# ---- mem_access_controller ----
--- src/rtl/mem_access_controller.sv ---
// MEM-stage data-memory sequencer: turns load/store requests into 16-bit
// word cycles, splitting 32-bit accesses into low word then high word.
module mem_access_controller (
    input  logic        i_clk,
    input  logic        i_reset,
    input  logic        i_req_read,
    input  logic        i_req_write,
    input  logic        i_req_double,
    input  logic [15:0] i_address,
    input  logic [31:0] i_write_data,
    input  logic [15:0] i_mem_read_data,
    output logic [15:0] o_mem_address,
    output logic [15:0] o_mem_write_data,
    output logic        o_mem_read,
    output logic        o_mem_write,
    output logic        o_stall,
    output logic        o_done,
    output logic [31:0] o_read_data
);

    localparam logic [1:0] S_IDLE = 2'd0;
    localparam logic [1:0] S_ACC0 = 2'd1;
    localparam logic [1:0] S_ACC1 = 2'd2;
    localparam logic [1:0] S_DONE = 2'd3;

    logic [1:0]  state_q, state_d;
    logic [15:0] addr_q, addr_d;
    logic [31:0] data_q, data_d;
    logic        dbl_q, dbl_d;
    logic        wr_q, wr_d;
    logic [15:0] lo_q, lo_d;
    logic        req_any;

    assign req_any = i_req_read | i_req_write;

    always_comb begin
        state_d          = state_q;
        addr_d           = addr_q;
        data_d           = data_q;
        dbl_d            = dbl_q;
        wr_d             = wr_q;
        lo_d             = lo_q;
        o_mem_address    = 16'h0000;
        o_mem_write_data = 16'h0000;
        o_mem_read       = 1'b0;
        o_mem_write      = 1'b0;
        o_stall          = 1'b0;
        o_done           = 1'b0;
        o_read_data      = 32'h0000_0000;

        case (state_q)
            S_IDLE: begin
                o_stall = req_any;
                if (req_any) begin
                    // a store wins over a simultaneous load
                    addr_d  = i_address;
                    data_d  = i_write_data;
                    dbl_d   = i_req_double;
                    wr_d    = i_req_write;
                    state_d = S_ACC0;
                end
            end
            S_ACC0: begin
                o_stall          = 1'b1;
                o_mem_address    = addr_q;
                o_mem_write_data = data_q[15:0];
                o_mem_read       = ~wr_q;
                o_mem_write      = wr_q;
                state_d          = dbl_q ? S_ACC1 : S_DONE;
            end
            S_ACC1: begin
                o_stall          = 1'b1;
                o_mem_address    = addr_q + 16'd1;
                o_mem_write_data = data_q[31:16];
                o_mem_read       = ~wr_q;
                o_mem_write      = wr_q;
                // memory returns the ACC0 word one cycle after its strobe
                if (!wr_q) begin
                    lo_d = i_mem_read_data;
                end
                state_d = S_DONE;
            end
            S_DONE: begin
                o_done = 1'b1;
                if (!wr_q) begin
                    o_read_data = dbl_q ? {i_mem_read_data, lo_q}
                                        : {16'h0000, i_mem_read_data};
                end
                state_d = S_IDLE;
            end
            default: begin
                state_d = S_IDLE;
            end
        endcase

        if (i_reset) begin
            o_mem_address    = 16'h0000;
            o_mem_write_data = 16'h0000;
            o_mem_read       = 1'b0;
            o_mem_write      = 1'b0;
            o_stall          = 1'b0;
            o_done           = 1'b0;
            o_read_data      = 32'h0000_0000;
        end
    end

    always_ff @(posedge i_clk) begin
        if (i_reset) begin
            state_q <= S_IDLE;
            addr_q  <= 16'h0000;
            data_q  <= 32'h0000_0000;
            dbl_q   <= 1'b0;
            wr_q    <= 1'b0;
            lo_q    <= 16'h0000;
        end else begin
            state_q <= state_d;
            addr_q  <= addr_d;
            data_q  <= data_d;
            dbl_q   <= dbl_d;
            wr_q    <= wr_d;
            lo_q    <= lo_d;
        end
    end

endmodule

--- config.mk ---
export PLATFORM = sky130hd
export DESIGN_NAME = mem_access_controller
export DESIGN_NICKNAME = d
export VERILOG_FILES = /design/src/rtl/mem_access_controller.sv
export SDC_FILE = /design/constraint.sdc
export NUM_CORES = 1
export LEC_CHECK = 0
export CAP_MARGIN = 20
export CELL_PAD_IN_SITES_DETAIL_PLACEMENT = 0
export CELL_PAD_IN_SITES_GLOBAL_PLACEMENT = 1
export CORE_MARGIN = 1.5
export CORE_UTILIZATION = 25
export DETAILED_ROUTE_END_ITERATION = 10
export HOLD_SLACK_MARGIN = 0.08
export PLACE_DENSITY_LB_ADDON = 0.1
export RECOVER_POWER = 50
export SLEW_MARGIN = 10
export SYNTH_ARGS = -nofsm -noshare
export SYNTH_HDL_FRONTEND = slang
export SYNTH_SLANG_ARGS = --single-unit
--- constraint.sdc ---
create_clock -name i_clk -period 4 [get_ports i_clk]
set_input_delay 0.4 -clock i_clk [delete_from_list [all_inputs] [get_ports i_clk]]
set_output_delay 0.4 -clock i_clk [all_outputs]
set_load 0.05 [all_outputs]
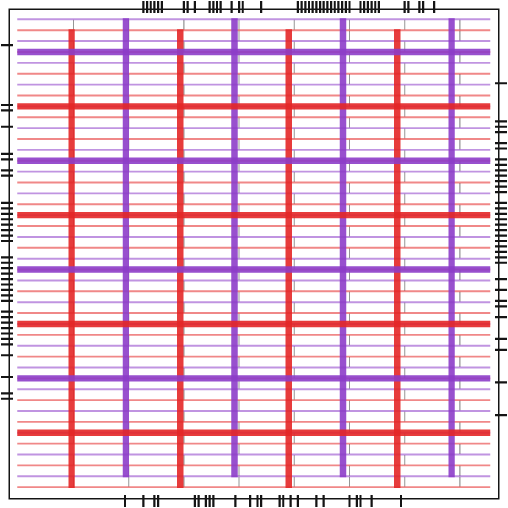
*PDN straps and rails, mem_access_controller*
Drawn at 4 px/um. Pins as bars on the die edge. Tap cells in grey.
net	colour
VDD	purple
VSS	red
met4 straps	8
signal pins	137
tap cells	180

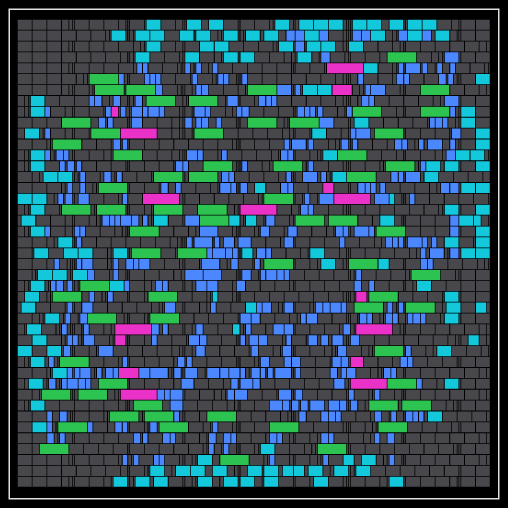
*Placed cells, one colour a class, mem_access_controller*
Drawn at 4 px/um. Fill, decap, tap and diode cells in grey.
class	colour	cells
clock drivers and dummy loads	magenta	16
combinational and other logic	blue	388
other buffers and delay cells	cyan	145
flops	green	68

==> flow_metrics.tcl <==
# yosys + openroad results
set metrics [dict create \
    outcome "finished with violations" \
    violations "max-capacitance violations, max-slew violations" \
    drt-total-wl_um 11800 \
    netlist.top_cell.by_area "dfxtp_1" \
    cell_at_the_root_of_the_clock_tree "clkbuf_16" \
    warning_total_across_the_stage_logs 30 \
    power_leakage_uw 0.00185 \
    grt_antenna_before_repair 0 \
    rrSetupSlack_ps 1460 \
    vias_per_cell 4.71 \
    max-cap-violations 1 \
    ff_latch_area_sq_um 1360 \
    worst_setup_hold_path_clk_slew_ps 60 \
    met2RoutedLength_um 5470 \
    synthesized_chip_area_reported_by_yosys_sq_um 3540 \
    die.size.x_um 122 \
    ys_sh_simple_pct 29.2 \
    min_delay_src "lo_q[4]$_SDFFE_PP0P_" \
    timing.final.max_slew_violations 15 \
    synth_cell_type_count 43 \
    final_core_utilization_pct 38.3 \
    num_antenna_cells 0 \
    biggest_fanout_along_the_worst_timing_path 22 \
    dr.first_iter.drc_count 220 \
    grtUsageMet2_pct 25.0 \
    synth-main-ff-cell "dfxtp_1" \
    layout.cells.largest_class "combinational gates" \
]
## sequential cells by signal (all words and copies together) (netlist names)
signal and count:
dbl_q 1, state_q 2, data_q 32, addr_q 16, lo_q 16, wr_q 1
## layout by cell type (no fill, tap or decap), types with 6 or more instances in the layout
master	n
nor2_1	41
inv_1	6
buf_4	11
nor2b_1	6
a21oi_1	74
dfxtp_1	68
ha_1	6
o21ai_0	6
nand3_1	6
mux2i_1	18
a22oi_1	18
clkdlybuf4s50_1	129
nand2_1	141
and3_1	17
clkbuf_16	9

# ---- wb_port_arbiter ----
### PDN straps and rails, wb_port_arbiter

Drawn at 4 px/um. Pins as bars on the die edge. Tap cells in grey.
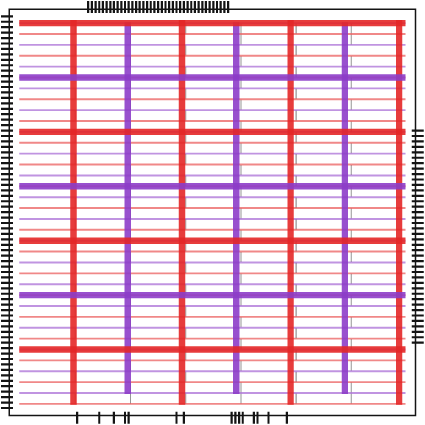
### Placed cells, one colour a class, wb_port_arbiter

Drawn at 4 px/um. Fill, decap, tap and diode cells in grey.
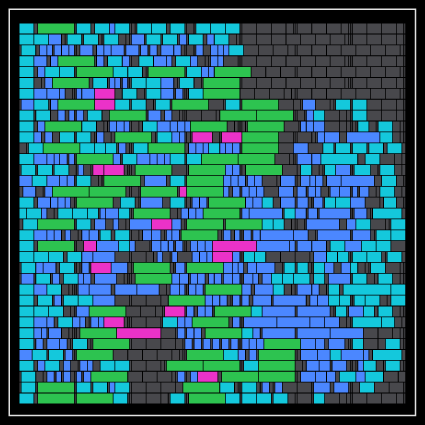
[config.mk]
export PLATFORM = sky130hd
export DESIGN_NAME = wb_port_arbiter
export DESIGN_NICKNAME = d
export VERILOG_FILES = /design/src/rtl/rf_pkg.sv /design/src/rtl/rf_scoreboard.sv /design/src/rtl/wb_port_arbiter.sv
export SDC_FILE = /design/constraint.sdc
export NUM_CORES = 1
export LEC_CHECK = 0
export CAP_MARGIN = 10
export CORE_MARGIN = 2
export CORE_UTILIZATION = 44
export DETAILED_ROUTE_END_ITERATION = 6
export GPL_TIMING_DRIVEN = 1
export PLACE_DENSITY = 0.87
export SLEW_MARGIN = 20
export SYNTH_ARGS = -nofsm -noshare
export SYNTH_HDL_FRONTEND = slang
export SYNTH_HIERARCHICAL = 1
export SYNTH_SLANG_ARGS = --single-unit
[constraint.sdc]
create_clock -name clock -period 3 [get_ports clock]
set_input_delay 0.6 -clock clock [delete_from_list [all_inputs] [get_ports clock]]
set_output_delay 0.6 -clock clock [all_outputs]
set_load 0.005 [all_outputs]
[src/rtl/rf_pkg.sv]
// Shared register-file definitions: data width, register address width and
// the writeback requester identifiers used by the arbiter.
package rf_pkg;

    localparam int XLEN       = 32;
    localparam int REG_ADDR_W = 5;

    typedef enum logic {
        REQ_ALU = 1'b0,
        REQ_MEM = 1'b1
    } req_e;

endpackage

[src/rtl/rf_scoreboard.sv]
// Pending-write scoreboard: marks a destination busy at issue, frees it at
// writeback, and flags issue hazards on any busy source or destination.
module rf_scoreboard #(
    parameter int NREG = 32
) (
    input  logic                          clock,
    input  logic                          reset,
    input  logic                          issue_valid,
    input  logic [rf_pkg::REG_ADDR_W-1:0] issue_rd,
    input  logic [rf_pkg::REG_ADDR_W-1:0] issue_rs1,
    input  logic [rf_pkg::REG_ADDR_W-1:0] issue_rs2,
    input  logic                          wb_fire,
    input  logic [rf_pkg::REG_ADDR_W-1:0] wb_rd,
    output logic                          hazard,
    output logic [NREG-1:0]               busy_mask
);
    import rf_pkg::*;

    localparam int ADDR_SPAN = 1 << REG_ADDR_W;

    logic                 set_en;
    logic                 clr_en;
    logic [NREG-1:0]      set_vec;
    logic [NREG-1:0]      clr_vec;
    logic [ADDR_SPAN-1:0] busy_ext;

    // Widen to the full address span so every 5-bit index is in range.
    assign busy_ext = ADDR_SPAN'(busy_mask);
    assign hazard   = issue_valid &&
                      (busy_ext[issue_rs1] || busy_ext[issue_rs2] || busy_ext[issue_rd]);

    assign set_en  = issue_valid && !hazard && (issue_rd != '0);
    assign clr_en  = wb_fire && (wb_rd != '0);
    assign set_vec = set_en ? (NREG'(1) << issue_rd) : '0;
    assign clr_vec = clr_en ? (NREG'(1) << wb_rd) : '0;

    // Clear is applied before set, so a same-cycle issue to the same
    // register leaves it busy for the newer producer.
    always_ff @(posedge clock or posedge reset) begin
        if (reset) begin
            busy_mask <= '0;
        end else begin
            // NOTE: state registers use non-blocking assignments so every flop
            // samples pre-edge values regardless of statement order.
            busy_mask <= ((busy_mask & ~clr_vec) | set_vec) & ~NREG'(1);
        end
    end

endmodule

[src/rtl/wb_port_arbiter.sv]
// Arbitrates ALU and MEM writebacks onto the single register-file write port.
// Define WBARB_RR_EN for round-robin on contention; default is MEM-over-ALU.
module wb_port_arbiter #(
    parameter int XLEN = rf_pkg::XLEN,
    parameter int NREG = 32
) (
    input  logic                          clock,
    input  logic                          reset,
    input  logic                          alu_valid,
    input  logic [rf_pkg::REG_ADDR_W-1:0] alu_rd,
    input  logic [XLEN-1:0]               alu_data,
    output logic                          alu_ready,
    input  logic                          mem_valid,
    input  logic [rf_pkg::REG_ADDR_W-1:0] mem_rd,
    input  logic [XLEN-1:0]               mem_data,
    output logic                          mem_ready,
    output logic                          rf_regwrite,
    output logic [rf_pkg::REG_ADDR_W-1:0] rf_write_reg,
    output logic [XLEN-1:0]               rf_write_data,
    input  logic                          issue_valid,
    input  logic [rf_pkg::REG_ADDR_W-1:0] issue_rd,
    input  logic [rf_pkg::REG_ADDR_W-1:0] issue_rs1,
    input  logic [rf_pkg::REG_ADDR_W-1:0] issue_rs2,
    output logic                          hazard,
    output logic [NREG-1:0]               busy_mask
);
    import rf_pkg::*;

    logic                  mem_first;
    logic                  alu_fire;
    logic                  mem_fire;
    logic                  wb_fire;
    logic [REG_ADDR_W-1:0] wb_rd;
    logic [XLEN-1:0]       wb_data;

`ifdef WBARB_RR_EN
    req_e last_grant;

    assign mem_first = (last_grant == REQ_ALU);

    always_ff @(posedge clock or posedge reset) begin
        if (reset) begin
            last_grant <= REQ_ALU;
        end else if (mem_fire) begin
            last_grant <= REQ_MEM;
        end else if (alu_fire) begin
            last_grant <= REQ_ALU;
        end
    end
`else
    assign mem_first = 1'b1;
`endif

    // Grants are mutually exclusive by construction; a lone valid wins at once.
    assign mem_ready = !reset && mem_valid && (!alu_valid || mem_first);
    assign alu_ready = !reset && alu_valid && !(mem_valid && mem_first);

    assign alu_fire = alu_valid && alu_ready;
    assign mem_fire = mem_valid && mem_ready;
    assign wb_fire  = alu_fire || mem_fire;

    always_comb begin
        // NOTE: defaults first so no path through this block leaves a signal
        // unassigned, which would infer a latch.
        wb_rd   = alu_rd;
        wb_data = alu_data;
        if (mem_fire) begin
            wb_rd   = mem_rd;
            wb_data = mem_data;
        end
    end

    // Writes to x0 are accepted so the requester drains, but never reach the RF.
    always_ff @(posedge clock or posedge reset) begin
        if (reset) begin
            rf_regwrite   <= 1'b0;
            rf_write_reg  <= '0;
            rf_write_data <= '0;
        end else begin
            rf_regwrite <= wb_fire && (wb_rd != '0);
            if (wb_fire) begin
                rf_write_reg  <= wb_rd;
                rf_write_data <= wb_data;
            end
        end
    end

    rf_scoreboard #(
        .NREG (NREG)
    ) u_scoreboard (
        .clock       (clock),
        .reset       (reset),
        .issue_valid (issue_valid),
        .issue_rd    (issue_rd),
        .issue_rs1   (issue_rs1),
        .issue_rs2   (issue_rs2),
        .wb_fire     (wb_fire),
        .wb_rd       (wb_rd),
        .hazard      (hazard),
        .busy_mask   (busy_mask)
    );

endmodule

==> flow_metrics.tcl <==
# yosys + openroad results
set metrics [dict create \
    nNonClkBuffers 211 \
    p_per_area_nw_per_um2 549 \
    cpLargestDelayFamily "buffers and inverters" \
    post_synth_inst_count 427 \
    ff_latch_area_sq_um 1730 \
    die_area_sq_um 10200 \
    worst-path-stages 8 \
    synth.most_common_cell "dfrtp_1" \
    yosysWarningCount 6 \
    relSlewSlack_pct 66.3 \
    critical_path.cell_chain "clkdlybuf4s50_1, buf_6, buf_4, buf_4, o311ai_1, and4_1, a31oi_1, buf_2" \
    power.group.top "sequential cells" \
    outcome "finished, final reports clean" \
    report.power.total_uw 3580 \
    combinationalPower_uw 1340 \
    synthesized_chip_area_reported_by_yosys_sq_um 4160 \
    finalClockPeriodUsage_pct 99.6 \
    endpoint_kind "output port" \
    cts_tree "built" \
    num_antenna_cells 0 \
]
Notes on 'PDN straps and rails' of wb_port_arbiter above:
net	colour
VSS	red
VDD	purple
rows	35
tap cells	111
met5 straps	7

Notes on 'Placed cells, one colour a class' of wb_port_arbiter above:
class	colour	cells
flops	green	69
clock drivers and dummy loads	magenta	16
other buffers and delay cells	cyan	211
combinational and other logic	blue	332

-- metal layers --
metal	vias to the layer above	global-route usage, %	routed length, um
li1	1978	-	-
met1	2054	33.6	5460
met2	302	48.4	7200
met3	69	8.83	1520
met4	0	14.9	738
met5	-	0	0
-- worst reg2reg max path, cell delays in order (launching register included) --
cell	delay [ps]
dfrtp_1	460
mux4_2	490
nand2b_1	150
and4_1	220
nor4_4	340
buf_4	180
buf_4	130
nand4_2	230
o21ai_0	320

# ---- master_bridge_async_fifo_rd_ctrl ----
==> src/rtl/master_bridge_async_fifo_rd_ctrl.sv <==
// ============================================================================
// master_bridge_async_fifo_rd_ctrl - async FIFO read-side controller
// (Gray sync, empty flag, FWFT output). Optional level: MASTER_BRIDGE_FIFO_RD_LEVEL_EN
// Revision: 1.0
// ============================================================================
`default_nettype none

module master_bridge_async_fifo_rd_ctrl #(
  parameter int DATA_WIDTH = 8,
  parameter int ADDR_WIDTH = 3
) (
  input  logic                  CLK,
  input  logic                  i_r_rst,
  input  logic [ADDR_WIDTH:0]   i_wr_ptr_gray,
  output logic [ADDR_WIDTH:0]   o_rd_ptr_gray,
  output logic [ADDR_WIDTH-1:0] o_rd_addr,
  input  logic [DATA_WIDTH-1:0] i_rd_data,
  output logic                  o_valid,
  output logic [DATA_WIDTH-1:0] o_data,
  input  logic                  i_ready,
`ifdef MASTER_BRIDGE_FIFO_RD_LEVEL_EN
  output logic [ADDR_WIDTH:0]   o_level,
`endif
  output logic                  o_empty
);

  localparam int c_PTR_W = ADDR_WIDTH + 1;

  typedef enum logic [0:0] {
    S_EMPTY = 1'b0,
    S_HOLD  = 1'b1
  } state_t;

  state_t                r_state;
  logic                  r_valid;
  logic [DATA_WIDTH-1:0] r_data;
  logic [c_PTR_W-1:0]    r_wr_gray_s1;
  logic [c_PTR_W-1:0]    r_wr_gray_s2;
  logic [c_PTR_W-1:0]    r_rd_ptr_bin;
  logic [c_PTR_W-1:0]    r_rd_ptr_gray;

  logic [c_PTR_W-1:0]    w_next_bin;
  logic [c_PTR_W-1:0]    w_next_gray;
  logic                  w_empty;
  logic                  w_pop;

  // Plain two-flop synchroniser; nothing may sit between the stages.
  always_ff @(posedge CLK or posedge i_r_rst) begin
    if (i_r_rst) begin
      r_wr_gray_s1 <= '0;
      r_wr_gray_s2 <= '0;
    end else begin
      r_wr_gray_s1 <= i_wr_ptr_gray;
      r_wr_gray_s2 <= r_wr_gray_s1;
    end
  end

  assign w_next_bin  = r_rd_ptr_bin + c_PTR_W'(1);
  assign w_next_gray = w_next_bin ^ (w_next_bin >> 1);
  assign w_empty     = (r_rd_ptr_gray == r_wr_gray_s2);
  assign w_pop       = ~w_empty & (~r_valid | i_ready);

  always_ff @(posedge CLK or posedge i_r_rst) begin
    if (i_r_rst) begin
      r_rd_ptr_bin  <= '0;
      r_rd_ptr_gray <= '0;
    end else if (w_pop) begin
      r_rd_ptr_bin  <= w_next_bin;
      r_rd_ptr_gray <= w_next_gray;
    end
  end

  // Output stage: a pop always refills the register, so HOLD persists
  // across back-to-back handshakes at one word per cycle.
  always_ff @(posedge CLK or posedge i_r_rst) begin
    if (i_r_rst) begin
      r_state <= S_EMPTY;
      r_valid <= 1'b0;
      r_data  <= '0;
    end else begin
      case (r_state)
        S_EMPTY: begin
          if (w_pop) begin
            r_state <= S_HOLD;
            r_valid <= 1'b1;
            r_data  <= i_rd_data;
          end
        end
        S_HOLD: begin
          if (i_ready) begin
            if (w_pop) begin
              r_data <= i_rd_data;
            end else begin
              r_state <= S_EMPTY;
              r_valid <= 1'b0;
            end
          end
        end
        default: begin
          r_state <= S_EMPTY;
          r_valid <= 1'b0;
        end
      endcase
    end
  end

  assign o_rd_ptr_gray = r_rd_ptr_gray;
  assign o_rd_addr     = r_rd_ptr_bin[ADDR_WIDTH-1:0];
  assign o_valid       = r_valid;
  assign o_data        = r_data;
  assign o_empty       = w_empty;

`ifdef MASTER_BRIDGE_FIFO_RD_LEVEL_EN
  logic [c_PTR_W-1:0] w_wr_bin_s2;

  always_comb begin
    w_wr_bin_s2 = '0;
    w_wr_bin_s2[c_PTR_W-1] = r_wr_gray_s2[c_PTR_W-1];
    for (int i = c_PTR_W - 2; i >= 0; i--) begin
      w_wr_bin_s2[i] = w_wr_bin_s2[i+1] ^ r_wr_gray_s2[i];
    end
  end

  assign o_level = w_wr_bin_s2 - r_rd_ptr_bin;
`endif

endmodule

`default_nettype wire

==> config.mk <==
export PLATFORM = sky130hd
export DESIGN_NAME = master_bridge_async_fifo_rd_ctrl
export DESIGN_NICKNAME = d
export VERILOG_FILES = /design/src/rtl/master_bridge_async_fifo_rd_ctrl.sv
export SDC_FILE = /design/constraint.sdc
export NUM_CORES = 1
export LEC_CHECK = 0
export CAP_MARGIN = 25
export CORE_MARGIN = 10
export CORE_UTILIZATION = 39
export DETAILED_ROUTE_END_ITERATION = 10
export PLACE_DENSITY = 0.7
export SLEW_MARGIN = 10
export SYNTH_ARGS = -nofsm -noshare
export SYNTH_HDL_FRONTEND = slang
export SYNTH_SLANG_ARGS = --single-unit
==> constraint.sdc <==
create_clock -name CLK -period 1.9 [get_ports CLK]
set_input_delay 0.38 -clock CLK [delete_from_list [all_inputs] [get_ports CLK]]
set_output_delay 0.38 -clock CLK [all_outputs]
set_load 0.02 [all_outputs]
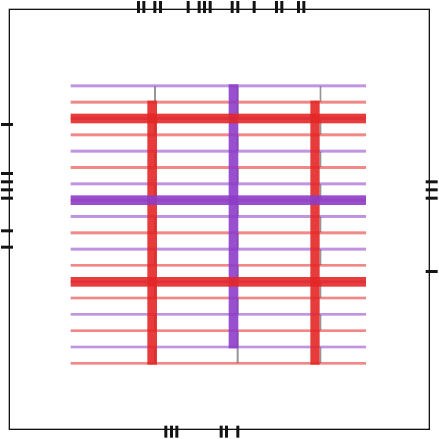
*PDN straps and rails, master_bridge_async_fifo_rd_ctrl*
Drawn at 6 px/um. Pins as bars on the die edge. Tap cells in grey.
net	colour
VDD	purple
VSS	red
met5 straps	3
met4 straps	3
met1 rails	18
signal pins	32
tap cells	28

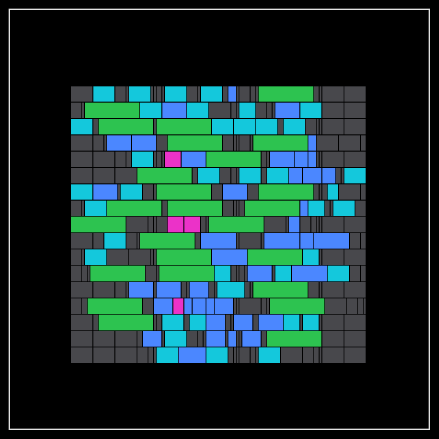
*Placed cells, one colour a class, master_bridge_async_fifo_rd_ctrl*
Drawn at 6 px/um. Fill, decap, tap and diode cells in grey.
class	colour	cells
clock drivers and dummy loads	magenta	4
other buffers and delay cells	cyan	39
flops	green	25
combinational and other logic	blue	40

==> cells by family after synthesis <==
kind of cell | Yosys count | synth area share (%)
compound gates | 5 | 4.41
xor+xnor | 12 | 10.9
fa+ha+maj | 1 | 1.30
buf+inv | 3 | 1.17
flops | 25 | 64.8
mux | 12 | 14.0
simple gates | 7 | 3.50
==> timing repair <==
action,in CTS,in global routing
hold endpoints to repair,0,0
buffers inserted,0,0
resized,3,6
setup endpoints to repair,1,1
==> worst register-to-register path, cell delays in order, from the launching register on <==
cell	delay, ps
dfrtp_1	420
xnor2_2	210
nand4_1	140
buf_4	160
o21ai_2	170
mux2_2	390
==> flow_metrics.tcl <==
# yosys + openroad results
set metrics [dict create \
    synth_cell_type_count 15 \
    hp-class "flip-flop to flip-flop" \
    power_switching_uw 819 \
    clkbuf_count 3 \
    layout_top_cell_excl_fill_tap "clkdlybuf4s50_1" \
    max_slew.worst_pin.slew_ps 435 \
    clock_path_buffers 2 \
    yosys.area.top_type_share_pct 64.8 \
    synth_stat.cells 65 \
    drt_drc_violations_left 0 \
    outcome "finished, final reports clean" \
    num_tap_cells 28 \
    p_per_area_nw_per_um2 1610 \
    yosysWarningCount 0 \
    maxUsedRoutingLayer "met3" \
    layout_min_cycle_time_ps 1820 \
    wl_met3_um 94 \
    placed_inst_area_sq_um 1370 \
    mi_logic_area_sq_um 359 \
    placed_cells 132 \
]

# ---- uart_frame_loader ----
$ cat src/rtl/uart_frame_loader_pkg.sv
// Shared types and defaults for the UART frame loader: parser states and frame constants.
package uart_frame_loader_pkg;

    typedef enum logic [2:0] {
        StHunt,
        StSync,
        StLenHi,
        StLenLo,
        StPayload,
        StCksum
    } loader_state_e;

    localparam logic [7:0]  SYNC0_DEFAULT     = 8'hAA;
    localparam logic [7:0]  SYNC1_DEFAULT     = 8'h55;
    localparam int unsigned MAX_BYTES_DEFAULT = 16384;

endpackage

$ cat src/rtl/uart_frame_loader_byte_timeout.sv
// Inter-byte idle watchdog: counts cycles without a kick while enabled and pulses on expiry.
module byte_timeout #(
    parameter int unsigned TIMEOUT_CYCLES = 50000
) (
    input  logic sys_clk,
    input  logic sys_rst_n,
    input  logic enable,
    input  logic kick,
    output logic expired
);

    localparam int unsigned CntW = $clog2(TIMEOUT_CYCLES + 1);
    localparam logic [CntW-1:0] Limit = CntW'(TIMEOUT_CYCLES);

    logic [CntW-1:0] cnt_q, cnt_d;

    // A kick on the expiry cycle wins: the byte is processed and no expiry is reported.
    assign expired = enable && !kick && (cnt_q == Limit);

    always_comb begin
        cnt_d = cnt_q + 1'b1;
        if (!enable || kick || expired) begin
            cnt_d = '0;
        end
    end

    always_ff @(posedge sys_clk or negedge sys_rst_n) begin
        if (!sys_rst_n) begin
            cnt_q <= '0;
        end else begin
            cnt_q <= cnt_d;
        end
    end

endmodule

$ cat src/rtl/uart_frame_loader.sv
// Parses sync/length/payload/checksum frames from the UART receiver and streams payload
// bytes into the sample BRAM; load_done fires only for a checksum-verified frame.
module uart_frame_loader
    import uart_frame_loader_pkg::*;
#(
    parameter int unsigned ADDR_W         = 14,
    parameter int unsigned MAX_BYTES      = MAX_BYTES_DEFAULT,
    parameter int unsigned TIMEOUT_CYCLES = 50000,
    parameter logic [7:0]  SYNC0          = SYNC0_DEFAULT,
    parameter logic [7:0]  SYNC1          = SYNC1_DEFAULT
) (
    input  logic              sys_clk,
    input  logic              sys_rst_n,
    input  logic              recv_done,
    input  logic [7:0]        recv_data,
    output logic              ram_we,
    output logic [ADDR_W-1:0] ram_addr,
    output logic [7:0]        ram_wdata,
    output logic              load_busy,
    output logic              load_done,
    output logic [15:0]       frame_len,
    output logic              err_checksum,
    output logic              err_timeout,
    output logic              err_overflow
);

    loader_state_e state_q, state_d;

    logic [15:0]       len_q, len_d;
    logic [ADDR_W:0]   idx_q, idx_d;
    logic [ADDR_W:0]   idx_inc;
    logic [7:0]        sum_q, sum_d;
    logic [15:0]       frame_len_q, frame_len_d;
    logic              ram_we_q, ram_we_d;
    logic [ADDR_W-1:0] ram_addr_q, ram_addr_d;
    logic [7:0]        ram_wdata_q, ram_wdata_d;
    logic              done_q, done_d;
    logic              cks_err_q, cks_err_d;
    logic              to_err_q, to_err_d;
    logic              ov_err_q, ov_err_d;
    logic              expired;

    byte_timeout #(
        .TIMEOUT_CYCLES (TIMEOUT_CYCLES)
    ) u_byte_timeout (
        .sys_clk   (sys_clk),
        .sys_rst_n (sys_rst_n),
        .enable    (state_q != StHunt),
        .kick      (recv_done),
        .expired   (expired)
    );

    // Index is one bit wider than the address so a MAX_BYTES-long payload ends without wrap.
    assign idx_inc = idx_q + 1'b1;

    always_comb begin
        state_d     = state_q;
        len_d       = len_q;
        idx_d       = idx_q;
        sum_d       = sum_q;
        frame_len_d = frame_len_q;
        ram_we_d    = 1'b0;
        ram_addr_d  = ram_addr_q;
        ram_wdata_d = ram_wdata_q;
        done_d      = 1'b0;
        cks_err_d   = 1'b0;
        to_err_d    = 1'b0;
        ov_err_d    = 1'b0;

        if (expired) begin
            to_err_d = 1'b1;
            state_d  = StHunt;
        end else if (recv_done) begin
            unique case (state_q)
                StHunt: begin
                    if (recv_data == SYNC0) state_d = StSync;
                end
                StSync: begin
                    if (recv_data == SYNC1) begin
                        state_d = StLenHi;
                    end else if (recv_data != SYNC0) begin
                        state_d = StHunt;
                    end
                end
                StLenHi: begin
                    len_d   = {recv_data, 8'h00};
                    state_d = StLenLo;
                end
                StLenLo: begin
                    len_d = {len_q[15:8], recv_data};
                    idx_d = '0;
                    sum_d = '0;
                    if (32'(len_d) > MAX_BYTES) begin
                        ov_err_d = 1'b1;
                        state_d  = StHunt;
                    end else if (len_d == 16'd0) begin
                        state_d = StCksum;
                    end else begin
                        state_d = StPayload;
                    end
                end
                StPayload: begin
                    ram_we_d    = 1'b1;
                    ram_addr_d  = idx_q[ADDR_W-1:0];
                    ram_wdata_d = recv_data;
                    sum_d       = sum_q + recv_data;
                    idx_d       = idx_inc;
                    if (32'(idx_inc) == 32'(len_q)) state_d = StCksum;
                end
                StCksum: begin
                    state_d = StHunt;
                    if (recv_data == sum_q) begin
                        done_d      = 1'b1;
                        frame_len_d = len_q;
                    end else begin
                        cks_err_d = 1'b1;
                    end
                end
                default: state_d = StHunt;
            endcase
        end
    end

    always_ff @(posedge sys_clk or negedge sys_rst_n) begin
        if (!sys_rst_n) begin
            state_q     <= StHunt;
            len_q       <= '0;
            idx_q       <= '0;
            sum_q       <= '0;
            frame_len_q <= '0;
            ram_we_q    <= 1'b0;
            ram_addr_q  <= '0;
            ram_wdata_q <= '0;
            done_q      <= 1'b0;
            cks_err_q   <= 1'b0;
            to_err_q    <= 1'b0;
            ov_err_q    <= 1'b0;
        end else begin
            state_q     <= state_d;
            len_q       <= len_d;
            idx_q       <= idx_d;
            sum_q       <= sum_d;
            frame_len_q <= frame_len_d;
            ram_we_q    <= ram_we_d;
            ram_addr_q  <= ram_addr_d;
            ram_wdata_q <= ram_wdata_d;
            done_q      <= done_d;
            cks_err_q   <= cks_err_d;
            to_err_q    <= to_err_d;
            ov_err_q    <= ov_err_d;
        end
    end

    assign ram_we       = ram_we_q;
    assign ram_addr     = ram_addr_q;
    assign ram_wdata    = ram_wdata_q;
    assign load_busy    = (state_q != StHunt);
    assign load_done    = done_q;
    assign frame_len    = frame_len_q;
    assign err_checksum = cks_err_q;
    assign err_timeout  = to_err_q;
    assign err_overflow = ov_err_q;

endmodule

$ cat config.mk
export PLATFORM = sky130hd
export DESIGN_NAME = uart_frame_loader
export DESIGN_NICKNAME = d
export VERILOG_FILES = /design/src/rtl/uart_frame_loader_pkg.sv /design/src/rtl/uart_frame_loader_byte_timeout.sv /design/src/rtl/uart_frame_loader.sv
export SDC_FILE = /design/constraint.sdc
export NUM_CORES = 1
export LEC_CHECK = 0
export CORE_ASPECT_RATIO = 1.1
export CORE_UTILIZATION = 30
export DETAILED_ROUTE_END_ITERATION = 12
export DONT_BUFFER_PORTS = 1
export GPL_ROUTABILITY_DRIVEN = 0
export GPL_TIMING_DRIVEN = 0
export HOLD_SLACK_MARGIN = 0.08
export PLACE_DENSITY = 0.41
export SLEW_MARGIN = 15
export SYNTH_ARGS = -nofsm -noshare
export SYNTH_HDL_FRONTEND = slang
export SYNTH_SLANG_ARGS = --single-unit
$ cat constraint.sdc
create_clock -name sys_clk -period 2.9 [get_ports sys_clk]
set_input_delay 0.58 -clock sys_clk [delete_from_list [all_inputs] [get_ports sys_clk]]
set_output_delay 0.58 -clock sys_clk [all_outputs]
set_load 0.02 [all_outputs]
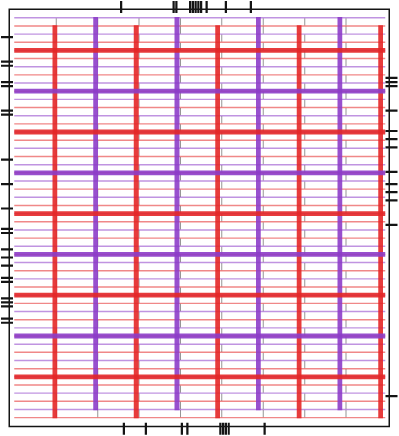
*PDN straps and rails, uart_frame_loader*
Drawn at 3 px/um. Pins as bars on the die edge. Tap cells in grey.
net	colour
VSS	red
VDD	purple
met4 straps	9
met1 rails	50
rows	49
met5 straps	9

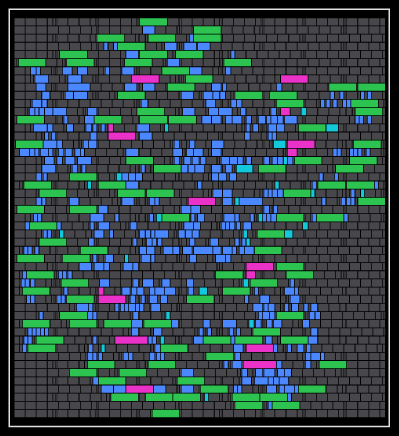
*Placed cells, one colour a class, uart_frame_loader*
Drawn at 3 px/um. Fill, decap, tap and diode cells in grey.
class	colour	cells
other buffers and delay cells	cyan	27
clock drivers and dummy loads	magenta	16
combinational and other logic	blue	393
flops	green	101

==> flow_metrics.tcl <==
# yosys + openroad results
set metrics [dict create \
    outcome "finished with violations" \
    violations "negative hold slack" \
    layout.nets 554 \
    powerSeq_uw 1690 \
    grt-busiest-layer "met2" \
    drt_pass1_iterations 4 \
    power_switching_share_pct 30.0 \
    drt-total-wl_um 13500 \
    detail_route.wirelength.met1_um 6270 \
    yosysSeqAreaShare_pct 49.7 \
    grt_pass1_wl_um 22300 \
    drt_drc_violations_left 0 \
    hold_ws_ps -91.8 \
    worst_setup_hold_path_clk_slew_ps 70 \
    fmaxAchievable_ghz 0.364 \
    share_seq_of_total_power_pct 46.5 \
    ff_latch_area_sq_um 2530 \
    post_synth_inst_count 521 \
    warning_total_across_the_stage_logs 31 \
    die.size.x_um 126 \
    hold_viol 101 \
]
[worst max path at each step]
stage / from / endpoint / slack (ps)
floorplan: recv_data[5] / frame_len[10]$_DFFE_PN0P_ / 500
finish: idx_q[0]$_DFFE_PN0P_ / state_q[0]$_DFFE_PN0P_ / 160
CTS: idx_q[0]$_DFFE_PN0P_ / state_q[0]$_DFFE_PN0P_ / 150
detailed placement: recv_data[7] / frame_len[12]$_DFFE_PN0P_ / -230
global route: idx_q[0]$_DFFE_PN0P_ / state_q[0]$_DFFE_PN0P_ / 20
global placement: recv_data[7] / frame_len[15]$_DFFE_PN0P_ / -210

# ---- aes_round_sequencer ----
### PDN straps and rails, aes_round_sequencer

Drawn at 12 px/um. Pins as bars on the die edge. Tap cells in grey.
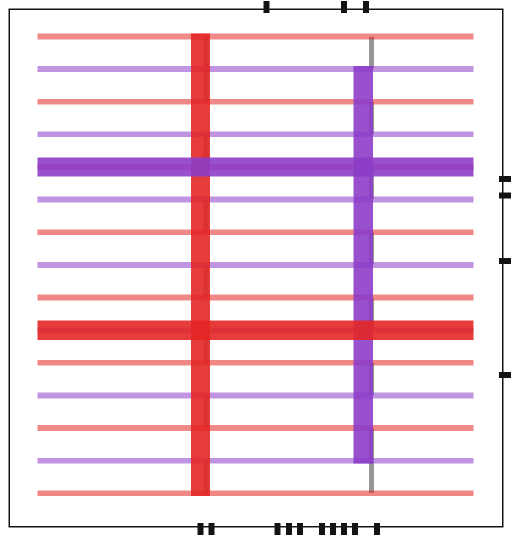
### Placed cells, one colour a class, aes_round_sequencer

Drawn at 12 px/um. Fill, decap, tap and diode cells in grey.
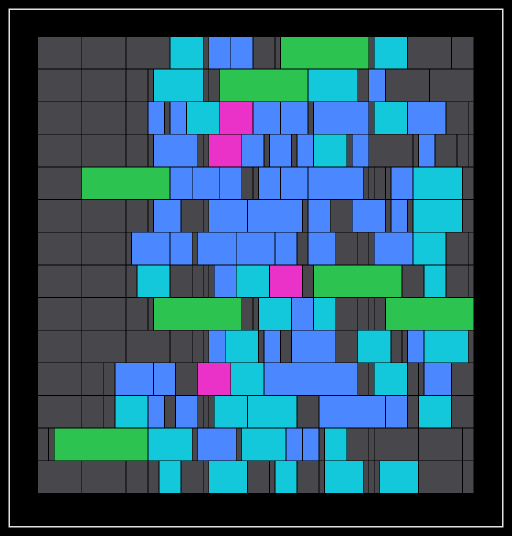
File: src/rtl/aes_ctrl_pkg.sv
// Shared control definitions for the multicycle AES-128 datapath sequencer:
// FSM state encoding, next-state mux step codes and the supported round count.
package aes_ctrl_pkg;

   typedef enum logic [2:0] {
      IDLE,
      SR,
      MC,
      SB,
      DONE
   } aes_fsm_e;

   localparam logic [1:0] STEP_SB = 2'd0;
   localparam logic [1:0] STEP_SR = 2'd1;
   localparam logic [1:0] STEP_MC = 2'd2;

   localparam int AES128_ROUNDS = 10;

endpackage

File: src/rtl/aes_round_sequencer.sv
// Control FSM for the fine-grained multicycle AES-128 datapath: walks each block
// through SB/SR/MC phases for ten rounds and holds the ciphertext under ready/valid.
import aes_ctrl_pkg::*;

module aes_round_sequencer #(
   parameter int NUM_ROUNDS = 10
) (
   input  logic       clk,
   input  logic       rst,
   input  logic       in_valid,
   output logic       ready,
   input  logic       out_ready,
   output logic       valid,
   output logic       in_sel,
   output logic [1:0] round_step,
   output logic [3:0] round_index,
   output logic       ks_en,
   output logic       key_en,
   output logic       state_en,
   output logic       busy
);

   if (NUM_ROUNDS != AES128_ROUNDS) begin : g_bad_rounds
      $error("aes_round_sequencer supports only NUM_ROUNDS = 10 (AES-128)");
   end

   localparam logic [3:0] LAST_RND = 4'(NUM_ROUNDS);

   aes_fsm_e   fsm;
   logic [3:0] rnd;

   always_ff @(posedge clk) begin
      if (rst) begin
         fsm <= IDLE;
         rnd <= 4'd0;
      end else begin
         case (fsm)
            IDLE: begin
               if (in_valid) begin
                  rnd <= 4'd1;
                  fsm <= SR;
               end
            end
            SR:   fsm <= MC;
            MC: begin
               rnd <= rnd + 4'd1;
               fsm <= SB;
            end
            SB:   fsm <= (rnd == LAST_RND) ? DONE : SR;
            DONE: begin
               if (out_ready) fsm <= IDLE;
            end
            default: fsm <= IDLE;
         endcase
      end
   end

   // The SB phase XORs the current round key before substitution, so the
   // round key pipeline runs one ahead: the accept cycle produces round key 1.
   always_comb begin
      ready       = 1'b0;
      valid       = 1'b0;
      busy        = 1'b0;
      in_sel      = 1'b0;
      round_step  = STEP_SB;
      round_index = 4'd0;
      ks_en       = 1'b0;
      key_en      = 1'b0;
      state_en    = 1'b0;
      if (!rst) begin
         busy = (fsm != IDLE);
         case (fsm)
            IDLE: begin
               ready = 1'b1;
               if (in_valid) begin
                  in_sel   = 1'b1;
                  state_en = 1'b1;
                  key_en   = 1'b1;
                  ks_en    = 1'b1;
               end
            end
            SR: begin
               round_step = STEP_SR;
               state_en   = 1'b1;
            end
            MC: begin
               round_step = STEP_MC;
               state_en   = 1'b1;
            end
            SB: begin
               round_step  = STEP_SB;
               state_en    = 1'b1;
               key_en      = 1'b1;
               ks_en       = 1'b1;
               round_index = rnd - 4'd1;
            end
            DONE: begin
               valid      = 1'b1;
               round_step = STEP_SR;
            end
            default: begin
               busy = 1'b1;
            end
         endcase
      end
   end

endmodule

File: config.mk
export PLATFORM = sky130hd
export DESIGN_NAME = aes_round_sequencer
export DESIGN_NICKNAME = d
export VERILOG_FILES = /design/src/rtl/aes_ctrl_pkg.sv /design/src/rtl/aes_round_sequencer.sv
export SDC_FILE = /design/constraint.sdc
export NUM_CORES = 1
export LEC_CHECK = 0
export CORE_AREA = 2 2 39 41
export CTS_BUF_LIST = sky130_fd_sc_hd__clkbuf_4 sky130_fd_sc_hd__clkbuf_8
export DETAILED_ROUTE_END_ITERATION = 12
export DIE_AREA = 0 0 41 43
export PLACE_DENSITY = 0.67
export SYNTH_ARGS = -nofsm -noshare
export SYNTH_HDL_FRONTEND = slang
export SYNTH_SLANG_ARGS = --single-unit
File: constraint.sdc
create_clock -name clk -period 1.8 [get_ports clk]
set_input_delay 0.36 -clock clk [delete_from_list [all_inputs] [get_ports clk]]
set_output_delay 0.36 -clock clk [all_outputs]
set_load 0.02 [all_outputs]
==> flow_metrics.tcl <==
# yosys + openroad results
set metrics [dict create \
    critical_path.cell_chain "buf_4, o31a_1, dlygate4sd2_1" \
    criticalPathCategory "flip-flop to output port" \
    num_antenna_cells 0 \
    power_switching_share_pct 35.4 \
    clock_path_buffers 2 \
    worst-endpoint-arrival_ps 1400 \
    drt-total-wl_um 1360 \
    post_cts_resized 42 \
    outcome "finished, final reports clean" \
    min_delay_src "rnd[3]$_SDFFE_PP0P_" \
    largest_register_ffs 4 \
    synth.cellmix.compoundShare_pct 14.5 \
    seqAreaFraction_pct 17.8 \
    synth_cell_type_count 24 \
    yosysWarningCount 0 \
    ys_sh_simple_pct 32.9 \
    drt_pass1_iterations 4 \
    synth-main-ff-cell "dfxtp_1" \
    endpoint "state_en" \
    layout_top_cell_excl_fill_tap "buf_4" \
    dr.first_iter.drc_count 20 \
    cpLargestDelayFamily "buffers and inverters" \
    combinationalPower_uw 255 \
    power_switching_uw 218 \
    area_leaders "dfxtp_1, ha_1, xnor2_1, nor2_1, o21ai_0" \
    synth_stat.cells 64 \
    warning_total_across_the_stage_logs 28 \
    grt_pass1_wl_um 2130 \
    num-fill-cells 130 \
    grt_antenna_before_repair 0 \
    grt_remaining_overflow 0 \
    hp-class "flip-flop to flip-flop" \
    critical_path_cell_with_the_highest_stage_delay "dfxtp_1" \
    cts-buffers-inserted 3 \
    netlist_area_sq_um 483 \
    seq_cells 7 \
    layout_min_cycle_time_ps 1760 \
    place.detailed.hpwl_um 1020 \
    wl_met3_um 46 \
    max_slew.worst_pin.slew_ps 276 \
    power_leakage_uw 0.000350 \
    finalSetupViolations 0 \
    asyncSetResetFlopFracSynth_pct 0 \
    clkbuf_count 4 \
    first_global_vias 502 \
    syn2layout_area_growth_pct 64.2 \
    endpoint_kind "output port" \
    post_synth.cell_area_avg_sq_um 7.55 \
    synthAdderAreaFrac_pct 7.77 \
    grt.met3_usage_pct 3.14 \
    postSynthNetCount 71 \
    crit_path_start "fsm[1]$_SDFFE_PP0P_" \
    ir_drop_mv 0.335 \
    synthMuxAreaShare_pct 0 \
    ys_top_logic_family "simple AND/OR/NAND/NOR gates" \
]
About 'PDN straps and rails' of aes_round_sequencer:
net	colour
VDD	purple
VSS	red
rows	14
met4 straps	2
signal pins	17
tap cells	16
met5 straps	2

About 'Placed cells, one colour a class' of aes_round_sequencer:
class	colour	cells
combinational and other logic	blue	52
flops	green	7
other buffers and delay cells	cyan	32
clock drivers and dummy loads	magenta	4

metrics by stage:
step                      setup slack (ps)  cell area, sq um  utilization (%)  instances
final                                 44.9               793             57.3        111
after global routing                  4.91               793             57.3        111
after CTS                             19.0               802             58.0        111
after detailed placement              -529               768             55.5        107
after global placement                -498               768             55.5        107
after floorplan                       31.7               498                -         64
cell usage after synthesis (2+ instances only):
master    instances
clkbuf_1          3
a21oi_1           2
inv_1             3
nand2_1           3
o21ai_0           6
dfxtp_1           7
nand3_1           4
nor3_1            5
xnor2_1           4
nor4b_1           2
ha_1              3
nor2_1            9
a31oi_1           2

# ---- cl_burst_adaptor ----
### PDN straps and rails, cl_burst_adaptor

Drawn at 1.5 px/um. Pins as bars on the die edge. Tap cells in grey.
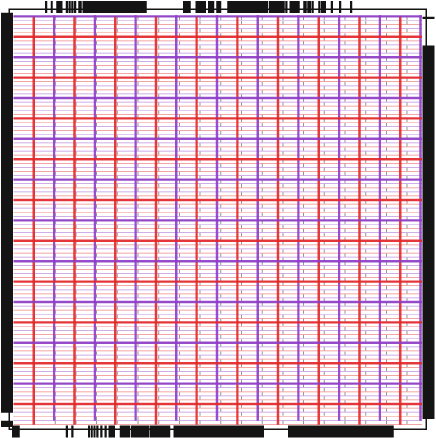
### Placed cells, one colour a class, cl_burst_adaptor

Drawn at 1.5 px/um. Fill, decap, tap and diode cells in grey.
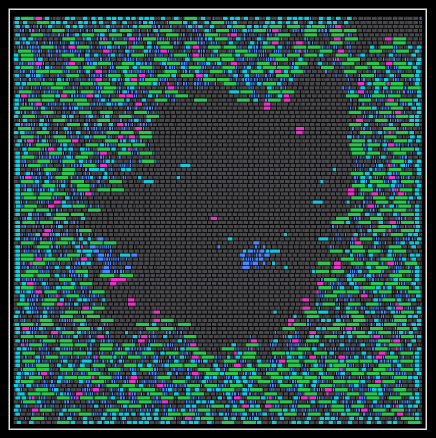
### Routed clock nets over the placement, cl_burst_adaptor

Drawn at 1.5 px/um.
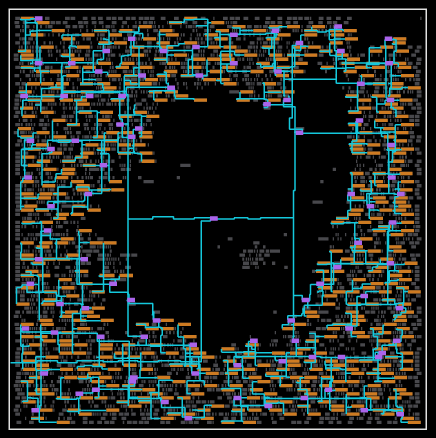
$ cat src/rtl/cl_burst_adaptor.sv
// Cache-line to memory-burst adaptor: splits a line writeback into beats and
// assembles a line fill from beats. Optional perf counters under CL_BURST_PERF_EN.
module cl_burst_adaptor #(
  parameter int s_line  = 256,
  parameter int s_burst = 64
) (
  input  logic               clk,
  input  logic               rst,
  input  logic [s_line-1:0]  line_i,
  output logic [s_line-1:0]  line_o,
  input  logic [31:0]        address_i,
  input  logic               read_i,
  input  logic               write_i,
  output logic               resp_o,
  input  logic [s_burst-1:0] burst_i,
  output logic [s_burst-1:0] burst_o,
  output logic [31:0]        address_o,
  output logic               read_o,
  output logic               write_o,
  input  logic               resp_i
`ifdef CL_BURST_PERF_EN
  ,
  output logic [31:0]        rd_lines_o,
  output logic [31:0]        wr_lines_o
`endif
);

  localparam int beats = s_line / s_burst;
  localparam int cnt_w = (beats > 1) ? $clog2(beats) : 1;
  localparam logic [cnt_w-1:0] last_beat = cnt_w'(beats - 1);
  // Byte offset bits inside a line are dropped so memory sees line-aligned addresses.
  localparam logic [31:0] align_mask = ~(32'(s_line / 8) - 32'd1);

  typedef enum logic [1:0] {IDLE, READ, WRITE, DONE} state_t;

  state_t             state_q, state_d;
  logic [cnt_w-1:0]   cnt_q;
  logic [31:0]        addr_q;
  logic [s_line-1:0]  line_q;

  always_comb begin
    state_d = state_q;
    case (state_q)
      IDLE: begin
        if (write_i)     state_d = WRITE;
        else if (read_i) state_d = READ;
      end
      READ, WRITE: begin
        if (resp_i && cnt_q == last_beat) state_d = DONE;
      end
      DONE:    state_d = IDLE;
      default: state_d = IDLE;
    endcase
  end

  assign read_o    = (state_q == READ);
  assign write_o   = (state_q == WRITE);
  assign resp_o    = (state_q == DONE);
  assign address_o = addr_q;
  assign burst_o   = (state_q == WRITE) ? line_q[cnt_q*s_burst +: s_burst] : '0;

  always_ff @(posedge clk or negedge rst) begin
    if (!rst) begin
      state_q <= IDLE;
      cnt_q   <= '0;
      addr_q  <= '0;
      line_q  <= '0;
      line_o  <= '0;
    end else begin
      state_q <= state_d;
      case (state_q)
        IDLE: begin
          if (write_i) begin
            line_q <= line_i;
            addr_q <= address_i & align_mask;
            cnt_q  <= '0;
          end else if (read_i) begin
            addr_q <= address_i & align_mask;
            cnt_q  <= '0;
          end
        end
        READ: begin
          if (resp_i) begin
            line_o[cnt_q*s_burst +: s_burst] <= burst_i;
            cnt_q <= cnt_q + 1'b1;
          end
        end
        WRITE: begin
          if (resp_i) cnt_q <= cnt_q + 1'b1;
        end
        default: ;
      endcase
    end
  end

`ifdef CL_BURST_PERF_EN
  logic        dir_rd_q;
  logic [31:0] rd_lines_q, wr_lines_q;

  // Direction is remembered at accept so DONE knows which counter to bump.
  always_ff @(posedge clk or negedge rst) begin
    if (!rst) begin
      dir_rd_q   <= 1'b0;
      rd_lines_q <= '0;
      wr_lines_q <= '0;
    end else begin
      if (state_q == IDLE) begin
        if (write_i)     dir_rd_q <= 1'b0;
        else if (read_i) dir_rd_q <= 1'b1;
      end
      if (state_q == DONE) begin
        if (dir_rd_q) rd_lines_q <= rd_lines_q + 32'd1;
        else          wr_lines_q <= wr_lines_q + 32'd1;
      end
    end
  end

  assign rd_lines_o = rd_lines_q;
  assign wr_lines_o = wr_lines_q;
`endif

endmodule
$ cat config.mk
export PLATFORM = sky130hd
export DESIGN_NAME = cl_burst_adaptor
export DESIGN_NICKNAME = d
export VERILOG_FILES = /design/src/rtl/cl_burst_adaptor.sv
export SDC_FILE = /design/constraint.sdc
export NUM_CORES = 1
export LEC_CHECK = 0
export ABC_AREA = 1
export CORE_AREA = 2 2 275 277
export CTS_BUF_LIST = sky130_fd_sc_hd__clkbuf_8
export DETAILED_ROUTE_END_ITERATION = 12
export DIE_AREA = 0 0 277 279
export HOLD_SLACK_MARGIN = 0.06
export PLACE_DENSITY = 0.66
export SYNTH_ARGS = -nofsm -noshare
export SYNTH_HDL_FRONTEND = slang
export SYNTH_SLANG_ARGS = --single-unit
$ cat constraint.sdc
create_clock -name clk -period 4.82 [get_ports clk]
set_input_delay 1.205 -clock clk [delete_from_list [all_inputs] [get_ports clk]]
set_output_delay 1.205 -clock clk [all_outputs]
set_load 0.02 [all_outputs]
==> flow_metrics.tcl <==
# yosys + openroad results
set metrics [dict create \
    cts_tree "built" \
    cts_hold_buffers 0 \
    outcome "finished, final reports clean" \
    synth.top_cells.by_count "nand2_1, dfrtp_1, inv_1, a21oi_1, nor2_1" \
    num_antenna_cells 7 \
    post_cts_resized 0 \
    htree_levels 3 \
    synthAdderAreaFrac_pct 0.529 \
    mi_logic_area_sq_um 7880 \
    post_place_setup_slack_ps 1160 \
    grt_antenna_before_repair 21 \
    synth-main-ff-cell "dfrtp_1" \
    asyncSetResetFlopFracSynth_pct 100 \
    worst_hold_path.num_cells 2 \
    clk-power_uw 4310 \
    worst-endpoint-required_ps 3620 \
    layout.cells.most_common_list "nand2_1, clkdlybuf4s50_1, dfrtp_1, inv_1, a21oi_1" \
    hold_viol 0 \
    num_io_pins 712 \
    fmaxAchievable_ghz 0.233 \
    yosys_register_bits 543 \
    die_height_um 279 \
    drt-total-wl_um 83500 \
    synth.cellmix.compoundShare_pct 10.2 \
]
## Picture notes: 'PDN straps and rails' of cl_burst_adaptor
net	colour
VSS	red
VDD	purple
met1 rails	101
tap cells	969

## Picture notes: 'Placed cells, one colour a class' of cl_burst_adaptor
class	colour	cells
flops	green	543
combinational and other logic	blue	2168
other buffers and delay cells	cyan	753
clock drivers and dummy loads	magenta	167

## Picture notes: 'Routed clock nets over the placement' of cl_burst_adaptor
[clock drivers] purple | count: 94
[flip-flops] orange | count: 543
[clock wires] cyan | length: 7880 um
flops lie	all over the die

==> worst max-delay path: stages, from the launching register on <==
cell and delay, ps:
dfrtp_2 630, buf_4 530, nand3_1 150, a21oi_1 380, clkdlybuf4s50_1 730
==> metal layers <==
layer | global-route usage [%] | up-vias | routed length [um]
met5 | 0 | - | 167
met3 | 6.97 | 162 | 7360
met1 | 25.6 | 10300 | 33000
met2 | 35.4 | 753 | 40500
li1 | - | 10300 | -
met4 | 8.05 | 24 | 2570
==> flip-flops by register name, indices dropped and copies added, names as in the netlist <==
register	flops
cnt_q	2
state_q	2
line_q	256
line_o	256
address_o	27

# ---- fetch_unit ----
File: src/rtl/fetch_unit_pkg.sv
// Shared definitions for the fetch sequencer and ctrlunit: opcode map, fetch states, default width.
package fetch_unit_pkg;

    localparam int DEF_WIDTH = 16;

    localparam logic [3:0] OP_ADD  = 4'h0;
    localparam logic [3:0] OP_SUB  = 4'h1;
    localparam logic [3:0] OP_AND  = 4'h2;
    localparam logic [3:0] OP_OR   = 4'h3;
    localparam logic [3:0] OP_SLT  = 4'h4;
    localparam logic [3:0] OP_LW   = 4'h5;
    localparam logic [3:0] OP_SW   = 4'h6;
    localparam logic [3:0] OP_ADDI = 4'h7;
    localparam logic [3:0] OP_BRZ  = 4'h8;
    localparam logic [3:0] OP_J    = 4'h9;
    localparam logic [3:0] OP_JAL  = 4'hA;
    localparam logic [3:0] OP_NOP  = 4'hE;
    localparam logic [3:0] OP_HALT = 4'hF;

    typedef enum logic [1:0] {
        ST_FETCH = 2'd0,
        ST_EXEC  = 2'd1,
        ST_HALT  = 2'd2
    } fetch_state_e;

    // Opcodes 1110/1111 never redirect the PC.
    function automatic logic is_nop_op(input logic [3:0] op);
        return (op == OP_NOP) || (op == OP_HALT);
    endfunction

endpackage

File: src/rtl/fetch_unit_pc_next.sv
// Combinational next-PC selection: jump beats taken branch beats sequential; also produces the link value.
module fetch_unit_pc_next
    import fetch_unit_pkg::*;
#(
    parameter int WIDTH = DEF_WIDTH
) (
    input  logic [WIDTH-1:0] i_pc,
    input  logic             i_jump,
    input  logic             i_branch,
    input  logic             i_zero,
    input  logic [WIDTH-1:0] i_jump_target,
    input  logic [WIDTH-1:0] i_br_offset,
    output logic [WIDTH-1:0] o_next_pc,
    output logic [WIDTH-1:0] o_link_addr
);

    localparam logic [WIDTH-1:0] PC_STEP = {{(WIDTH-1){1'b0}}, 1'b1};

    // Priority mux; all sums wrap modulo 2^WIDTH.
    always_comb begin
        o_link_addr = i_pc + PC_STEP;
        if (i_jump) begin
            o_next_pc = i_jump_target;
        end else if (i_branch && i_zero) begin
            o_next_pc = o_link_addr + i_br_offset;
        end else begin
            o_next_pc = o_link_addr;
        end
    end

endmodule

File: src/rtl/fetch_unit.sv
// Instruction fetch sequencer: owns the PC, fetches over req/ack, presents the instruction for execution.
// Optional FETCH_HALT_EN: opcode 1111 enters a HALT state left only through reset, and adds the halted port.
module fetch_unit
    import fetch_unit_pkg::*;
#(
    parameter int               WIDTH    = DEF_WIDTH,
    parameter logic [WIDTH-1:0] RESET_PC = {WIDTH{1'b0}}
) (
    input  logic             clk,
    input  logic             rst,
    input  logic             imemAck,
    input  logic [WIDTH-1:0] imemData,
    input  logic             jump,
    input  logic             branch,
    input  logic             zero,
    input  logic [WIDTH-1:0] jumpTarget,
    input  logic [WIDTH-1:0] brOffset,
    input  logic             stall,
    output logic             imemReq,
    output logic [WIDTH-1:0] imemAddr,
    output logic [WIDTH-1:0] pc,
    output logic [WIDTH-1:0] instr,
    output logic [3:0]       opcode,
    output logic             instrValid,
    output logic [WIDTH-1:0] linkAddr,
    output logic [15:0]      retired
`ifdef FETCH_HALT_EN
    ,
    output logic             halted
`endif
);

    fetch_state_e     r_state;
    logic [WIDTH-1:0] r_pc;
    logic [WIDTH-1:0] r_instr;
    logic [15:0]      r_retired;
    logic             r_req;
    logic             r_valid;
    logic [3:0]       w_opcode;
    logic             w_is_nop;
    logic [WIDTH-1:0] w_next_pc;
    logic [WIDTH-1:0] w_link;
`ifdef FETCH_HALT_EN
    logic             r_halted;
`endif

    assign w_opcode = r_instr[WIDTH-1 -: 4];
    assign w_is_nop = is_nop_op(w_opcode);

    fetch_unit_pc_next #(.WIDTH(WIDTH)) u_pc_next (
        .i_pc          (r_pc),
        .i_jump        (jump & ~w_is_nop),
        .i_branch      (branch & ~w_is_nop),
        .i_zero        (zero),
        .i_jump_target (jumpTarget),
        .i_br_offset   (brOffset),
        .o_next_pc     (w_next_pc),
        .o_link_addr   (w_link)
    );

    // Fetch/execute sequencer; an ack only counts while the request is actually on the bus.
    always_ff @(posedge clk or posedge rst) begin
        if (rst) begin
            r_state   <= ST_FETCH;
            r_pc      <= RESET_PC;
            r_instr   <= {WIDTH{1'b0}};
            r_retired <= 16'h0000;
            r_req     <= 1'b0;
            r_valid   <= 1'b0;
`ifdef FETCH_HALT_EN
            r_halted  <= 1'b0;
`endif
        end else begin
            case (r_state)
                ST_FETCH: begin
                    if (r_req && imemAck) begin
                        r_instr <= imemData;
                        r_state <= ST_EXEC;
                        r_req   <= 1'b0;
                        r_valid <= 1'b1;
                    end else begin
                        r_req   <= 1'b1;
                    end
                end
                ST_EXEC: begin
                    if (!stall) begin
                        r_pc      <= w_next_pc;
                        r_retired <= r_retired + 16'd1;
                        r_valid   <= 1'b0;
                        r_state   <= ST_FETCH;
                        r_req     <= 1'b1;
`ifdef FETCH_HALT_EN
                        if (w_opcode == OP_HALT) begin
                            r_state  <= ST_HALT;
                            r_req    <= 1'b0;
                            r_halted <= 1'b1;
                        end
`endif
                    end
                end
`ifdef FETCH_HALT_EN
                ST_HALT: begin
                    r_req   <= 1'b0;
                    r_valid <= 1'b0;
                end
`endif
                default: begin
                    r_state <= ST_FETCH;
                    r_req   <= 1'b0;
                    r_valid <= 1'b0;
                end
            endcase
        end
    end

    assign imemReq    = r_req;
    assign imemAddr   = r_pc;
    assign pc         = r_pc;
    assign instr      = r_instr;
    assign opcode     = w_opcode;
    assign instrValid = r_valid;
    assign linkAddr   = w_link;
    assign retired    = r_retired;
`ifdef FETCH_HALT_EN
    assign halted     = r_halted;
`endif

endmodule

File: config.mk
export PLATFORM = sky130hd
export DESIGN_NAME = fetch_unit
export DESIGN_NICKNAME = d
export VERILOG_FILES = /design/src/rtl/fetch_unit_pkg.sv /design/src/rtl/fetch_unit_pc_next.sv /design/src/rtl/fetch_unit.sv
export SDC_FILE = /design/constraint.sdc
export NUM_CORES = 1
export LEC_CHECK = 0
export CAP_MARGIN = 20
export CORE_UTILIZATION = 44
export CTS_CLUSTER_SIZE = 30
export DETAILED_ROUTE_END_ITERATION = 8
export PLACE_DENSITY = 0.81
export RECOVER_POWER = 25
export SYNTH_ARGS = -nofsm -noshare
export SYNTH_HDL_FRONTEND = slang
export SYNTH_HIERARCHICAL = 1
export SYNTH_SLANG_ARGS = --single-unit
File: constraint.sdc
create_clock -name clk -period 4.4 [get_ports clk]
set_input_delay 0.88 -clock clk [delete_from_list [all_inputs] [get_ports clk]]
set_output_delay 0.88 -clock clk [all_outputs]
set_load 0.1 [all_outputs]
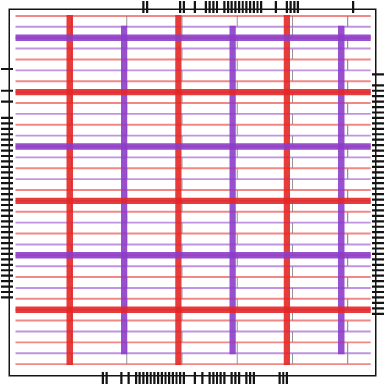
*PDN straps and rails, fetch_unit*
Drawn at 4 px/um. Pins as bars on the die edge. Tap cells in grey.
net	colour
VDD	purple
VSS	red
tap cells	102
met1 rails	33
met5 straps	6

==> flow_metrics.tcl <==
# yosys + openroad results
set metrics [dict create \
    finalClockPeriodUsage_pct 82.6 \
    area_leaders "dfrtp_1, nand2_1, mux2_2, ha_1, xnor2_1" \
    mi_logic_area_sq_um 2190 \
    vias_per_cell 5.21 \
    worst-endpoint-required_ps 4590 \
    synth-main-ff-cell "dfrtp_1" \
    seq_cells 50 \
    rrSetupSlack_ps 770 \
    post_place_setup_slack_ps 623 \
    ys_top_logic_family "simple AND/OR/NAND/NOR gates" \
    hold_viol 0 \
    grt.met3_usage_pct 5.53 \
    synthesized_chip_area_reported_by_yosys_sq_um 3500 \
    layout.cells.most_common_list "clkdlybuf4s50_1, nand2_1, dfrtp_1, mux2_2, a21oi_1" \
    outcome "finished, final reports clean" \
]
==> synth_stat cells (all sizes together) (3+ instances only) <==
cell,instances
a21o,6
nand4,14
and2,3
buf,27
nor4,5
dfrtp,50
xnor2,22
nand3,13
a21oi,26
and4,3
ha,21
mux2i,3
inv,6
nor3,6
nand2,76
clkbuf,4
o21ai,13
mux2,24
nor2,17
and3,4
xor2,17
==> sequential cells by signal, indices dropped and copies added (netlist names) <==
signal,count
imemAddr,16
imemReq,1
instr,16
instrValid,1
retired,16

# ---- regfile_port_ctrl_flat ----
===== src/rtl/regfile_port_ctrl_if.sv =====
// regfile_port_ctrl_if: core-side read-request, response and write-back channels of the register file controller
interface regfile_port_ctrl_if #(
  parameter int DATA_W = 32,
  parameter int ADDR_W = 6
);
  logic              rd_req_valid;
  logic              rd_req_ready;
  logic [ADDR_W-6:0] rd_bank;
  logic [4:0]        rs1;
  logic [4:0]        rs2;
  logic              rsp_valid;
  logic              rsp_ready;
  logic [DATA_W-1:0] rs1_data;
  logic [DATA_W-1:0] rs2_data;
  logic              wb_valid;
  logic              wb_ready;
  logic [ADDR_W-6:0] wb_bank;
  logic [4:0]        wb_rd;
  logic [DATA_W-1:0] wb_data;
  modport master (
    output rd_req_valid, rd_bank, rs1, rs2, rsp_ready, wb_valid, wb_bank, wb_rd, wb_data,
    input  rd_req_ready, rsp_valid, rs1_data, rs2_data, wb_ready
  );
  modport slave (
    input  rd_req_valid, rd_bank, rs1, rs2, rsp_ready, wb_valid, wb_bank, wb_rd, wb_data,
    output rd_req_ready, rsp_valid, rs1_data, rs2_data, wb_ready
  );
endinterface


===== src/rtl/regfile_port_ctrl.sv =====
// regfile_port_ctrl: drives a dual-port BSRAM register file, zero-filling it after reset and serving rs1/rs2 reads and rd writes
module regfile_port_ctrl #(
  parameter int DATA_W = 32,
  parameter int ADDR_W = 6
) (
  input  logic              clk,
  input  logic              reset,
  regfile_port_ctrl_if.slave bus,
  output logic              clear_done,
  output logic [ADDR_W-1:0] ram_ada,
  output logic [DATA_W-1:0] ram_dina,
  output logic              ram_wrea,
  output logic              ram_cea,
  output logic [ADDR_W-1:0] ram_adb,
  output logic              ram_ceb,
  input  logic [DATA_W-1:0] ram_douta,
  input  logic [DATA_W-1:0] ram_doutb
);
  typedef enum logic [1:0] {CLEAR, IDLE, WAIT, RSP} state_t;
  state_t            state_q, state_d;
  logic [ADDR_W-1:0] clr_cnt_q, clr_cnt_d;
  logic              rsp_valid_q, rsp_valid_d;
  logic              clear_done_q, clear_done_d;
  logic              rs1_zero_q, rs1_zero_d;
  logic              rs2_zero_q, rs2_zero_d;
  logic [DATA_W-1:0] rs1_data_q, rs1_data_d;
  logic [DATA_W-1:0] rs2_data_q, rs2_data_d;
  logic              clearing, rd_fire, wb_fire, wb_wr;

  assign clearing         = state_q == CLEAR;
  assign bus.wb_ready     = !clearing;
  assign bus.rd_req_ready = state_q == IDLE && !bus.wb_valid;
  assign bus.rsp_valid    = rsp_valid_q;
  assign bus.rs1_data     = rs1_data_q;
  assign bus.rs2_data     = rs2_data_q;
  assign clear_done       = clear_done_q;

  always_comb begin
    rd_fire  = bus.rd_req_valid && bus.rd_req_ready;
    wb_fire  = bus.wb_valid && bus.wb_ready;
    wb_wr    = wb_fire && |bus.wb_rd;
    ram_wrea = clearing || wb_wr;
    ram_cea  = clearing || wb_wr || rd_fire;
    ram_ada  = clearing ? clr_cnt_q : wb_wr ? {bus.wb_bank, bus.wb_rd} : {bus.rd_bank, bus.rs1};
    ram_dina = clearing ? '0 : bus.wb_data;
    ram_adb  = {bus.rd_bank, bus.rs2};
    ram_ceb  = rd_fire;
  end

  // A write during WAIT lands at the same edge as the capture, so the capture sees pre-write data.
  always_comb begin
    state_d      = state_q;
    clr_cnt_d    = clr_cnt_q;
    rsp_valid_d  = rsp_valid_q;
    clear_done_d = clear_done_q;
    rs1_zero_d   = rs1_zero_q;
    rs2_zero_d   = rs2_zero_q;
    rs1_data_d   = rs1_data_q;
    rs2_data_d   = rs2_data_q;
    case (state_q)
      CLEAR: begin
        clr_cnt_d = clr_cnt_q + ADDR_W'(1);
        if (&clr_cnt_q) begin
          state_d      = IDLE;
          clear_done_d = 1'b1;
        end
      end
      IDLE: if (rd_fire) begin
        state_d    = WAIT;
        rs1_zero_d = ~|bus.rs1;
        rs2_zero_d = ~|bus.rs2;
      end
      WAIT: begin
        rs1_data_d  = rs1_zero_q ? '0 : ram_douta;
        rs2_data_d  = rs2_zero_q ? '0 : ram_doutb;
        rsp_valid_d = 1'b1;
        state_d     = RSP;
      end
      RSP: if (bus.rsp_ready) begin
        rsp_valid_d = 1'b0;
        state_d     = IDLE;
      end
    endcase
  end

  always_ff @(posedge clk) begin
    if (reset) begin
      state_q      <= CLEAR;
      clr_cnt_q    <= '0;
      rsp_valid_q  <= 1'b0;
      clear_done_q <= 1'b0;
      rs1_zero_q   <= 1'b0;
      rs2_zero_q   <= 1'b0;
      rs1_data_q   <= '0;
      rs2_data_q   <= '0;
    end else begin
      state_q      <= state_d;
      clr_cnt_q    <= clr_cnt_d;
      rsp_valid_q  <= rsp_valid_d;
      clear_done_q <= clear_done_d;
      rs1_zero_q   <= rs1_zero_d;
      rs2_zero_q   <= rs2_zero_d;
      rs1_data_q   <= rs1_data_d;
      rs2_data_q   <= rs2_data_d;
    end
  end
endmodule


===== src/flat_wrapper.sv =====
// flat-port wrapper written by rule: the top's interface ports become plain ports
module regfile_port_ctrl_flat 
#(
  parameter int DATA_W = 32,
  parameter int ADDR_W = 6
)
  (clk, reset, clear_done, ram_ada, ram_dina, ram_wrea, ram_cea, ram_adb, ram_ceb, ram_douta, ram_doutb, bus_rd_req_valid, bus_rd_bank, bus_rs1, bus_rs2, bus_rsp_ready, bus_wb_valid, bus_wb_bank, bus_wb_rd, bus_wb_data, bus_rd_req_ready, bus_rsp_valid, bus_rs1_data, bus_rs2_data, bus_wb_ready);
  regfile_port_ctrl_if #(.DATA_W(DATA_W), .ADDR_W(ADDR_W)) bus_i ();
  input  logic clk;
  input  logic reset;
  output logic clear_done;
  output logic [ADDR_W-1:0] ram_ada;
  output logic [DATA_W-1:0] ram_dina;
  output logic ram_wrea;
  output logic ram_cea;
  output logic [ADDR_W-1:0] ram_adb;
  output logic ram_ceb;
  input  logic [DATA_W-1:0] ram_douta;
  input  logic [DATA_W-1:0] ram_doutb;
  input wire logic [$bits(bus_i.rd_req_valid)-1:0] bus_rd_req_valid;
  input wire logic [$bits(bus_i.rd_bank)-1:0] bus_rd_bank;
  input wire logic [$bits(bus_i.rs1)-1:0] bus_rs1;
  input wire logic [$bits(bus_i.rs2)-1:0] bus_rs2;
  input wire logic [$bits(bus_i.rsp_ready)-1:0] bus_rsp_ready;
  input wire logic [$bits(bus_i.wb_valid)-1:0] bus_wb_valid;
  input wire logic [$bits(bus_i.wb_bank)-1:0] bus_wb_bank;
  input wire logic [$bits(bus_i.wb_rd)-1:0] bus_wb_rd;
  input wire logic [$bits(bus_i.wb_data)-1:0] bus_wb_data;
  output wire logic [$bits(bus_i.rd_req_ready)-1:0] bus_rd_req_ready;
  output wire logic [$bits(bus_i.rsp_valid)-1:0] bus_rsp_valid;
  output wire logic [$bits(bus_i.rs1_data)-1:0] bus_rs1_data;
  output wire logic [$bits(bus_i.rs2_data)-1:0] bus_rs2_data;
  output wire logic [$bits(bus_i.wb_ready)-1:0] bus_wb_ready;
  assign bus_i.rd_req_valid = bus_rd_req_valid;
  assign bus_i.rd_bank = bus_rd_bank;
  assign bus_i.rs1 = bus_rs1;
  assign bus_i.rs2 = bus_rs2;
  assign bus_i.rsp_ready = bus_rsp_ready;
  assign bus_i.wb_valid = bus_wb_valid;
  assign bus_i.wb_bank = bus_wb_bank;
  assign bus_i.wb_rd = bus_wb_rd;
  assign bus_i.wb_data = bus_wb_data;
  assign bus_rd_req_ready = bus_i.rd_req_ready;
  assign bus_rsp_valid = bus_i.rsp_valid;
  assign bus_rs1_data = bus_i.rs1_data;
  assign bus_rs2_data = bus_i.rs2_data;
  assign bus_wb_ready = bus_i.wb_ready;
  regfile_port_ctrl #(.DATA_W(DATA_W), .ADDR_W(ADDR_W)) u_core (.clk(clk), .reset(reset), .bus(bus_i), .clear_done(clear_done), .ram_ada(ram_ada), .ram_dina(ram_dina), .ram_wrea(ram_wrea), .ram_cea(ram_cea), .ram_adb(ram_adb), .ram_ceb(ram_ceb), .ram_douta(ram_douta), .ram_doutb(ram_doutb));
endmodule

===== config.mk =====
export PLATFORM = sky130hd
export DESIGN_NAME = regfile_port_ctrl_flat
export DESIGN_NICKNAME = d
export VERILOG_FILES = /design/src/rtl/regfile_port_ctrl_if.sv /design/src/rtl/regfile_port_ctrl.sv /design/src/flat_wrapper.sv
export SDC_FILE = /design/constraint.sdc
export NUM_CORES = 1
export LEC_CHECK = 0
export ABC_AREA = 1
export CAP_MARGIN = 20
export CORE_MARGIN = 2
export CORE_UTILIZATION = 38
export CTS_CLUSTER_DIAMETER = 30
export DETAILED_ROUTE_END_ITERATION = 8
export GPL_ROUTABILITY_DRIVEN = 0
export HOLD_SLACK_MARGIN = 0.02
export PLACE_DENSITY = 0.94
export SLEW_MARGIN = 10
export SYNTH_ARGS = -nofsm -noshare
export SYNTH_HDL_FRONTEND = slang
export SYNTH_SLANG_ARGS = --single-unit

===== constraint.sdc =====
create_clock -name clk -period 2.2 [get_ports clk]
set_clock_uncertainty 0.1 [all_clocks]
set_input_delay 0.22 -clock clk [delete_from_list [all_inputs] [get_ports clk]]
set_output_delay 0.22 -clock clk [all_outputs]
set_load 0.02 [all_outputs]

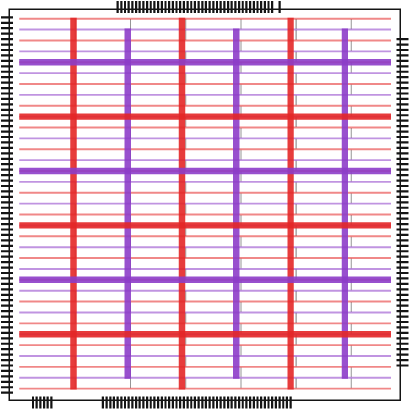
*PDN straps and rails, regfile_port_ctrl_flat*
Drawn at 4 px/um. Pins as bars on the die edge. Tap cells in grey.
net	colour
VDD	purple
VSS	red
tap cells	108
signal pins	233
met1 rails	35
rows	34

==> flow_metrics.tcl <==
# yosys + openroad results
set metrics [dict create \
    p_per_area_nw_per_um2 505 \
    n_multi_input_combinational_cell 314 \
    placement.io_buffers 232 \
    grt_pass1_wl_um 17700 \
    mi_logic_area_sq_um 1420 \
    num_tap_cells 108 \
    cts-buffers-inserted 9 \
    worst-endpoint-required_ps 1880 \
    grt_max_degree 56 \
    dr.first_iter.drc_count 106 \
    outcome "finished, final reports clean" \
    final_antenna_net_count 0 \
    die_area_sq_um 9480 \
    grtUsageTotal_pct 23.0 \
    max-cap-violations 0 \
    internal-power_uw 2340 \
    drt-wirelength-per-cell_um 14.2 \
    num_antenna_cells 0 \
    placed_inst_area_sq_um 5630 \
    layout.nets 808 \
    post_cts_resized 61 \
    timing.final.max_slew_violations 0 \
    first_global_vias 3788 \
    sh_comb_area_pct 24.3 \
    timing.critical_path.buf_inv 3 \
    ys_sh_xor_pct 0 \
    cts_setup_buffers 0 \
    htree_levels 3 \
    combPwrFrac_pct 10.5 \
    post_synth.cell_area_avg_sq_um 7.11 \
    final_core_utilization_pct 67.9 \
    asyncSetResetFlopFracSynth_pct 0 \
    ff_latch_area_sq_um 1520 \
    hold_ws_ps 168 \
    drt_pass1_iterations 4 \
    postSynthNetCount 589 \
    max_slew.worst_pin.slew_ps 784 \
    cell_at_the_root_of_the_clock_tree "clkbuf_8" \
    criticalPathCategory "flip-flop to output port" \
    worst_hold_path.num_cells 2 \
    biggest_fanout_along_the_worst_timing_path 32 \
    num_vias 3806 \
    layout.nonclk_buf_share_pct 40.5 \
    critical_path_cell_with_the_highest_stage_delay "dfxtp_1" \
    totalNegativeSetupSlack_ps 0 \
    holdPathEnd "u_core.bus.rs1_data[8]$_SDFFE_PP0P_" \
    share_seq_of_total_power_pct 47.0 \
    post_synth_inst_count 466 \
    power_switching_uw 606 \
    vias_per_cell 4.78 \
    hold_viol 0 \
    grt_setup_unrepaired "no" \
    layout.clock.cell_area_share_pct 4.05 \
]
per-layer routing:
metal	share of wire, %	up-vias	track usage [%]
met5	0	-	0
met4	2.0	0	7.80
met3	6.8	20	5.68
met2	54	193	44.9
met1	37	1714	23.6
li1	-	1879	-
worst max-delay path by stage:
| stage | end | slack (ps) | depth (start not counted) |
|---|---|---|---|
| CTS | ram_ada[1] | 20 | 7 |
| global route | ram_dina[30] | 20 | 5 |
| floorplan | ram_cea | 380 | 6 |
| global placement | ram_cea | 40 | 7 |
| finish | ram_dina[6] | 60 | 5 |
| detailed placement | ram_dina[6] | 0.2 | 5 |

# ---- multicycle_control ----
### PDN straps and rails, multicycle_control

Drawn at 4 px/um. Pins as bars on the die edge. Tap cells in grey.
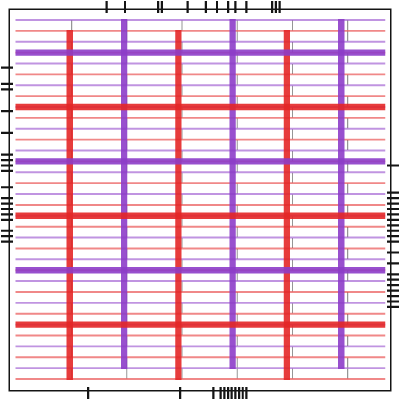
### Placed cells, one colour a class, multicycle_control

Drawn at 4 px/um. Fill, decap, tap and diode cells in grey.
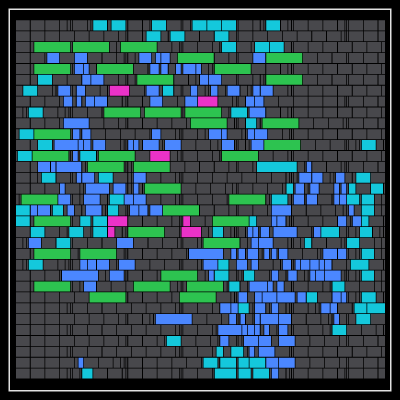
### Routed clock nets over the placement, multicycle_control

Drawn at 4 px/um.
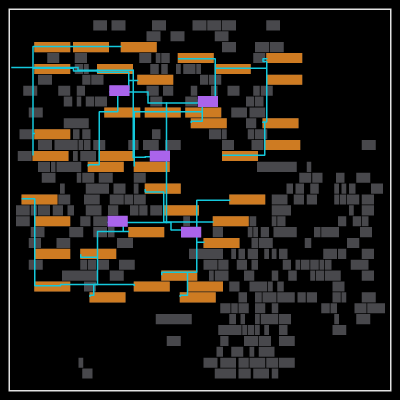
--- src/rtl/multicycle_control_pkg.sv ---
// Shared types and constants for the multicycle controller: ALU op codes,
// FSM states, RISC-V opcodes (type_enums) and datapath mux encodings (defs).
package type_enums;

  typedef enum logic [1:0] {
    ALUOP_ADD    = 2'd0,
    ALUOP_RTYPE  = 2'd1,
    ALUOP_ITYPE  = 2'd2,
    ALUOP_BRANCH = 2'd3
  } aluop_t;

  typedef enum logic [3:0] {
    ST_FETCH   = 4'd0,
    ST_DECODE  = 4'd1,
    ST_MEMADR  = 4'd2,
    ST_MEMRD   = 4'd3,
    ST_MEMWB   = 4'd4,
    ST_MEMWR   = 4'd5,
    ST_EXEC_R  = 4'd6,
    ST_EXEC_I  = 4'd7,
    ST_ALUWB   = 4'd8,
    ST_BRANCH  = 4'd9,
    ST_JAL     = 4'd10,
    ST_JALR    = 4'd11,
    ST_LUI     = 4'd12,
    ST_AUIPC   = 4'd13,
    ST_ILLEGAL = 4'd14
  } state_t;

  localparam logic [6:0] OP_LOAD   = 7'b0000011;
  localparam logic [6:0] OP_STORE  = 7'b0100011;
  localparam logic [6:0] OP_RTYPE  = 7'b0110011;
  localparam logic [6:0] OP_ITYPE  = 7'b0010011;
  localparam logic [6:0] OP_BRANCH = 7'b1100011;
  localparam logic [6:0] OP_JAL    = 7'b1101111;
  localparam logic [6:0] OP_JALR   = 7'b1100111;
  localparam logic [6:0] OP_LUI    = 7'b0110111;
  localparam logic [6:0] OP_AUIPC  = 7'b0010111;
  localparam logic [6:0] OP_FENCE  = 7'b0001111;

endpackage

package defs;

  localparam logic [1:0] MEMTOREG_ALUOUT = 2'd0;
  localparam logic [1:0] MEMTOREG_MDR    = 2'd1;
  localparam logic [1:0] MEMTOREG_PC4    = 2'd2;

  localparam logic [1:0] PCSRC_ALU      = 2'd0;
  localparam logic [1:0] PCSRC_ALUOUT   = 2'd1;
  localparam logic [1:0] PCSRC_ALU_CLR0 = 2'd2;

  localparam logic [1:0] SRCA_PC   = 2'd0;
  localparam logic [1:0] SRCA_A    = 2'd1;
  localparam logic [1:0] SRCA_ZERO = 2'd2;

  localparam logic [2:0] SRCB_B       = 3'd0;
  localparam logic [2:0] SRCB_FOUR    = 3'd1;
  localparam logic [2:0] SRCB_IMM     = 3'd2;
  localparam logic [2:0] SRCB_IMM_SH1 = 3'd3;
  localparam logic [2:0] SRCB_ZERO    = 3'd4;

endpackage

--- src/rtl/multicycle_decode.sv ---
// Opcode-to-next-state map used while the controller sits in DECODE.
module multicycle_decode
  import type_enums::*;
(
  input  logic [6:0] opcode,
  output state_t     next_state
);

  // FENCE has no work in this datapath, so it retires straight back to FETCH.
  always_comb begin
    next_state = ST_ILLEGAL;
    case (opcode)
      OP_LOAD, OP_STORE: next_state = ST_MEMADR;
      OP_RTYPE:          next_state = ST_EXEC_R;
      OP_ITYPE:          next_state = ST_EXEC_I;
      OP_BRANCH:         next_state = ST_BRANCH;
      OP_JAL:            next_state = ST_JAL;
      OP_JALR:           next_state = ST_JALR;
      OP_LUI:            next_state = ST_LUI;
      OP_AUIPC:          next_state = ST_AUIPC;
      OP_FENCE:          next_state = ST_FETCH;
      default:           next_state = ST_ILLEGAL;
    endcase
  end

endmodule

--- src/rtl/multicycle_control.sv ---
// Multicycle RISC-V control FSM: sequences the shared-memory datapath and
// tracks retired instructions and illegal-opcode traps.
module multicycle_control
  import type_enums::*, defs::*;
(
  input  logic       clk,
  input  logic       reset,
  input  logic [6:0] opcode,
  input  logic       mem_ready,
  output logic       CTL_IorD,
  output logic       CTL_MemWrite,
  output logic       CTL_MemRead,
  output logic       CTL_IRWrite,
  output logic       CTL_RegWrite,
  output logic       CTL_PCWriteCond,
  output logic       CTL_PCWrite,
  output logic [1:0] CTL_MemToReg,
  output logic [1:0] CTL_PCSrc,
  output logic [1:0] CTL_ALUSrcA,
  output logic [2:0] CTL_ALUSrcB,
  output aluop_t     CTL_ALUOp,
  output logic       illegal,
  output logic       retire,
  output logic [31:0] instret
);

  state_t      state_q, state_d;
  state_t      decode_next;
  logic        illegal_q, illegal_d;
  logic        retire_q, retire_d;
  logic [31:0] instret_q, instret_d;

  multicycle_decode u_decode (
    .opcode     (opcode),
    .next_state (decode_next)
  );

  always_comb begin
    state_d = state_q;
    case (state_q)
      ST_FETCH:  if (mem_ready) state_d = ST_DECODE;
      ST_DECODE: state_d = decode_next;
      // IR is not rewritten after FETCH, so opcode still tells load from store.
      ST_MEMADR: state_d = (opcode == OP_STORE) ? ST_MEMWR : ST_MEMRD;
      ST_MEMRD:  if (mem_ready) state_d = ST_MEMWB;
      ST_MEMWR:  if (mem_ready) state_d = ST_FETCH;
      ST_MEMWB:  state_d = ST_FETCH;
      ST_EXEC_R, ST_EXEC_I, ST_LUI, ST_AUIPC: state_d = ST_ALUWB;
      ST_ALUWB, ST_BRANCH, ST_JAL, ST_JALR:   state_d = ST_FETCH;
      ST_ILLEGAL: state_d = ST_ILLEGAL;
      default:    state_d = ST_FETCH;
    endcase

    retire_d  = (state_d == ST_FETCH) && (state_q != ST_FETCH);
    instret_d = instret_q + {31'd0, retire_d};
    illegal_d = illegal_q | (state_d == ST_ILLEGAL);
  end

  always_ff @(posedge clk or posedge reset) begin
    if (reset) begin
      state_q   <= ST_FETCH;
      illegal_q <= 1'b0;
      retire_q  <= 1'b0;
      instret_q <= '0;
    end else begin
      state_q   <= state_d;
      illegal_q <= illegal_d;
      retire_q  <= retire_d;
      instret_q <= instret_d;
    end
  end

  // Strobes depend only on state_q; mem_ready gates just the FETCH writes.
  always_comb begin
    CTL_IorD        = 1'b0;
    CTL_MemWrite    = 1'b0;
    CTL_MemRead     = 1'b0;
    CTL_IRWrite     = 1'b0;
    CTL_RegWrite    = 1'b0;
    CTL_PCWriteCond = 1'b0;
    CTL_PCWrite     = 1'b0;
    CTL_MemToReg    = MEMTOREG_ALUOUT;
    CTL_PCSrc       = PCSRC_ALU;
    CTL_ALUSrcA     = SRCA_PC;
    CTL_ALUSrcB     = SRCB_B;
    CTL_ALUOp       = ALUOP_ADD;
    case (state_q)
      ST_FETCH: begin
        CTL_MemRead = 1'b1;
        CTL_ALUSrcA = SRCA_PC;
        CTL_ALUSrcB = SRCB_FOUR;
        CTL_PCSrc   = PCSRC_ALU;
        CTL_IRWrite = mem_ready;
        CTL_PCWrite = mem_ready;
      end
      ST_DECODE: begin
        CTL_ALUSrcA = SRCA_PC;
        CTL_ALUSrcB = SRCB_IMM;
      end
      ST_MEMADR: begin
        CTL_ALUSrcA = SRCA_A;
        CTL_ALUSrcB = SRCB_IMM;
      end
      ST_MEMRD: begin
        CTL_IorD    = 1'b1;
        CTL_MemRead = 1'b1;
      end
      ST_MEMWB: begin
        CTL_RegWrite = 1'b1;
        CTL_MemToReg = MEMTOREG_MDR;
      end
      ST_MEMWR: begin
        CTL_IorD     = 1'b1;
        CTL_MemWrite = 1'b1;
      end
      ST_EXEC_R: begin
        CTL_ALUSrcA = SRCA_A;
        CTL_ALUSrcB = SRCB_B;
        CTL_ALUOp   = ALUOP_RTYPE;
      end
      ST_EXEC_I: begin
        CTL_ALUSrcA = SRCA_A;
        CTL_ALUSrcB = SRCB_IMM;
        CTL_ALUOp   = ALUOP_ITYPE;
      end
      ST_ALUWB: begin
        CTL_RegWrite = 1'b1;
        CTL_MemToReg = MEMTOREG_ALUOUT;
      end
      ST_BRANCH: begin
        CTL_ALUSrcA     = SRCA_A;
        CTL_ALUSrcB     = SRCB_B;
        CTL_ALUOp       = ALUOP_BRANCH;
        CTL_PCWriteCond = 1'b1;
        CTL_PCSrc       = PCSRC_ALUOUT;
      end
      ST_JAL: begin
        CTL_PCWrite  = 1'b1;
        CTL_PCSrc    = PCSRC_ALUOUT;
        CTL_RegWrite = 1'b1;
        CTL_MemToReg = MEMTOREG_PC4;
      end
      ST_JALR: begin
        CTL_ALUSrcA  = SRCA_A;
        CTL_ALUSrcB  = SRCB_IMM;
        CTL_PCSrc    = PCSRC_ALU_CLR0;
        CTL_PCWrite  = 1'b1;
        CTL_RegWrite = 1'b1;
        CTL_MemToReg = MEMTOREG_PC4;
      end
      ST_LUI: begin
        CTL_ALUSrcA = SRCA_ZERO;
        CTL_ALUSrcB = SRCB_IMM;
      end
      ST_AUIPC: begin
        CTL_ALUSrcA = SRCA_PC;
        CTL_ALUSrcB = SRCB_IMM;
      end
      default: ;
    endcase
  end

  assign illegal = illegal_q;
  assign retire  = retire_q;
  assign instret = instret_q;

endmodule

--- config.mk ---
export PLATFORM = sky130hd
export DESIGN_NAME = multicycle_control
export DESIGN_NICKNAME = d
export VERILOG_FILES = /design/src/rtl/multicycle_control_pkg.sv /design/src/rtl/multicycle_decode.sv /design/src/rtl/multicycle_control.sv
export SDC_FILE = /design/constraint.sdc
export NUM_CORES = 1
export LEC_CHECK = 0
export CAP_MARGIN = 5
export CORE_UTILIZATION = 24
export DETAILED_ROUTE_END_ITERATION = 10
export GPL_TIMING_DRIVEN = 0
export PLACE_DENSITY = 0.47
export SLEW_MARGIN = 30
export SYNTH_ARGS = -nofsm -noshare
export SYNTH_HDL_FRONTEND = slang
export SYNTH_SLANG_ARGS = --single-unit
--- constraint.sdc ---
create_clock -name clk -period 2.7 [get_ports clk]
set_input_delay 0.54 -clock clk [delete_from_list [all_inputs] [get_ports clk]]
set_output_delay 0.54 -clock clk [all_outputs]
set_load 0.05 [all_outputs]
==> flow_metrics.tcl <==
# yosys + openroad results
set metrics [dict create \
    outcome "finished with violations" \
    violations "negative setup slack" \
    relSlewSlack_pct 65.1 \
    synth_stat.cells 218 \
    layout.nonclk_buf_share_pct 23.9 \
    synth-main-ff-cell "dfrtp_1" \
    area_leaders "dfrtp_1, xnor2_1, nor2_1, xor2_1, and3_1" \
    drt-total-wl_um 5140 \
    edf_count 0 \
    warning_total_across_the_stage_logs 29 \
    post_place_setup_slack_ps -995 \
    layout.cells.most_common_list "dfrtp_1, clkdlybuf4s50_1, xnor2_1, nor2_1, nand2_1" \
    totalNegativeSetupSlack_ps -393 \
    num-fill-cells 844 \
    placed_cells 384 \
    powerSeq_uw 745 \
    num_antenna_cells 0 \
    setup_ws_ps -58.7 \
    grt_setup_unrepaired "yes" \
    synthMuxAreaShare_pct 1.51 \
    power_switching_share_pct 47.8 \
    syn2layout_area_growth_pct 53.2 \
    sh_comb_area_pct 38.9 \
    placeableCoreArea_sq_um 8300 \
    yosysWarningCount 0 \
    grtUsageTotal_pct 11.6 \
    combinationalPower_uw 1470 \
    synthesized_chip_area_reported_by_yosys_sq_um 2070 \
    inverters 5 \
    cell_at_the_root_of_the_clock_tree "clkbuf_8" \
    placed_inst_area_sq_um 2880 \
    fp_util_pct 25.0 \
    nNonClkBuffers 80 \
    synth.top_cells.by_count "dfrtp_1, nor2_1, xnor2_1, nand2_1, nand3_1" \
    grt_antenna_before_repair 0 \
    grt_pass1_wl_um 8190 \
    worstReg2RegStart "state_q[1]$_DFF_PP0_" \
    finalSetupViolations 13 \
    clk-insertion-delay-late_ps 280 \
    seqAreaFraction_pct 29.9 \
    timing.final.max_slew_violations 0 \
    synthAdderAreaFrac_pct 1.21 \
    endpoint_kind "flip-flop" \
    hold_ws_ps 466 \
    drt_drc_violations_left 0 \
    ff_latch_area_sq_um 951 \
    cts_hold_buffers 0 \
    clock_path_buffers 2 \
    critical_path.cell_chain "buf_8, or3b_4, nor2_4, a211oi_2, a221o_1, nor4b_4, ha_4, ha_4, and3_4, and3_4, nand3_1, xnor2_1" \
    combPwrFrac_pct 57.1 \
    share_seq_of_total_power_pct 28.9 \
    netlist.top_cell.by_area "dfrtp_1" \
    max_slew.worst_pin.slew_ps 522 \
    cts-buffers-inserted 5 \
    proportion_of_power_drawn_by_the_clock_network_pct 14.0 \
    layout-drive-gt1-share_pct 22.6 \
    post_synth.cell_area_avg_sq_um 9.52 \
]
About 'PDN straps and rails' of multicycle_control:
net	colour
VDD	purple
VSS	red
met1 rails	34
met5 straps	6
met4 straps	6

About 'Placed cells, one colour a class' of multicycle_control:
class	colour	cells
flops	green	38
clock drivers and dummy loads	magenta	7
other buffers and delay cells	cyan	80
combinational and other logic	blue	171

About 'Routed clock nets over the placement' of multicycle_control:
[flip-flops] orange | count: 38
[clock drivers] purple | count: 5
[clock wires] cyan | length: 511 um
routed clock nets	6

[layer usage]
metal | GRT usage [%] | vias up | share of wire (%)
li1 | - | 908 | -
met1 | 14.9 | 835 | 47
met2 | 18.4 | 51 | 45
met3 | 4.19 | 5 | 7.0
met4 | 3.03 | 0 | 0.99
met5 | 0 | - | 0
[registers in the layout, indices dropped and copies added (netlist names)]
register / count
state_q: 4
retire: 1
illegal: 1
instret: 32

# ---- vga_sync_gen ----
<file path="src/rtl/vga_pkg.sv">
// -----------------------------------------------------------------------------
// vga_pkg
// Shared definitions for the VGA raster timing path:
//   - sync_phase_t : the four phases every scan axis walks through
//   - default 640x480@60 timing constants (pixels for H, lines for V)
//   - helpers deriving line/frame totals and counter widths from the
//     per-phase lengths, so every consumer sizes its counters identically
// -----------------------------------------------------------------------------
package vga_pkg;

    // Phase order is fixed: ACTIVE -> FRONT -> SYNC -> BACK -> ACTIVE.
    typedef enum logic [1:0] {
        ACTIVE = 2'd0,
        FRONT  = 2'd1,
        SYNC   = 2'd2,
        BACK   = 2'd3
    } sync_phase_t;

    // Default 640x480@60 horizontal timing, in pixels.
    localparam int H_VISIBLE_DEF = 640;
    localparam int H_FRONT_DEF   = 16;
    localparam int H_SYNC_DEF    = 96;
    localparam int H_BACK_DEF    = 48;

    // Default 640x480@60 vertical timing, in lines.
    localparam int V_VISIBLE_DEF = 480;
    localparam int V_FRONT_DEF   = 10;
    localparam int V_SYNC_DEF    = 2;
    localparam int V_BACK_DEF    = 33;

    // Length of one full scan period of an axis.
    function automatic int phase_total(input int visible_len, input int front_len,
                                       input int sync_len, input int back_len);
        return visible_len + front_len + sync_len + back_len;
    endfunction

    // Pixels per line (800 with defaults).
    function automatic int h_total(input int visible_len, input int front_len,
                                   input int sync_len, input int back_len);
        return phase_total(visible_len, front_len, sync_len, back_len);
    endfunction

    // Lines per frame (525 with defaults).
    function automatic int v_total(input int visible_len, input int front_len,
                                   input int sync_len, input int back_len);
        return phase_total(visible_len, front_len, sync_len, back_len);
    endfunction

    // Longest phase of an axis; sizes the per-phase down-counter.
    function automatic int phase_max(input int visible_len, input int front_len,
                                     input int sync_len, input int back_len);
        int m;
        m = visible_len;
        if (front_len > m) m = front_len;
        if (sync_len > m)  m = sync_len;
        if (back_len > m)  m = back_len;
        return m;
    endfunction

    // Bits needed to hold the values 0..max_len inclusive.
    function automatic int count_width(input int max_len);
        return $clog2(max_len + 1);
    endfunction

endpackage

</file>
<file path="src/rtl/sync_phase_fsm.sv">
// -----------------------------------------------------------------------------
// sync_phase_fsm
// One scan axis of the raster: walks ACTIVE -> FRONT -> SYNC -> BACK using a
// per-phase down-counter, and tracks the absolute position along the axis.
// Used once for the horizontal axis (step = pixel strobe) and once for the
// vertical axis (step = pixel strobe on the pixel that ends a line).
//
// Ports
//   clk        in   clock
//   reset      in   synchronous, active-high; returns to ACTIVE, position 0
//   step       in   advance one position on this clock edge
//   pos        out  registered position, 0..TOTAL-1
//   phase      out  registered current phase (sync_phase_t encoding)
//   phase_nxt  out  phase the axis will hold after this edge; lets the parent
//                   register decoded flags in the same edge as pos
//   in_sync    out  registered, high while phase is SYNC
//   wrap       out  high on the step that takes pos from TOTAL-1 back to 0
//                   (already qualified by step; intended for chaining and
//                   for registering into tick pulses)
//
// Every phase length must be at least 1. A phase of length 1 lasts exactly
// one step because the counter is loaded with the length and the phase ends
// on the step taken while the counter reads 1.
// -----------------------------------------------------------------------------
module sync_phase_fsm #(
    parameter int  VISIBLE = vga_pkg::H_VISIBLE_DEF,
    parameter int  FRONT   = vga_pkg::H_FRONT_DEF,
    parameter int  SYNC    = vga_pkg::H_SYNC_DEF,
    parameter int  BACK    = vga_pkg::H_BACK_DEF,
    localparam int POS_W   = $clog2(vga_pkg::phase_total(VISIBLE, FRONT, SYNC, BACK))
) (
    input  logic             clk,
    input  logic             reset,
    input  logic             step,
    output logic [POS_W-1:0] pos,
    output logic [1:0]       phase,
    output logic [1:0]       phase_nxt,
    output logic             in_sync,
    output logic             wrap
);

    localparam int CNT_W = vga_pkg::count_width(vga_pkg::phase_max(VISIBLE, FRONT, SYNC, BACK));

    // Phase lengths pre-sized to the counter so reloads need no width games.
    localparam logic [CNT_W-1:0] LEN_ACTIVE = CNT_W'(VISIBLE);
    localparam logic [CNT_W-1:0] LEN_FRONT  = CNT_W'(FRONT);
    localparam logic [CNT_W-1:0] LEN_SYNC   = CNT_W'(SYNC);
    localparam logic [CNT_W-1:0] LEN_BACK   = CNT_W'(BACK);
    localparam logic [CNT_W-1:0] CNT_ONE    = CNT_W'(1);
    localparam logic [POS_W-1:0] POS_ONE    = POS_W'(1);
    localparam logic [POS_W-1:0] POS_ZERO   = POS_W'(0);

    vga_pkg::sync_phase_t phase_r;
    vga_pkg::sync_phase_t phase_nxt_s;
    logic [CNT_W-1:0]     cnt_r;
    logic [CNT_W-1:0]     cnt_nxt_s;
    logic [POS_W-1:0]     pos_r;
    logic [POS_W-1:0]     pos_nxt_s;
    logic                 in_sync_r;
    logic                 last_s;
    logic                 wrap_s;

    // Next-state decode: phase sequencing, counter reload/decrement, position.
    always_comb begin
        phase_nxt_s = phase_r;
        cnt_nxt_s   = cnt_r;
        pos_nxt_s   = pos_r;
        last_s      = (cnt_r == CNT_ONE);
        // The only place pos returns to zero is the last step of BACK.
        wrap_s      = step && last_s && (phase_r == vga_pkg::BACK);

        if (step) begin
            if (last_s) begin
                case (phase_r)
                    vga_pkg::ACTIVE: begin
                        phase_nxt_s = vga_pkg::FRONT;
                        cnt_nxt_s   = LEN_FRONT;
                    end
                    vga_pkg::FRONT: begin
                        phase_nxt_s = vga_pkg::SYNC;
                        cnt_nxt_s   = LEN_SYNC;
                    end
                    vga_pkg::SYNC: begin
                        phase_nxt_s = vga_pkg::BACK;
                        cnt_nxt_s   = LEN_BACK;
                    end
                    vga_pkg::BACK: begin
                        phase_nxt_s = vga_pkg::ACTIVE;
                        cnt_nxt_s   = LEN_ACTIVE;
                    end
                    default: begin
                        // Unreachable encoding: resynchronise to line start.
                        phase_nxt_s = vga_pkg::ACTIVE;
                        cnt_nxt_s   = LEN_ACTIVE;
                    end
                endcase
            end else begin
                phase_nxt_s = phase_r;
                cnt_nxt_s   = cnt_r - CNT_ONE;
            end

            if (wrap_s) begin
                pos_nxt_s = POS_ZERO;
            end else begin
                pos_nxt_s = pos_r + POS_ONE;
            end
        end else begin
            phase_nxt_s = phase_r;
            cnt_nxt_s   = cnt_r;
            pos_nxt_s   = pos_r;
        end
    end

    // State registers; reset parks the axis at the start of ACTIVE with a full count.
    always_ff @(posedge clk) begin
        if (reset) begin
            phase_r   <= vga_pkg::ACTIVE;
            cnt_r     <= LEN_ACTIVE;
            pos_r     <= POS_ZERO;
            in_sync_r <= 1'b0;
        end else begin
            phase_r   <= phase_nxt_s;
            cnt_r     <= cnt_nxt_s;
            pos_r     <= pos_nxt_s;
            in_sync_r <= (phase_nxt_s == vga_pkg::SYNC);
        end
    end

    assign pos       = pos_r;
    assign phase     = phase_r;
    assign phase_nxt = phase_nxt_s;
    assign in_sync   = in_sync_r;
    assign wrap      = wrap_s;

endmodule

</file>
<file path="src/rtl/vga_sync_gen.sv">
// -----------------------------------------------------------------------------
// vga_sync_gen
// VGA raster timing generator. Advances one pixel per cycle of the upstream
// pixel strobe (en) and produces coordinates, active-low syncs, a visible
// flag and line/frame tick pulses for the renderer and game-step logic.
//
// Ports
//   clk         in   system clock (single domain)
//   reset       in   synchronous, active-high; wins over en
//   en          in   pixel strobe; all state holds while en is low
//   x           out  column 0..H_TOTAL-1
//   y           out  line   0..V_TOTAL-1
//   hsync_n     out  low while the horizontal axis is in SYNC
//   vsync_n     out  low while the vertical axis is in SYNC
//   visible     out  high while x < H_VISIBLE and y < V_VISIBLE
//   line_tick   out  one clk high after the edge where x wraps to 0
//   frame_tick  out  one clk high after the edge where (x,y) wraps to (0,0)
//
// All outputs come straight from flops. x/y are the axis position registers;
// the decoded flags are registered from each axis's next phase, so all of
// them change on the same edge and always describe the same pixel.
// Every timing parameter must be at least 1.
// -----------------------------------------------------------------------------
module vga_sync_gen
    import vga_pkg::*;
#(
    parameter int  H_VISIBLE = H_VISIBLE_DEF,
    parameter int  H_FRONT   = H_FRONT_DEF,
    parameter int  H_SYNC    = H_SYNC_DEF,
    parameter int  H_BACK    = H_BACK_DEF,
    parameter int  V_VISIBLE = V_VISIBLE_DEF,
    parameter int  V_FRONT   = V_FRONT_DEF,
    parameter int  V_SYNC    = V_SYNC_DEF,
    parameter int  V_BACK    = V_BACK_DEF,
    localparam int H_TOTAL   = h_total(H_VISIBLE, H_FRONT, H_SYNC, H_BACK),
    localparam int V_TOTAL   = v_total(V_VISIBLE, V_FRONT, V_SYNC, V_BACK),
    localparam int X_W       = $clog2(H_TOTAL),
    localparam int Y_W       = $clog2(V_TOTAL)
) (
    input  logic           clk,
    input  logic           reset,
    input  logic           en,
    output logic [X_W-1:0] x,
    output logic [Y_W-1:0] y,
    output logic           hsync_n,
    output logic           vsync_n,
    output logic           visible,
    output logic           line_tick,
    output logic           frame_tick
);

    logic [X_W-1:0] h_pos_s;
    logic [1:0]     h_phase_s;
    logic [1:0]     h_phase_nxt_s;
    logic           h_in_sync_s;
    logic           h_wrap_s;

    logic [Y_W-1:0] v_pos_s;
    logic [1:0]     v_phase_s;
    logic [1:0]     v_phase_nxt_s;
    logic           v_in_sync_s;
    logic           v_wrap_s;
    logic           v_step_s;

    logic           hsync_n_r;
    logic           vsync_n_r;
    logic           visible_r;
    logic           line_tick_r;
    logic           frame_tick_r;

    // The vertical axis moves one line on the pixel strobe that ends a line.
    assign v_step_s = en && h_wrap_s;

    sync_phase_fsm #(
        .VISIBLE (H_VISIBLE),
        .FRONT   (H_FRONT),
        .SYNC    (H_SYNC),
        .BACK    (H_BACK)
    ) u_h_fsm (
        .clk       (clk),
        .reset     (reset),
        .step      (en),
        .pos       (h_pos_s),
        .phase     (h_phase_s),
        .phase_nxt (h_phase_nxt_s),
        .in_sync   (h_in_sync_s),
        .wrap      (h_wrap_s)
    );

    sync_phase_fsm #(
        .VISIBLE (V_VISIBLE),
        .FRONT   (V_FRONT),
        .SYNC    (V_SYNC),
        .BACK    (V_BACK)
    ) u_v_fsm (
        .clk       (clk),
        .reset     (reset),
        .step      (v_step_s),
        .pos       (v_pos_s),
        .phase     (v_phase_s),
        .phase_nxt (v_phase_nxt_s),
        .in_sync   (v_in_sync_s),
        .wrap      (v_wrap_s)
    );

    // Registered phase/sync views of each axis are not needed at this level;
    // the flags below are decoded from the next phase so they align with x/y.
    logic unused_s;
    assign unused_s = ^{h_phase_s, v_phase_s, h_in_sync_s, v_in_sync_s};

    // Output flags, registered on the same edge that updates x and y.
    // h_wrap_s is already qualified by en, so ticks fall back to 0 on the
    // following edge even when en stays low.
    always_ff @(posedge clk) begin
        if (reset) begin
            hsync_n_r    <= 1'b1;
            vsync_n_r    <= 1'b1;
            visible_r    <= 1'b1;
            line_tick_r  <= 1'b0;
            frame_tick_r <= 1'b0;
        end else begin
            hsync_n_r    <= (h_phase_nxt_s != SYNC);
            vsync_n_r    <= (v_phase_nxt_s != SYNC);
            visible_r    <= (h_phase_nxt_s == ACTIVE) && (v_phase_nxt_s == ACTIVE);
            line_tick_r  <= h_wrap_s;
            frame_tick_r <= h_wrap_s && v_wrap_s;
        end
    end

    assign x          = h_pos_s;
    assign y          = v_pos_s;
    assign hsync_n    = hsync_n_r;
    assign vsync_n    = vsync_n_r;
    assign visible    = visible_r;
    assign line_tick  = line_tick_r;
    assign frame_tick = frame_tick_r;

endmodule
</file>
<file path="config.mk">
export PLATFORM = sky130hd
export DESIGN_NAME = vga_sync_gen
export DESIGN_NICKNAME = d
export VERILOG_FILES = /design/src/rtl/vga_pkg.sv /design/src/rtl/sync_phase_fsm.sv /design/src/rtl/vga_sync_gen.sv
export SDC_FILE = /design/constraint.sdc
export NUM_CORES = 1
export LEC_CHECK = 0
export CORE_MARGIN = 10
export CORE_UTILIZATION = 50
export CTS_CLUSTER_DIAMETER = 200
export CTS_CLUSTER_SIZE = 30
export DETAILED_ROUTE_END_ITERATION = 10
export HOLD_SLACK_MARGIN = 0.02
export PLACE_DENSITY_LB_ADDON = 0.12
export SYNTH_ARGS = -nofsm -noshare
export SYNTH_HDL_FRONTEND = slang
export SYNTH_HIERARCHICAL = 1
export SYNTH_SLANG_ARGS = --single-unit
</file>
<file path="constraint.sdc">
create_clock -name clk -period 2.6 [get_ports clk]
set_input_delay 0.39 -clock clk [delete_from_list [all_inputs] [get_ports clk]]
set_output_delay 0.39 -clock clk [all_outputs]
set_load 0.005 [all_outputs]
</file>
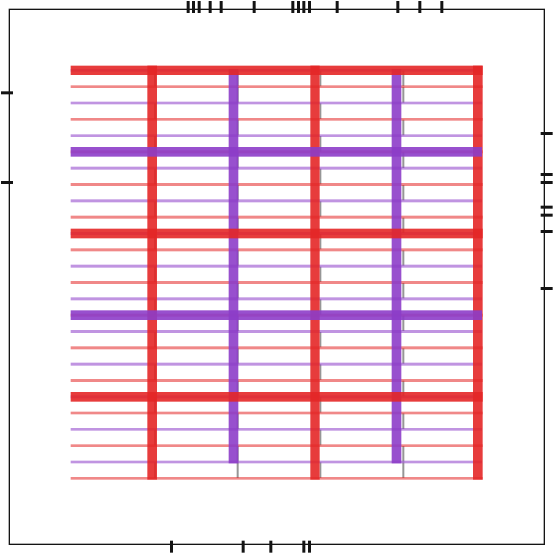
*PDN straps and rails, vga_sync_gen*
Drawn at 6 px/um. Pins as bars on the die edge. Tap cells in grey.
net	colour
VDD	purple
VSS	red
met1 rails	26
met5 straps	5
tap cells	54
signal pins	28
rows	25

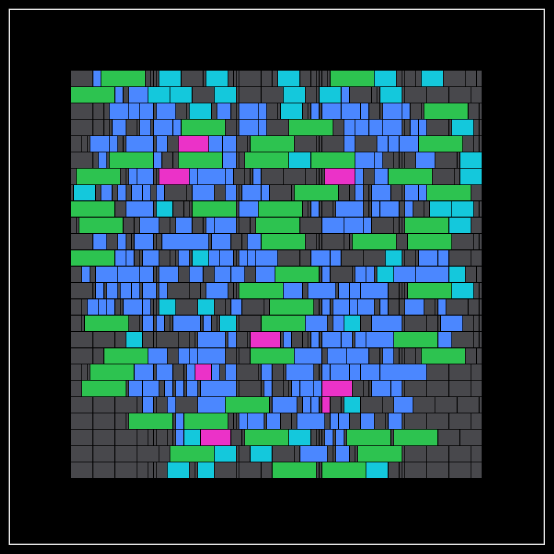
*Placed cells, one colour a class, vga_sync_gen*
Drawn at 6 px/um. Fill, decap, tap and diode cells in grey.
class	colour	cells
clock drivers and dummy loads	magenta	8
flops	green	48
other buffers and delay cells	cyan	40
combinational and other logic	blue	208

==> flow_metrics.tcl <==
# yosys + openroad results
set metrics [dict create \
    outcome "finished, final reports clean" \
    layout-drive-gt1-share_pct 11.8 \
    setup_ws_ps 189 \
    detail_route.wirelength.met1_um 2190 \
    clock_skew_ps 11.3 \
    die.size.x_um 88.9 \
    vias_per_cell 5.43 \
    cpLargestDelayFamily "simple AND/OR/NAND/NOR gates" \
    cts_hold_buffers 0 \
    combinationalPower_uw 146 \
    cp_max_stage_delay_ps 550 \
    grt-busiest-layer "met2" \
    rrSetupSlack_ps 190 \
    internal-power_uw 1040 \
    layout_min_cycle_time_ps 2410 \
    layout.nets 320 \
    endpoint "visible$_SDFF_PP1_" \
    timing.final.max_slew_violations 0 \
    grt_setup_unrepaired "no" \
    timing.critical_path.buf_inv 1 \
    powerSeq_uw 775 \
    crit_path_start "u_h_fsm/cnt_r[3]$_SDFFE_PP0P_" \
    drt_drc_violations_left 0 \
    worst_hold_path.num_cells 2 \
    ir_drop_mv 0.301 \
    worst_setup_hold_path_clk_slew_ps 80 \
    report.power.total_uw 1370 \
]
[cell type report]
| cell class | instances | area (sq um) |
|---|---|---|
| tap | 54 | 67.6 |
| multi-input combinational | 195 | 1330 |
| clock inverter | 1 | 7.51 |
| inverter | 13 | 48.8 |
| sequential | 48 | 961 |
| fill | 410 | 1790 |
| clock buffer | 7 | 86.3 |
| timing repair buffer | 40 | 368 |
[tightest hold or removal path, stage by stage, from the launching register on]
cell     delay [ps]
dfxtp_1         340
nand2_1          70
a21oi_1          60

# ---- pulse_pacer ----
### PDN straps and rails, pulse_pacer

Drawn at 10 px/um. Pins as bars on the die edge. Tap cells in grey.
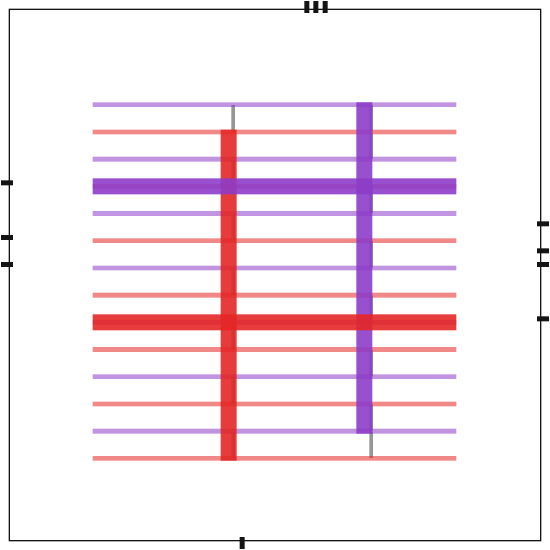
### Placed cells, one colour a class, pulse_pacer

Drawn at 10 px/um. Fill, decap, tap and diode cells in grey.
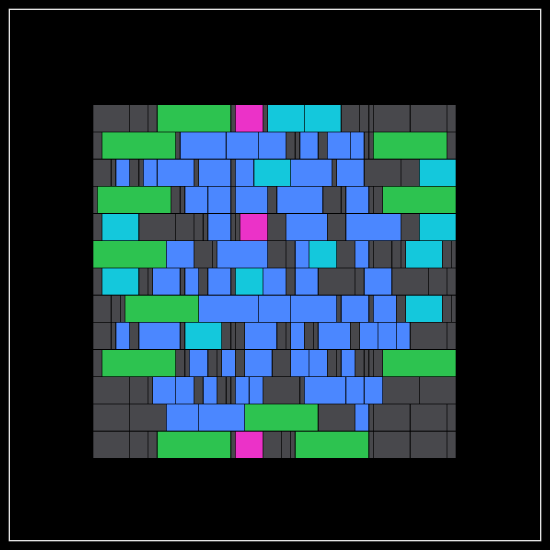
### Routed clock nets over the placement, pulse_pacer

Drawn at 8 px/um.
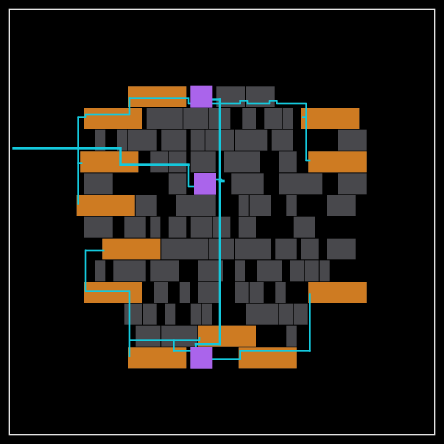
$ cat src/rtl/pulse_pacer_pkg.sv
// Shared definitions for the pulse pacer placed ahead of the fast-to-slow pulse synchroniser.
// Optional build macro used by the top: PULSE_PACER_DROP_CNT_EN.
package pulse_pacer_pkg;

    typedef enum logic [1:0] {
        StIdle = 2'd0,
        StFire = 2'd1,
        StGap  = 2'd2
    } pacer_state_t;

    // Smallest legal pulse spacing; the gap counter is loaded with GAP minus this.
    localparam int unsigned PACER_GAP_MIN = 2;

    // The synchroniser needs this many slow-clock periods between pulses.
    localparam int unsigned PACER_SPACING_MULT = 5;

    // Recommended GAP in clka cycles from the two clock frequencies (any common unit),
    // rounding the ratio up and adding a caller-chosen margin.
    function automatic int unsigned pacer_recommended_gap(input int unsigned fast_freq,
                                                          input int unsigned slow_freq,
                                                          input int unsigned margin);
        int unsigned ratio;
        int unsigned gap;
        ratio = (slow_freq == 0) ? 1 : (fast_freq + slow_freq - 1) / slow_freq;
        gap   = PACER_SPACING_MULT * ratio + margin;
        return (gap < PACER_GAP_MIN) ? PACER_GAP_MIN : gap;
    endfunction

endpackage

$ cat src/rtl/pulse_pacer_cnt.sv
// Saturating up/down backlog counter. A simultaneous inc and dec leaves the count alone;
// an inc that finds the counter full is dropped and reported on ovf for one cycle.
module pulse_pacer_cnt
    import pulse_pacer_pkg::*;
#(
    parameter int unsigned CNT_W = 4
) (
    input  logic             clk,
    input  logic             rst,
    input  logic             inc,
    input  logic             dec,
    output logic [CNT_W-1:0] count,
    output logic             ovf
);

    localparam logic [CNT_W-1:0] CNT_MAX = '1;

    // Count update with saturation at both ends; ovf is a registered one-cycle pulse.
    always_ff @(posedge clk) begin
        if (rst) begin
            count <= '0;
            ovf   <= 1'b0;
        end else begin
            ovf <= 1'b0;
            if (inc && !dec) begin
                if (count == CNT_MAX) begin
                    ovf <= 1'b1;
                end else begin
                    count <= count + CNT_W'(1);
                end
            end else if (dec && !inc && count != '0) begin
                count <= count - CNT_W'(1);
            end
        end
    end

endmodule

$ cat src/rtl/pulse_pacer.sv
// Paces a dense stream of event pulses into single-cycle pulses exactly GAP clka cycles
// apart, so the downstream pulse synchroniser never sees pulses closer than it can handle.
// Optional build macro: PULSE_PACER_DROP_CNT_EN adds a saturating drop_cnt output.
module pulse_pacer
    import pulse_pacer_pkg::*;
#(
    parameter int unsigned GAP   = 12,
    parameter int unsigned CNT_W = 4
) (
    input  logic             clka,
    input  logic             rst,
    input  logic             din,
    input  logic             en,
    output logic             dout,
    output logic [CNT_W-1:0] pending,
    output logic             busy,
    output logic             ovf
`ifdef PULSE_PACER_DROP_CNT_EN
    ,
    output logic [15:0]      drop_cnt
`endif
);

    // Gap counter only has to hold GAP-2.
    localparam int unsigned GW = (GAP > 2) ? $clog2(GAP - 1) : 1;
    localparam logic [GW-1:0] GAP_LOAD = GW'(GAP - PACER_GAP_MIN);

    pacer_state_t  state;
    logic [GW-1:0] gap_cnt;
    logic          want;
    logic          fire;
    logic          inc;

    // A fire is taken from IDLE or at the end of a GAP; a din arriving on that edge
    // bypasses the backlog so an idle event is not delayed by a cycle.
    always_comb begin
        want = en && (pending != '0 || din);
        fire = want && (state == StIdle || (state == StGap && gap_cnt == '0));
        inc  = din && !rst;
    end

    pulse_pacer_cnt #(
        .CNT_W (CNT_W)
    ) u_cnt (
        .clk   (clka),
        .rst   (rst),
        .inc   (inc),
        .dec   (fire),
        .count (pending),
        .ovf   (ovf)
    );

    // Pacing FSM; dout is registered and high exactly while in FIRE.
    always_ff @(posedge clka) begin
        if (rst) begin
            state   <= StIdle;
            gap_cnt <= '0;
            dout    <= 1'b0;
        end else begin
            dout <= fire;
            case (state)
                StIdle: begin
                    if (fire) state <= StFire;
                end
                StFire: begin
                    state   <= StGap;
                    gap_cnt <= GAP_LOAD;
                end
                StGap: begin
                    if (gap_cnt == '0) begin
                        state <= fire ? StFire : StIdle;
                    end else begin
                        gap_cnt <= gap_cnt - GW'(1);
                    end
                end
                default: state <= StIdle;
            endcase
        end
    end

    // Busy while anything is queued or a pulse/gap is still in progress.
    always_comb begin
        busy = (pending != '0) || (state != StIdle);
    end

`ifdef PULSE_PACER_DROP_CNT_EN
    // Running count of dropped events, one per ovf pulse, sticking at all-ones.
    always_ff @(posedge clka) begin
        if (rst) begin
            drop_cnt <= '0;
        end else if (ovf && drop_cnt != 16'hFFFF) begin
            drop_cnt <= drop_cnt + 16'd1;
        end
    end
`endif

endmodule
$ cat config.mk
export PLATFORM = sky130hd
export DESIGN_NAME = pulse_pacer
export DESIGN_NICKNAME = d
export VERILOG_FILES = /design/src/rtl/pulse_pacer_pkg.sv /design/src/rtl/pulse_pacer_cnt.sv /design/src/rtl/pulse_pacer.sv
export SDC_FILE = /design/constraint.sdc
export NUM_CORES = 1
export LEC_CHECK = 0
export CAP_MARGIN = 20
export CORE_MARGIN = 8
export CORE_UTILIZATION = 50
export DETAILED_ROUTE_END_ITERATION = 16
export GPL_TIMING_DRIVEN = 1
export PLACE_DENSITY_LB_ADDON = 0.25
export SYNTH_ARGS = -nofsm -noshare
export SYNTH_HDL_FRONTEND = slang
export SYNTH_SLANG_ARGS = --single-unit
$ cat constraint.sdc
create_clock -name clka -period 3.2 [get_ports clka]
set_input_delay 0.48 -clock clka [delete_from_list [all_inputs] [get_ports clka]]
set_output_delay 0.48 -clock clka [all_outputs]
set_load 0.02 [all_outputs]
==> flow_metrics.tcl <==
# yosys + openroad results
set metrics [dict create \
    yosysWarningCount 0 \
    maxUsedRoutingLayer "met4" \
    num_tap_cells 15 \
    clock_skew_ps 2.01 \
    layout.nets 97 \
    rrSetupSlack_ps 730 \
    post_synth_inst_count 76 \
    place.detailed.hpwl_um 970 \
    post_synth.cell_area_avg_sq_um 9.01 \
    outcome "finished, final reports clean" \
    seqAreaFraction_pct 29.0 \
    combinationalPower_uw 396 \
    clock_path_buffers 2 \
    die_height_um 53.0 \
    area_leaders "dfxtp_1, ha_1, nor2_1, xnor2_1, nand2b_1" \
    die_area_sq_um 2810 \
    clkbuf_count 3 \
    hold_viol 0 \
    finalClockPeriodUsage_pct 81.3 \
    synth.cellmix.compoundShare_pct 15.7 \
    cts_tree "built" \
    cts_setup_buffers 0 \
    summed_area_of_non_filler_cells_in_the_final_layout_sq_um 830 \
    layout_top_cell_excl_fill_tap "dfxtp_1" \
]
Notes on 'PDN straps and rails' of pulse_pacer above:
net	colour
VDD	purple
VSS	red
signal pins	11
met4 straps	2
rows	13
met5 straps	2

Notes on 'Placed cells, one colour a class' of pulse_pacer above:
class	colour	cells
combinational and other logic	blue	61
other buffers and delay cells	cyan	12
flops	green	12
clock drivers	magenta	3

Notes on 'Routed clock nets over the placement' of pulse_pacer above:
[clock drivers] purple | count: 3
[clock wires] cyan | length: 177 um
[flip-flops] orange | count: 12
routed clock nets	4

==> path summary, 6_finish.rpt <==
| check | endpoint | from | cells after the start |
|---|---|---|---|
| max | busy | u_cnt.count[1]$_SDFFE_PP0P_ | 3 |
| min | gap_cnt[1]$_SDFFE_PP0P_ | gap_cnt[1]$_SDFFE_PP0P_ | 2 |
| max reg2reg | u_cnt.count[3]$_SDFFE_PP0P_ | gap_cnt[0]$_SDFFE_PP0P_ | 8 |
| min reg2reg | gap_cnt[1]$_SDFFE_PP0P_ | gap_cnt[1]$_SDFFE_PP0P_ | 2 |

# ---- cacheline_adapter ----
### PDN straps and rails, cacheline_adapter

Drawn at 1.5 px/um. Pins as bars on the die edge. Tap cells in grey.
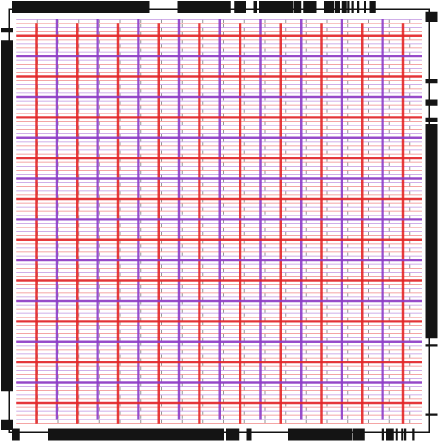
File: config.mk
export PLATFORM = sky130hd
export DESIGN_NAME = cacheline_adapter
export DESIGN_NICKNAME = d
export VERILOG_FILES = /design/src/rtl/cacheline_adapter.sv
export SDC_FILE = /design/constraint.sdc
export NUM_CORES = 1
export LEC_CHECK = 0
export CAP_MARGIN = 0
export CORE_AREA = 4 4 275 277
export CTS_BUF_LIST = sky130_fd_sc_hd__clkbuf_16
export DETAILED_ROUTE_END_ITERATION = 12
export DIE_AREA = 0 0 279 281
export GPL_TIMING_DRIVEN = 0
export PLACE_DENSITY_LB_ADDON = 0.05
export SLEW_MARGIN = 20
export SYNTH_ARGS = -nofsm -noshare
export SYNTH_HDL_FRONTEND = slang
export SYNTH_SLANG_ARGS = --single-unit
File: constraint.sdc
create_clock -name clk -period 3.8 [get_ports clk]
set_input_delay 1.14 -clock clk [delete_from_list [all_inputs] [get_ports clk]]
set_output_delay 1.14 -clock clk [all_outputs]
set_load 0.01 [all_outputs]
File: src/rtl/cacheline_adapter.sv
// Line-to-burst adapter: one full cacheline request is serialized into BEATS narrow
// memory beats; read beats are assembled into a line and a one-cycle line_resp ends each transfer.
module cacheline_adapter #(
    parameter int ADDR_WIDTH = 32,
    parameter int LINE_WIDTH = 256,
    parameter int BEAT_WIDTH = 64
) (
    input  logic                  clk,
    input  logic                  rst_n,
    input  logic                  line_read,
    input  logic                  line_write,
    input  logic [ADDR_WIDTH-1:0] line_addr,
    input  logic [LINE_WIDTH-1:0] line_wdata,
    output logic                  line_resp,
    output logic [LINE_WIDTH-1:0] line_rdata,
    output logic                  burst_read,
    output logic                  burst_write,
    output logic [ADDR_WIDTH-1:0] burst_addr,
    output logic [BEAT_WIDTH-1:0] burst_wdata,
    input  logic                  burst_resp,
    input  logic [BEAT_WIDTH-1:0] burst_rdata
);
    localparam int BEATS  = LINE_WIDTH / BEAT_WIDTH;
    localparam int CNT_W  = (BEATS > 1) ? $clog2(BEATS) : 1;
    localparam int OFFS_W = $clog2(LINE_WIDTH / 8);

    localparam logic [1:0] IDLE     = 2'd0;
    localparam logic [1:0] RD_BURST = 2'd1;
    localparam logic [1:0] WR_BURST = 2'd2;
    localparam logic [1:0] DONE     = 2'd3;

    logic [1:0]                           state;
    logic [CNT_W-1:0]                     beat_cnt;
    logic [BEATS-1:0][BEAT_WIDTH-1:0]     wbuf;
    logic [BEATS-1:0][BEAT_WIDTH-1:0]     rbuf;
    logic [BEATS-1:0][BEAT_WIDTH-1:0]     rbuf_fill;
    logic                                 last_beat;
    logic [ADDR_WIDTH-1:0]                aligned_addr;

    assign last_beat    = (beat_cnt == CNT_W'(BEATS - 1));
    assign aligned_addr = {line_addr[ADDR_WIDTH-1:OFFS_W], {OFFS_W{1'b0}}};

    // The final beat is merged combinationally so line_rdata is complete at the DONE edge.
    always_comb begin
        rbuf_fill           = rbuf;
        rbuf_fill[beat_cnt] = burst_rdata;
    end

    always_ff @(posedge clk or negedge rst_n) begin
        if (!rst_n) begin
            state      <= IDLE;
            beat_cnt   <= '0;
            burst_addr <= '0;
            wbuf       <= '0;
            rbuf       <= '0;
            line_rdata <= '0;
        end else begin
            case (state)
                IDLE: begin
                    if (line_write) begin
                        burst_addr <= aligned_addr;
                        wbuf       <= line_wdata;
                        beat_cnt   <= '0;
                        state      <= WR_BURST;
                    end else if (line_read) begin
                        burst_addr <= aligned_addr;
                        beat_cnt   <= '0;
                        state      <= RD_BURST;
                    end
                end
                RD_BURST: begin
                    if (burst_resp) begin
                        rbuf[beat_cnt] <= burst_rdata;
                        beat_cnt       <= beat_cnt + CNT_W'(1);
                        if (last_beat) begin
                            line_rdata <= rbuf_fill;
                            state      <= DONE;
                        end
                    end
                end
                WR_BURST: begin
                    if (burst_resp) begin
                        beat_cnt <= beat_cnt + CNT_W'(1);
                        if (last_beat) begin
                            state <= DONE;
                        end
                    end
                end
                default: begin
                    state <= IDLE;
                end
            endcase
        end
    end

    // Control outputs decode straight from the state flops, so reset clears them immediately.
    assign line_resp   = (state == DONE);
    assign burst_read  = (state == RD_BURST);
    assign burst_write = (state == WR_BURST);
    assign burst_wdata = wbuf[beat_cnt];

endmodule

==> flow_metrics.tcl <==
# yosys + openroad results
set metrics [dict create \
    power_switching_share_pct 32.0 \
    gp_congestion 0.843 \
    grt_antenna_before_repair 34 \
    met2RoutedLength_um 50100 \
    post_synth.cell_area_avg_sq_um 13.9 \
    placed_inst_area_sq_um 39300 \
    combinationalPower_uw 14300 \
    post_cts_resized 15 \
    num_antenna_cells 18 \
    die.size.x_um 279 \
    synth_stat.cells 2226 \
    synthMuxAreaShare_pct 28.4 \
    place.detailed.hpwl_um 74900 \
    power_leakage_uw 0.0184 \
    endpoint_kind "output port" \
    worstReg2RegStart "beat_cnt[1]$_DFFE_PN0P_" \
    outcome "finished, final reports clean" \
    num_tap_cells 959 \
    share_seq_of_total_power_pct 38.4 \
    hp-class "flip-flop to flip-flop" \
    htree_levels 3 \
    seqAreaFraction_pct 44.0 \
    post_place_setup_slack_ps 388 \
    report.power.total_uw 34900 \
    synth-main-ff-cell "dfrtp_1" \
    fp-row-count 99 \
    die_area_sq_um 78400 \
    yosysSeqAreaShare_pct 59.6 \
    clock_path_buffers 3 \
    inverters 6 \
    fmaxAchievable_ghz 0.271 \
    rrSetupSlack_ps 1300 \
    layout-drive-gt1-share_pct 24.3 \
    mi_logic_area_sq_um 11400 \
    p_per_area_nw_per_um2 835 \
    clkbuf_count 83 \
    grt.met3_usage_pct 7.97 \
    worst_hold_path.num_cells 2 \
    worst-endpoint-arrival_ps 2550 \
    min_delay_src "line_rdata[60]$_DFFE_PN0P_" \
    num-fill-cells 5907 \
    crit_path_start "beat_cnt[0]$_DFFE_PN0P_" \
    internal-power_uw 23800 \
    cp_max_stage_delay_ps 580 \
    relSlewSlack_pct 57.5 \
    cts-buffers-inserted 82 \
    powerSeq_uw 13400 \
    synth.cellmix.compoundShare_pct 3.23 \
    vias_per_cell 5.12 \
    area_leaders "dfrtp_1, mux2_2, mux2i_1, nand2_1, mux4_2" \
    layout.cells.most_common_list "dfrtp_1, clkdlybuf4s50_1, mux2_2, nand2_1, mux2i_1" \
    setup_ws_ps 115 \
    placed_cells 3898 \
    asyncSetResetFlopFracSynth_pct 100 \
    edf_count 0 \
    detail_route.wirelength.met1_um 37400 \
    clock_skew_ps 31.0 \
    clk-power_uw 7180 \
    n_multi_input_combinational_cell 1341 \
    grt-busiest-layer "met2" \
    max-cap-violations 0 \
    synthesized_chip_area_reported_by_yosys_sq_um 30900 \
    critical_path.cell_chain "buf_8, buf_6, mux4_2, clkdlybuf4s50_1" \
    layout_top_cell_excl_fill_tap "dfrtp_1" \
]
## Picture notes: 'PDN straps and rails' of cacheline_adapter
net	colour
VDD	purple
VSS	red
met1 rails	100
met5 straps	19
met4 straps	19
rows	99
tap cells	959

[cell usage after synthesis (2+ instances only)]
| master | instances |
|---|---|
| a21oi_1 | 2 |
| buf_2 | 44 |
| buf_4 | 26 |
| buf_6 | 39 |
| clkbuf_1 | 27 |
| clkbuf_4 | 12 |
| dfrtp_1 | 735 |
| ha_1 | 9 |
| inv_1 | 6 |
| mux2_1 | 32 |
| mux2_2 | 445 |
| mux2i_1 | 194 |
| mux4_2 | 64 |
| nand2_1 | 387 |
| nand3_4 | 4 |
| o21ai_0 | 192 |


==> gallery <==
Metal layers overlaid.
panel A
Drawn at 12 px/um.
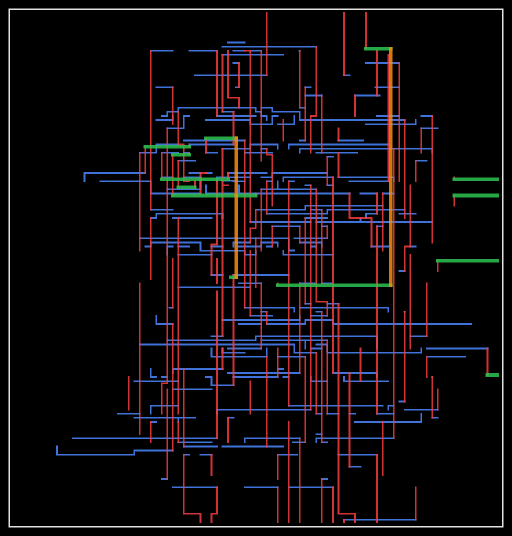
panel B
Drawn at 4 px/um.
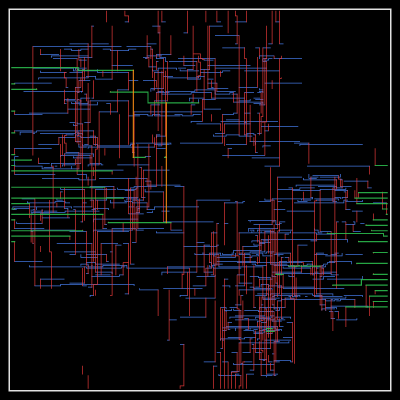
panel C
Drawn at 1.5 px/um.
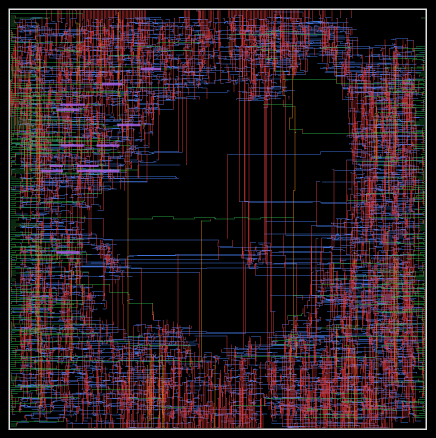
panel D
Drawn at 6 px/um.
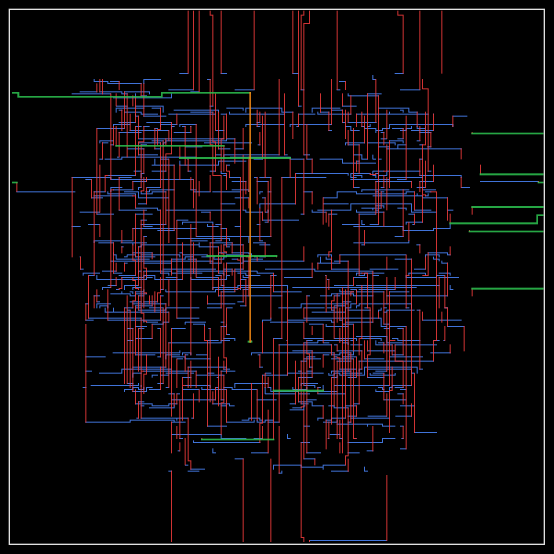
panel E
Drawn at 1.5 px/um.
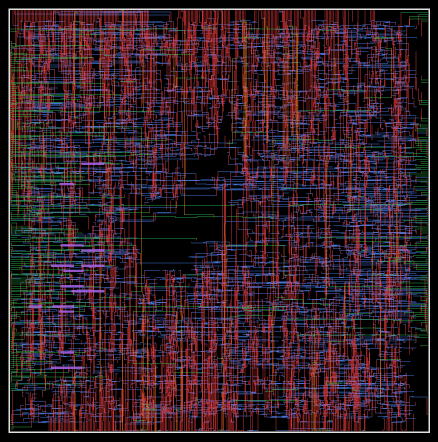
panel F
Drawn at 3 px/um.
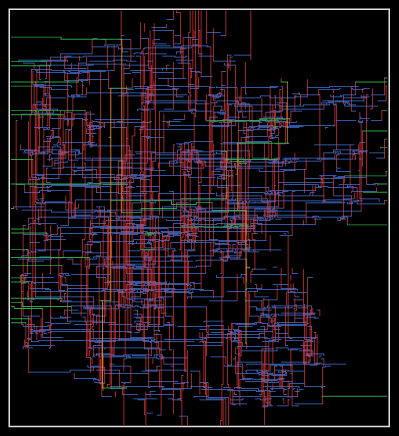
multicycle_control: panel B
aes_round_sequencer: panel A
uart_frame_loader: panel F
vga_sync_gen: panel D
cacheline_adapter: panel E
cl_burst_adaptor: panel C
- least wire: panel A
- smallest die: panel A


## Gallery

Routed clock nets over the placement.
image #1
Drawn at 1.5 px/um.
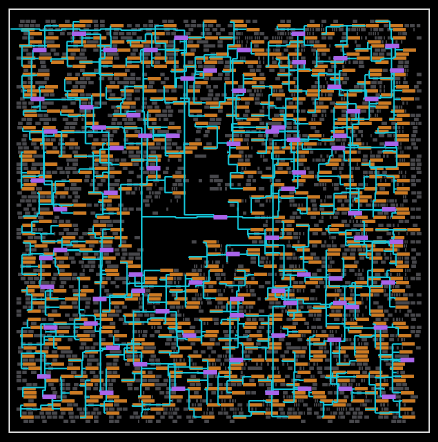
image #2
Drawn at 4 px/um.
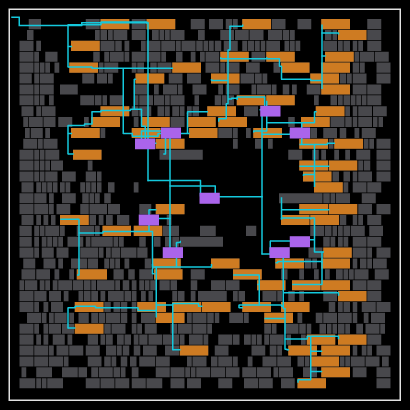
image #3
Drawn at 3 px/um.
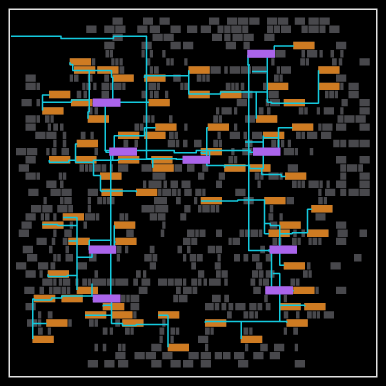
image #4
Drawn at 8 px/um.
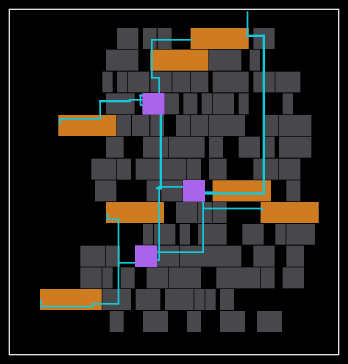
image #5
Drawn at 4 px/um.
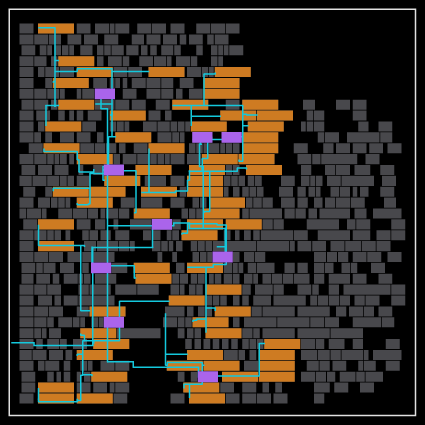
image #6
Drawn at 4 px/um.
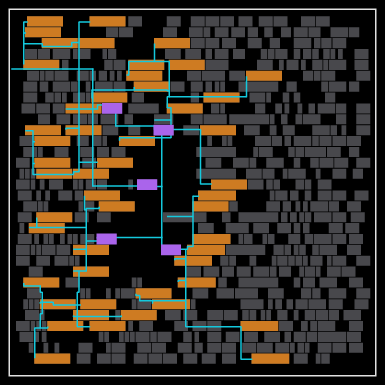
| from | picture |
|---|---|
| fetch_unit | image #6 |
| aes_round_sequencer | image #4 |
| regfile_port_ctrl_flat | image #2 |
| mem_access_controller | image #3 |
| wb_port_arbiter | image #5 |
| cacheline_adapter | image #1 |

Key to image #3:
[clock drivers] purple | count: 9
[flip-flops] orange | count: 68
[clock wires] cyan | length: 1020 um
flops lie	all over the die
routed clock nets	10

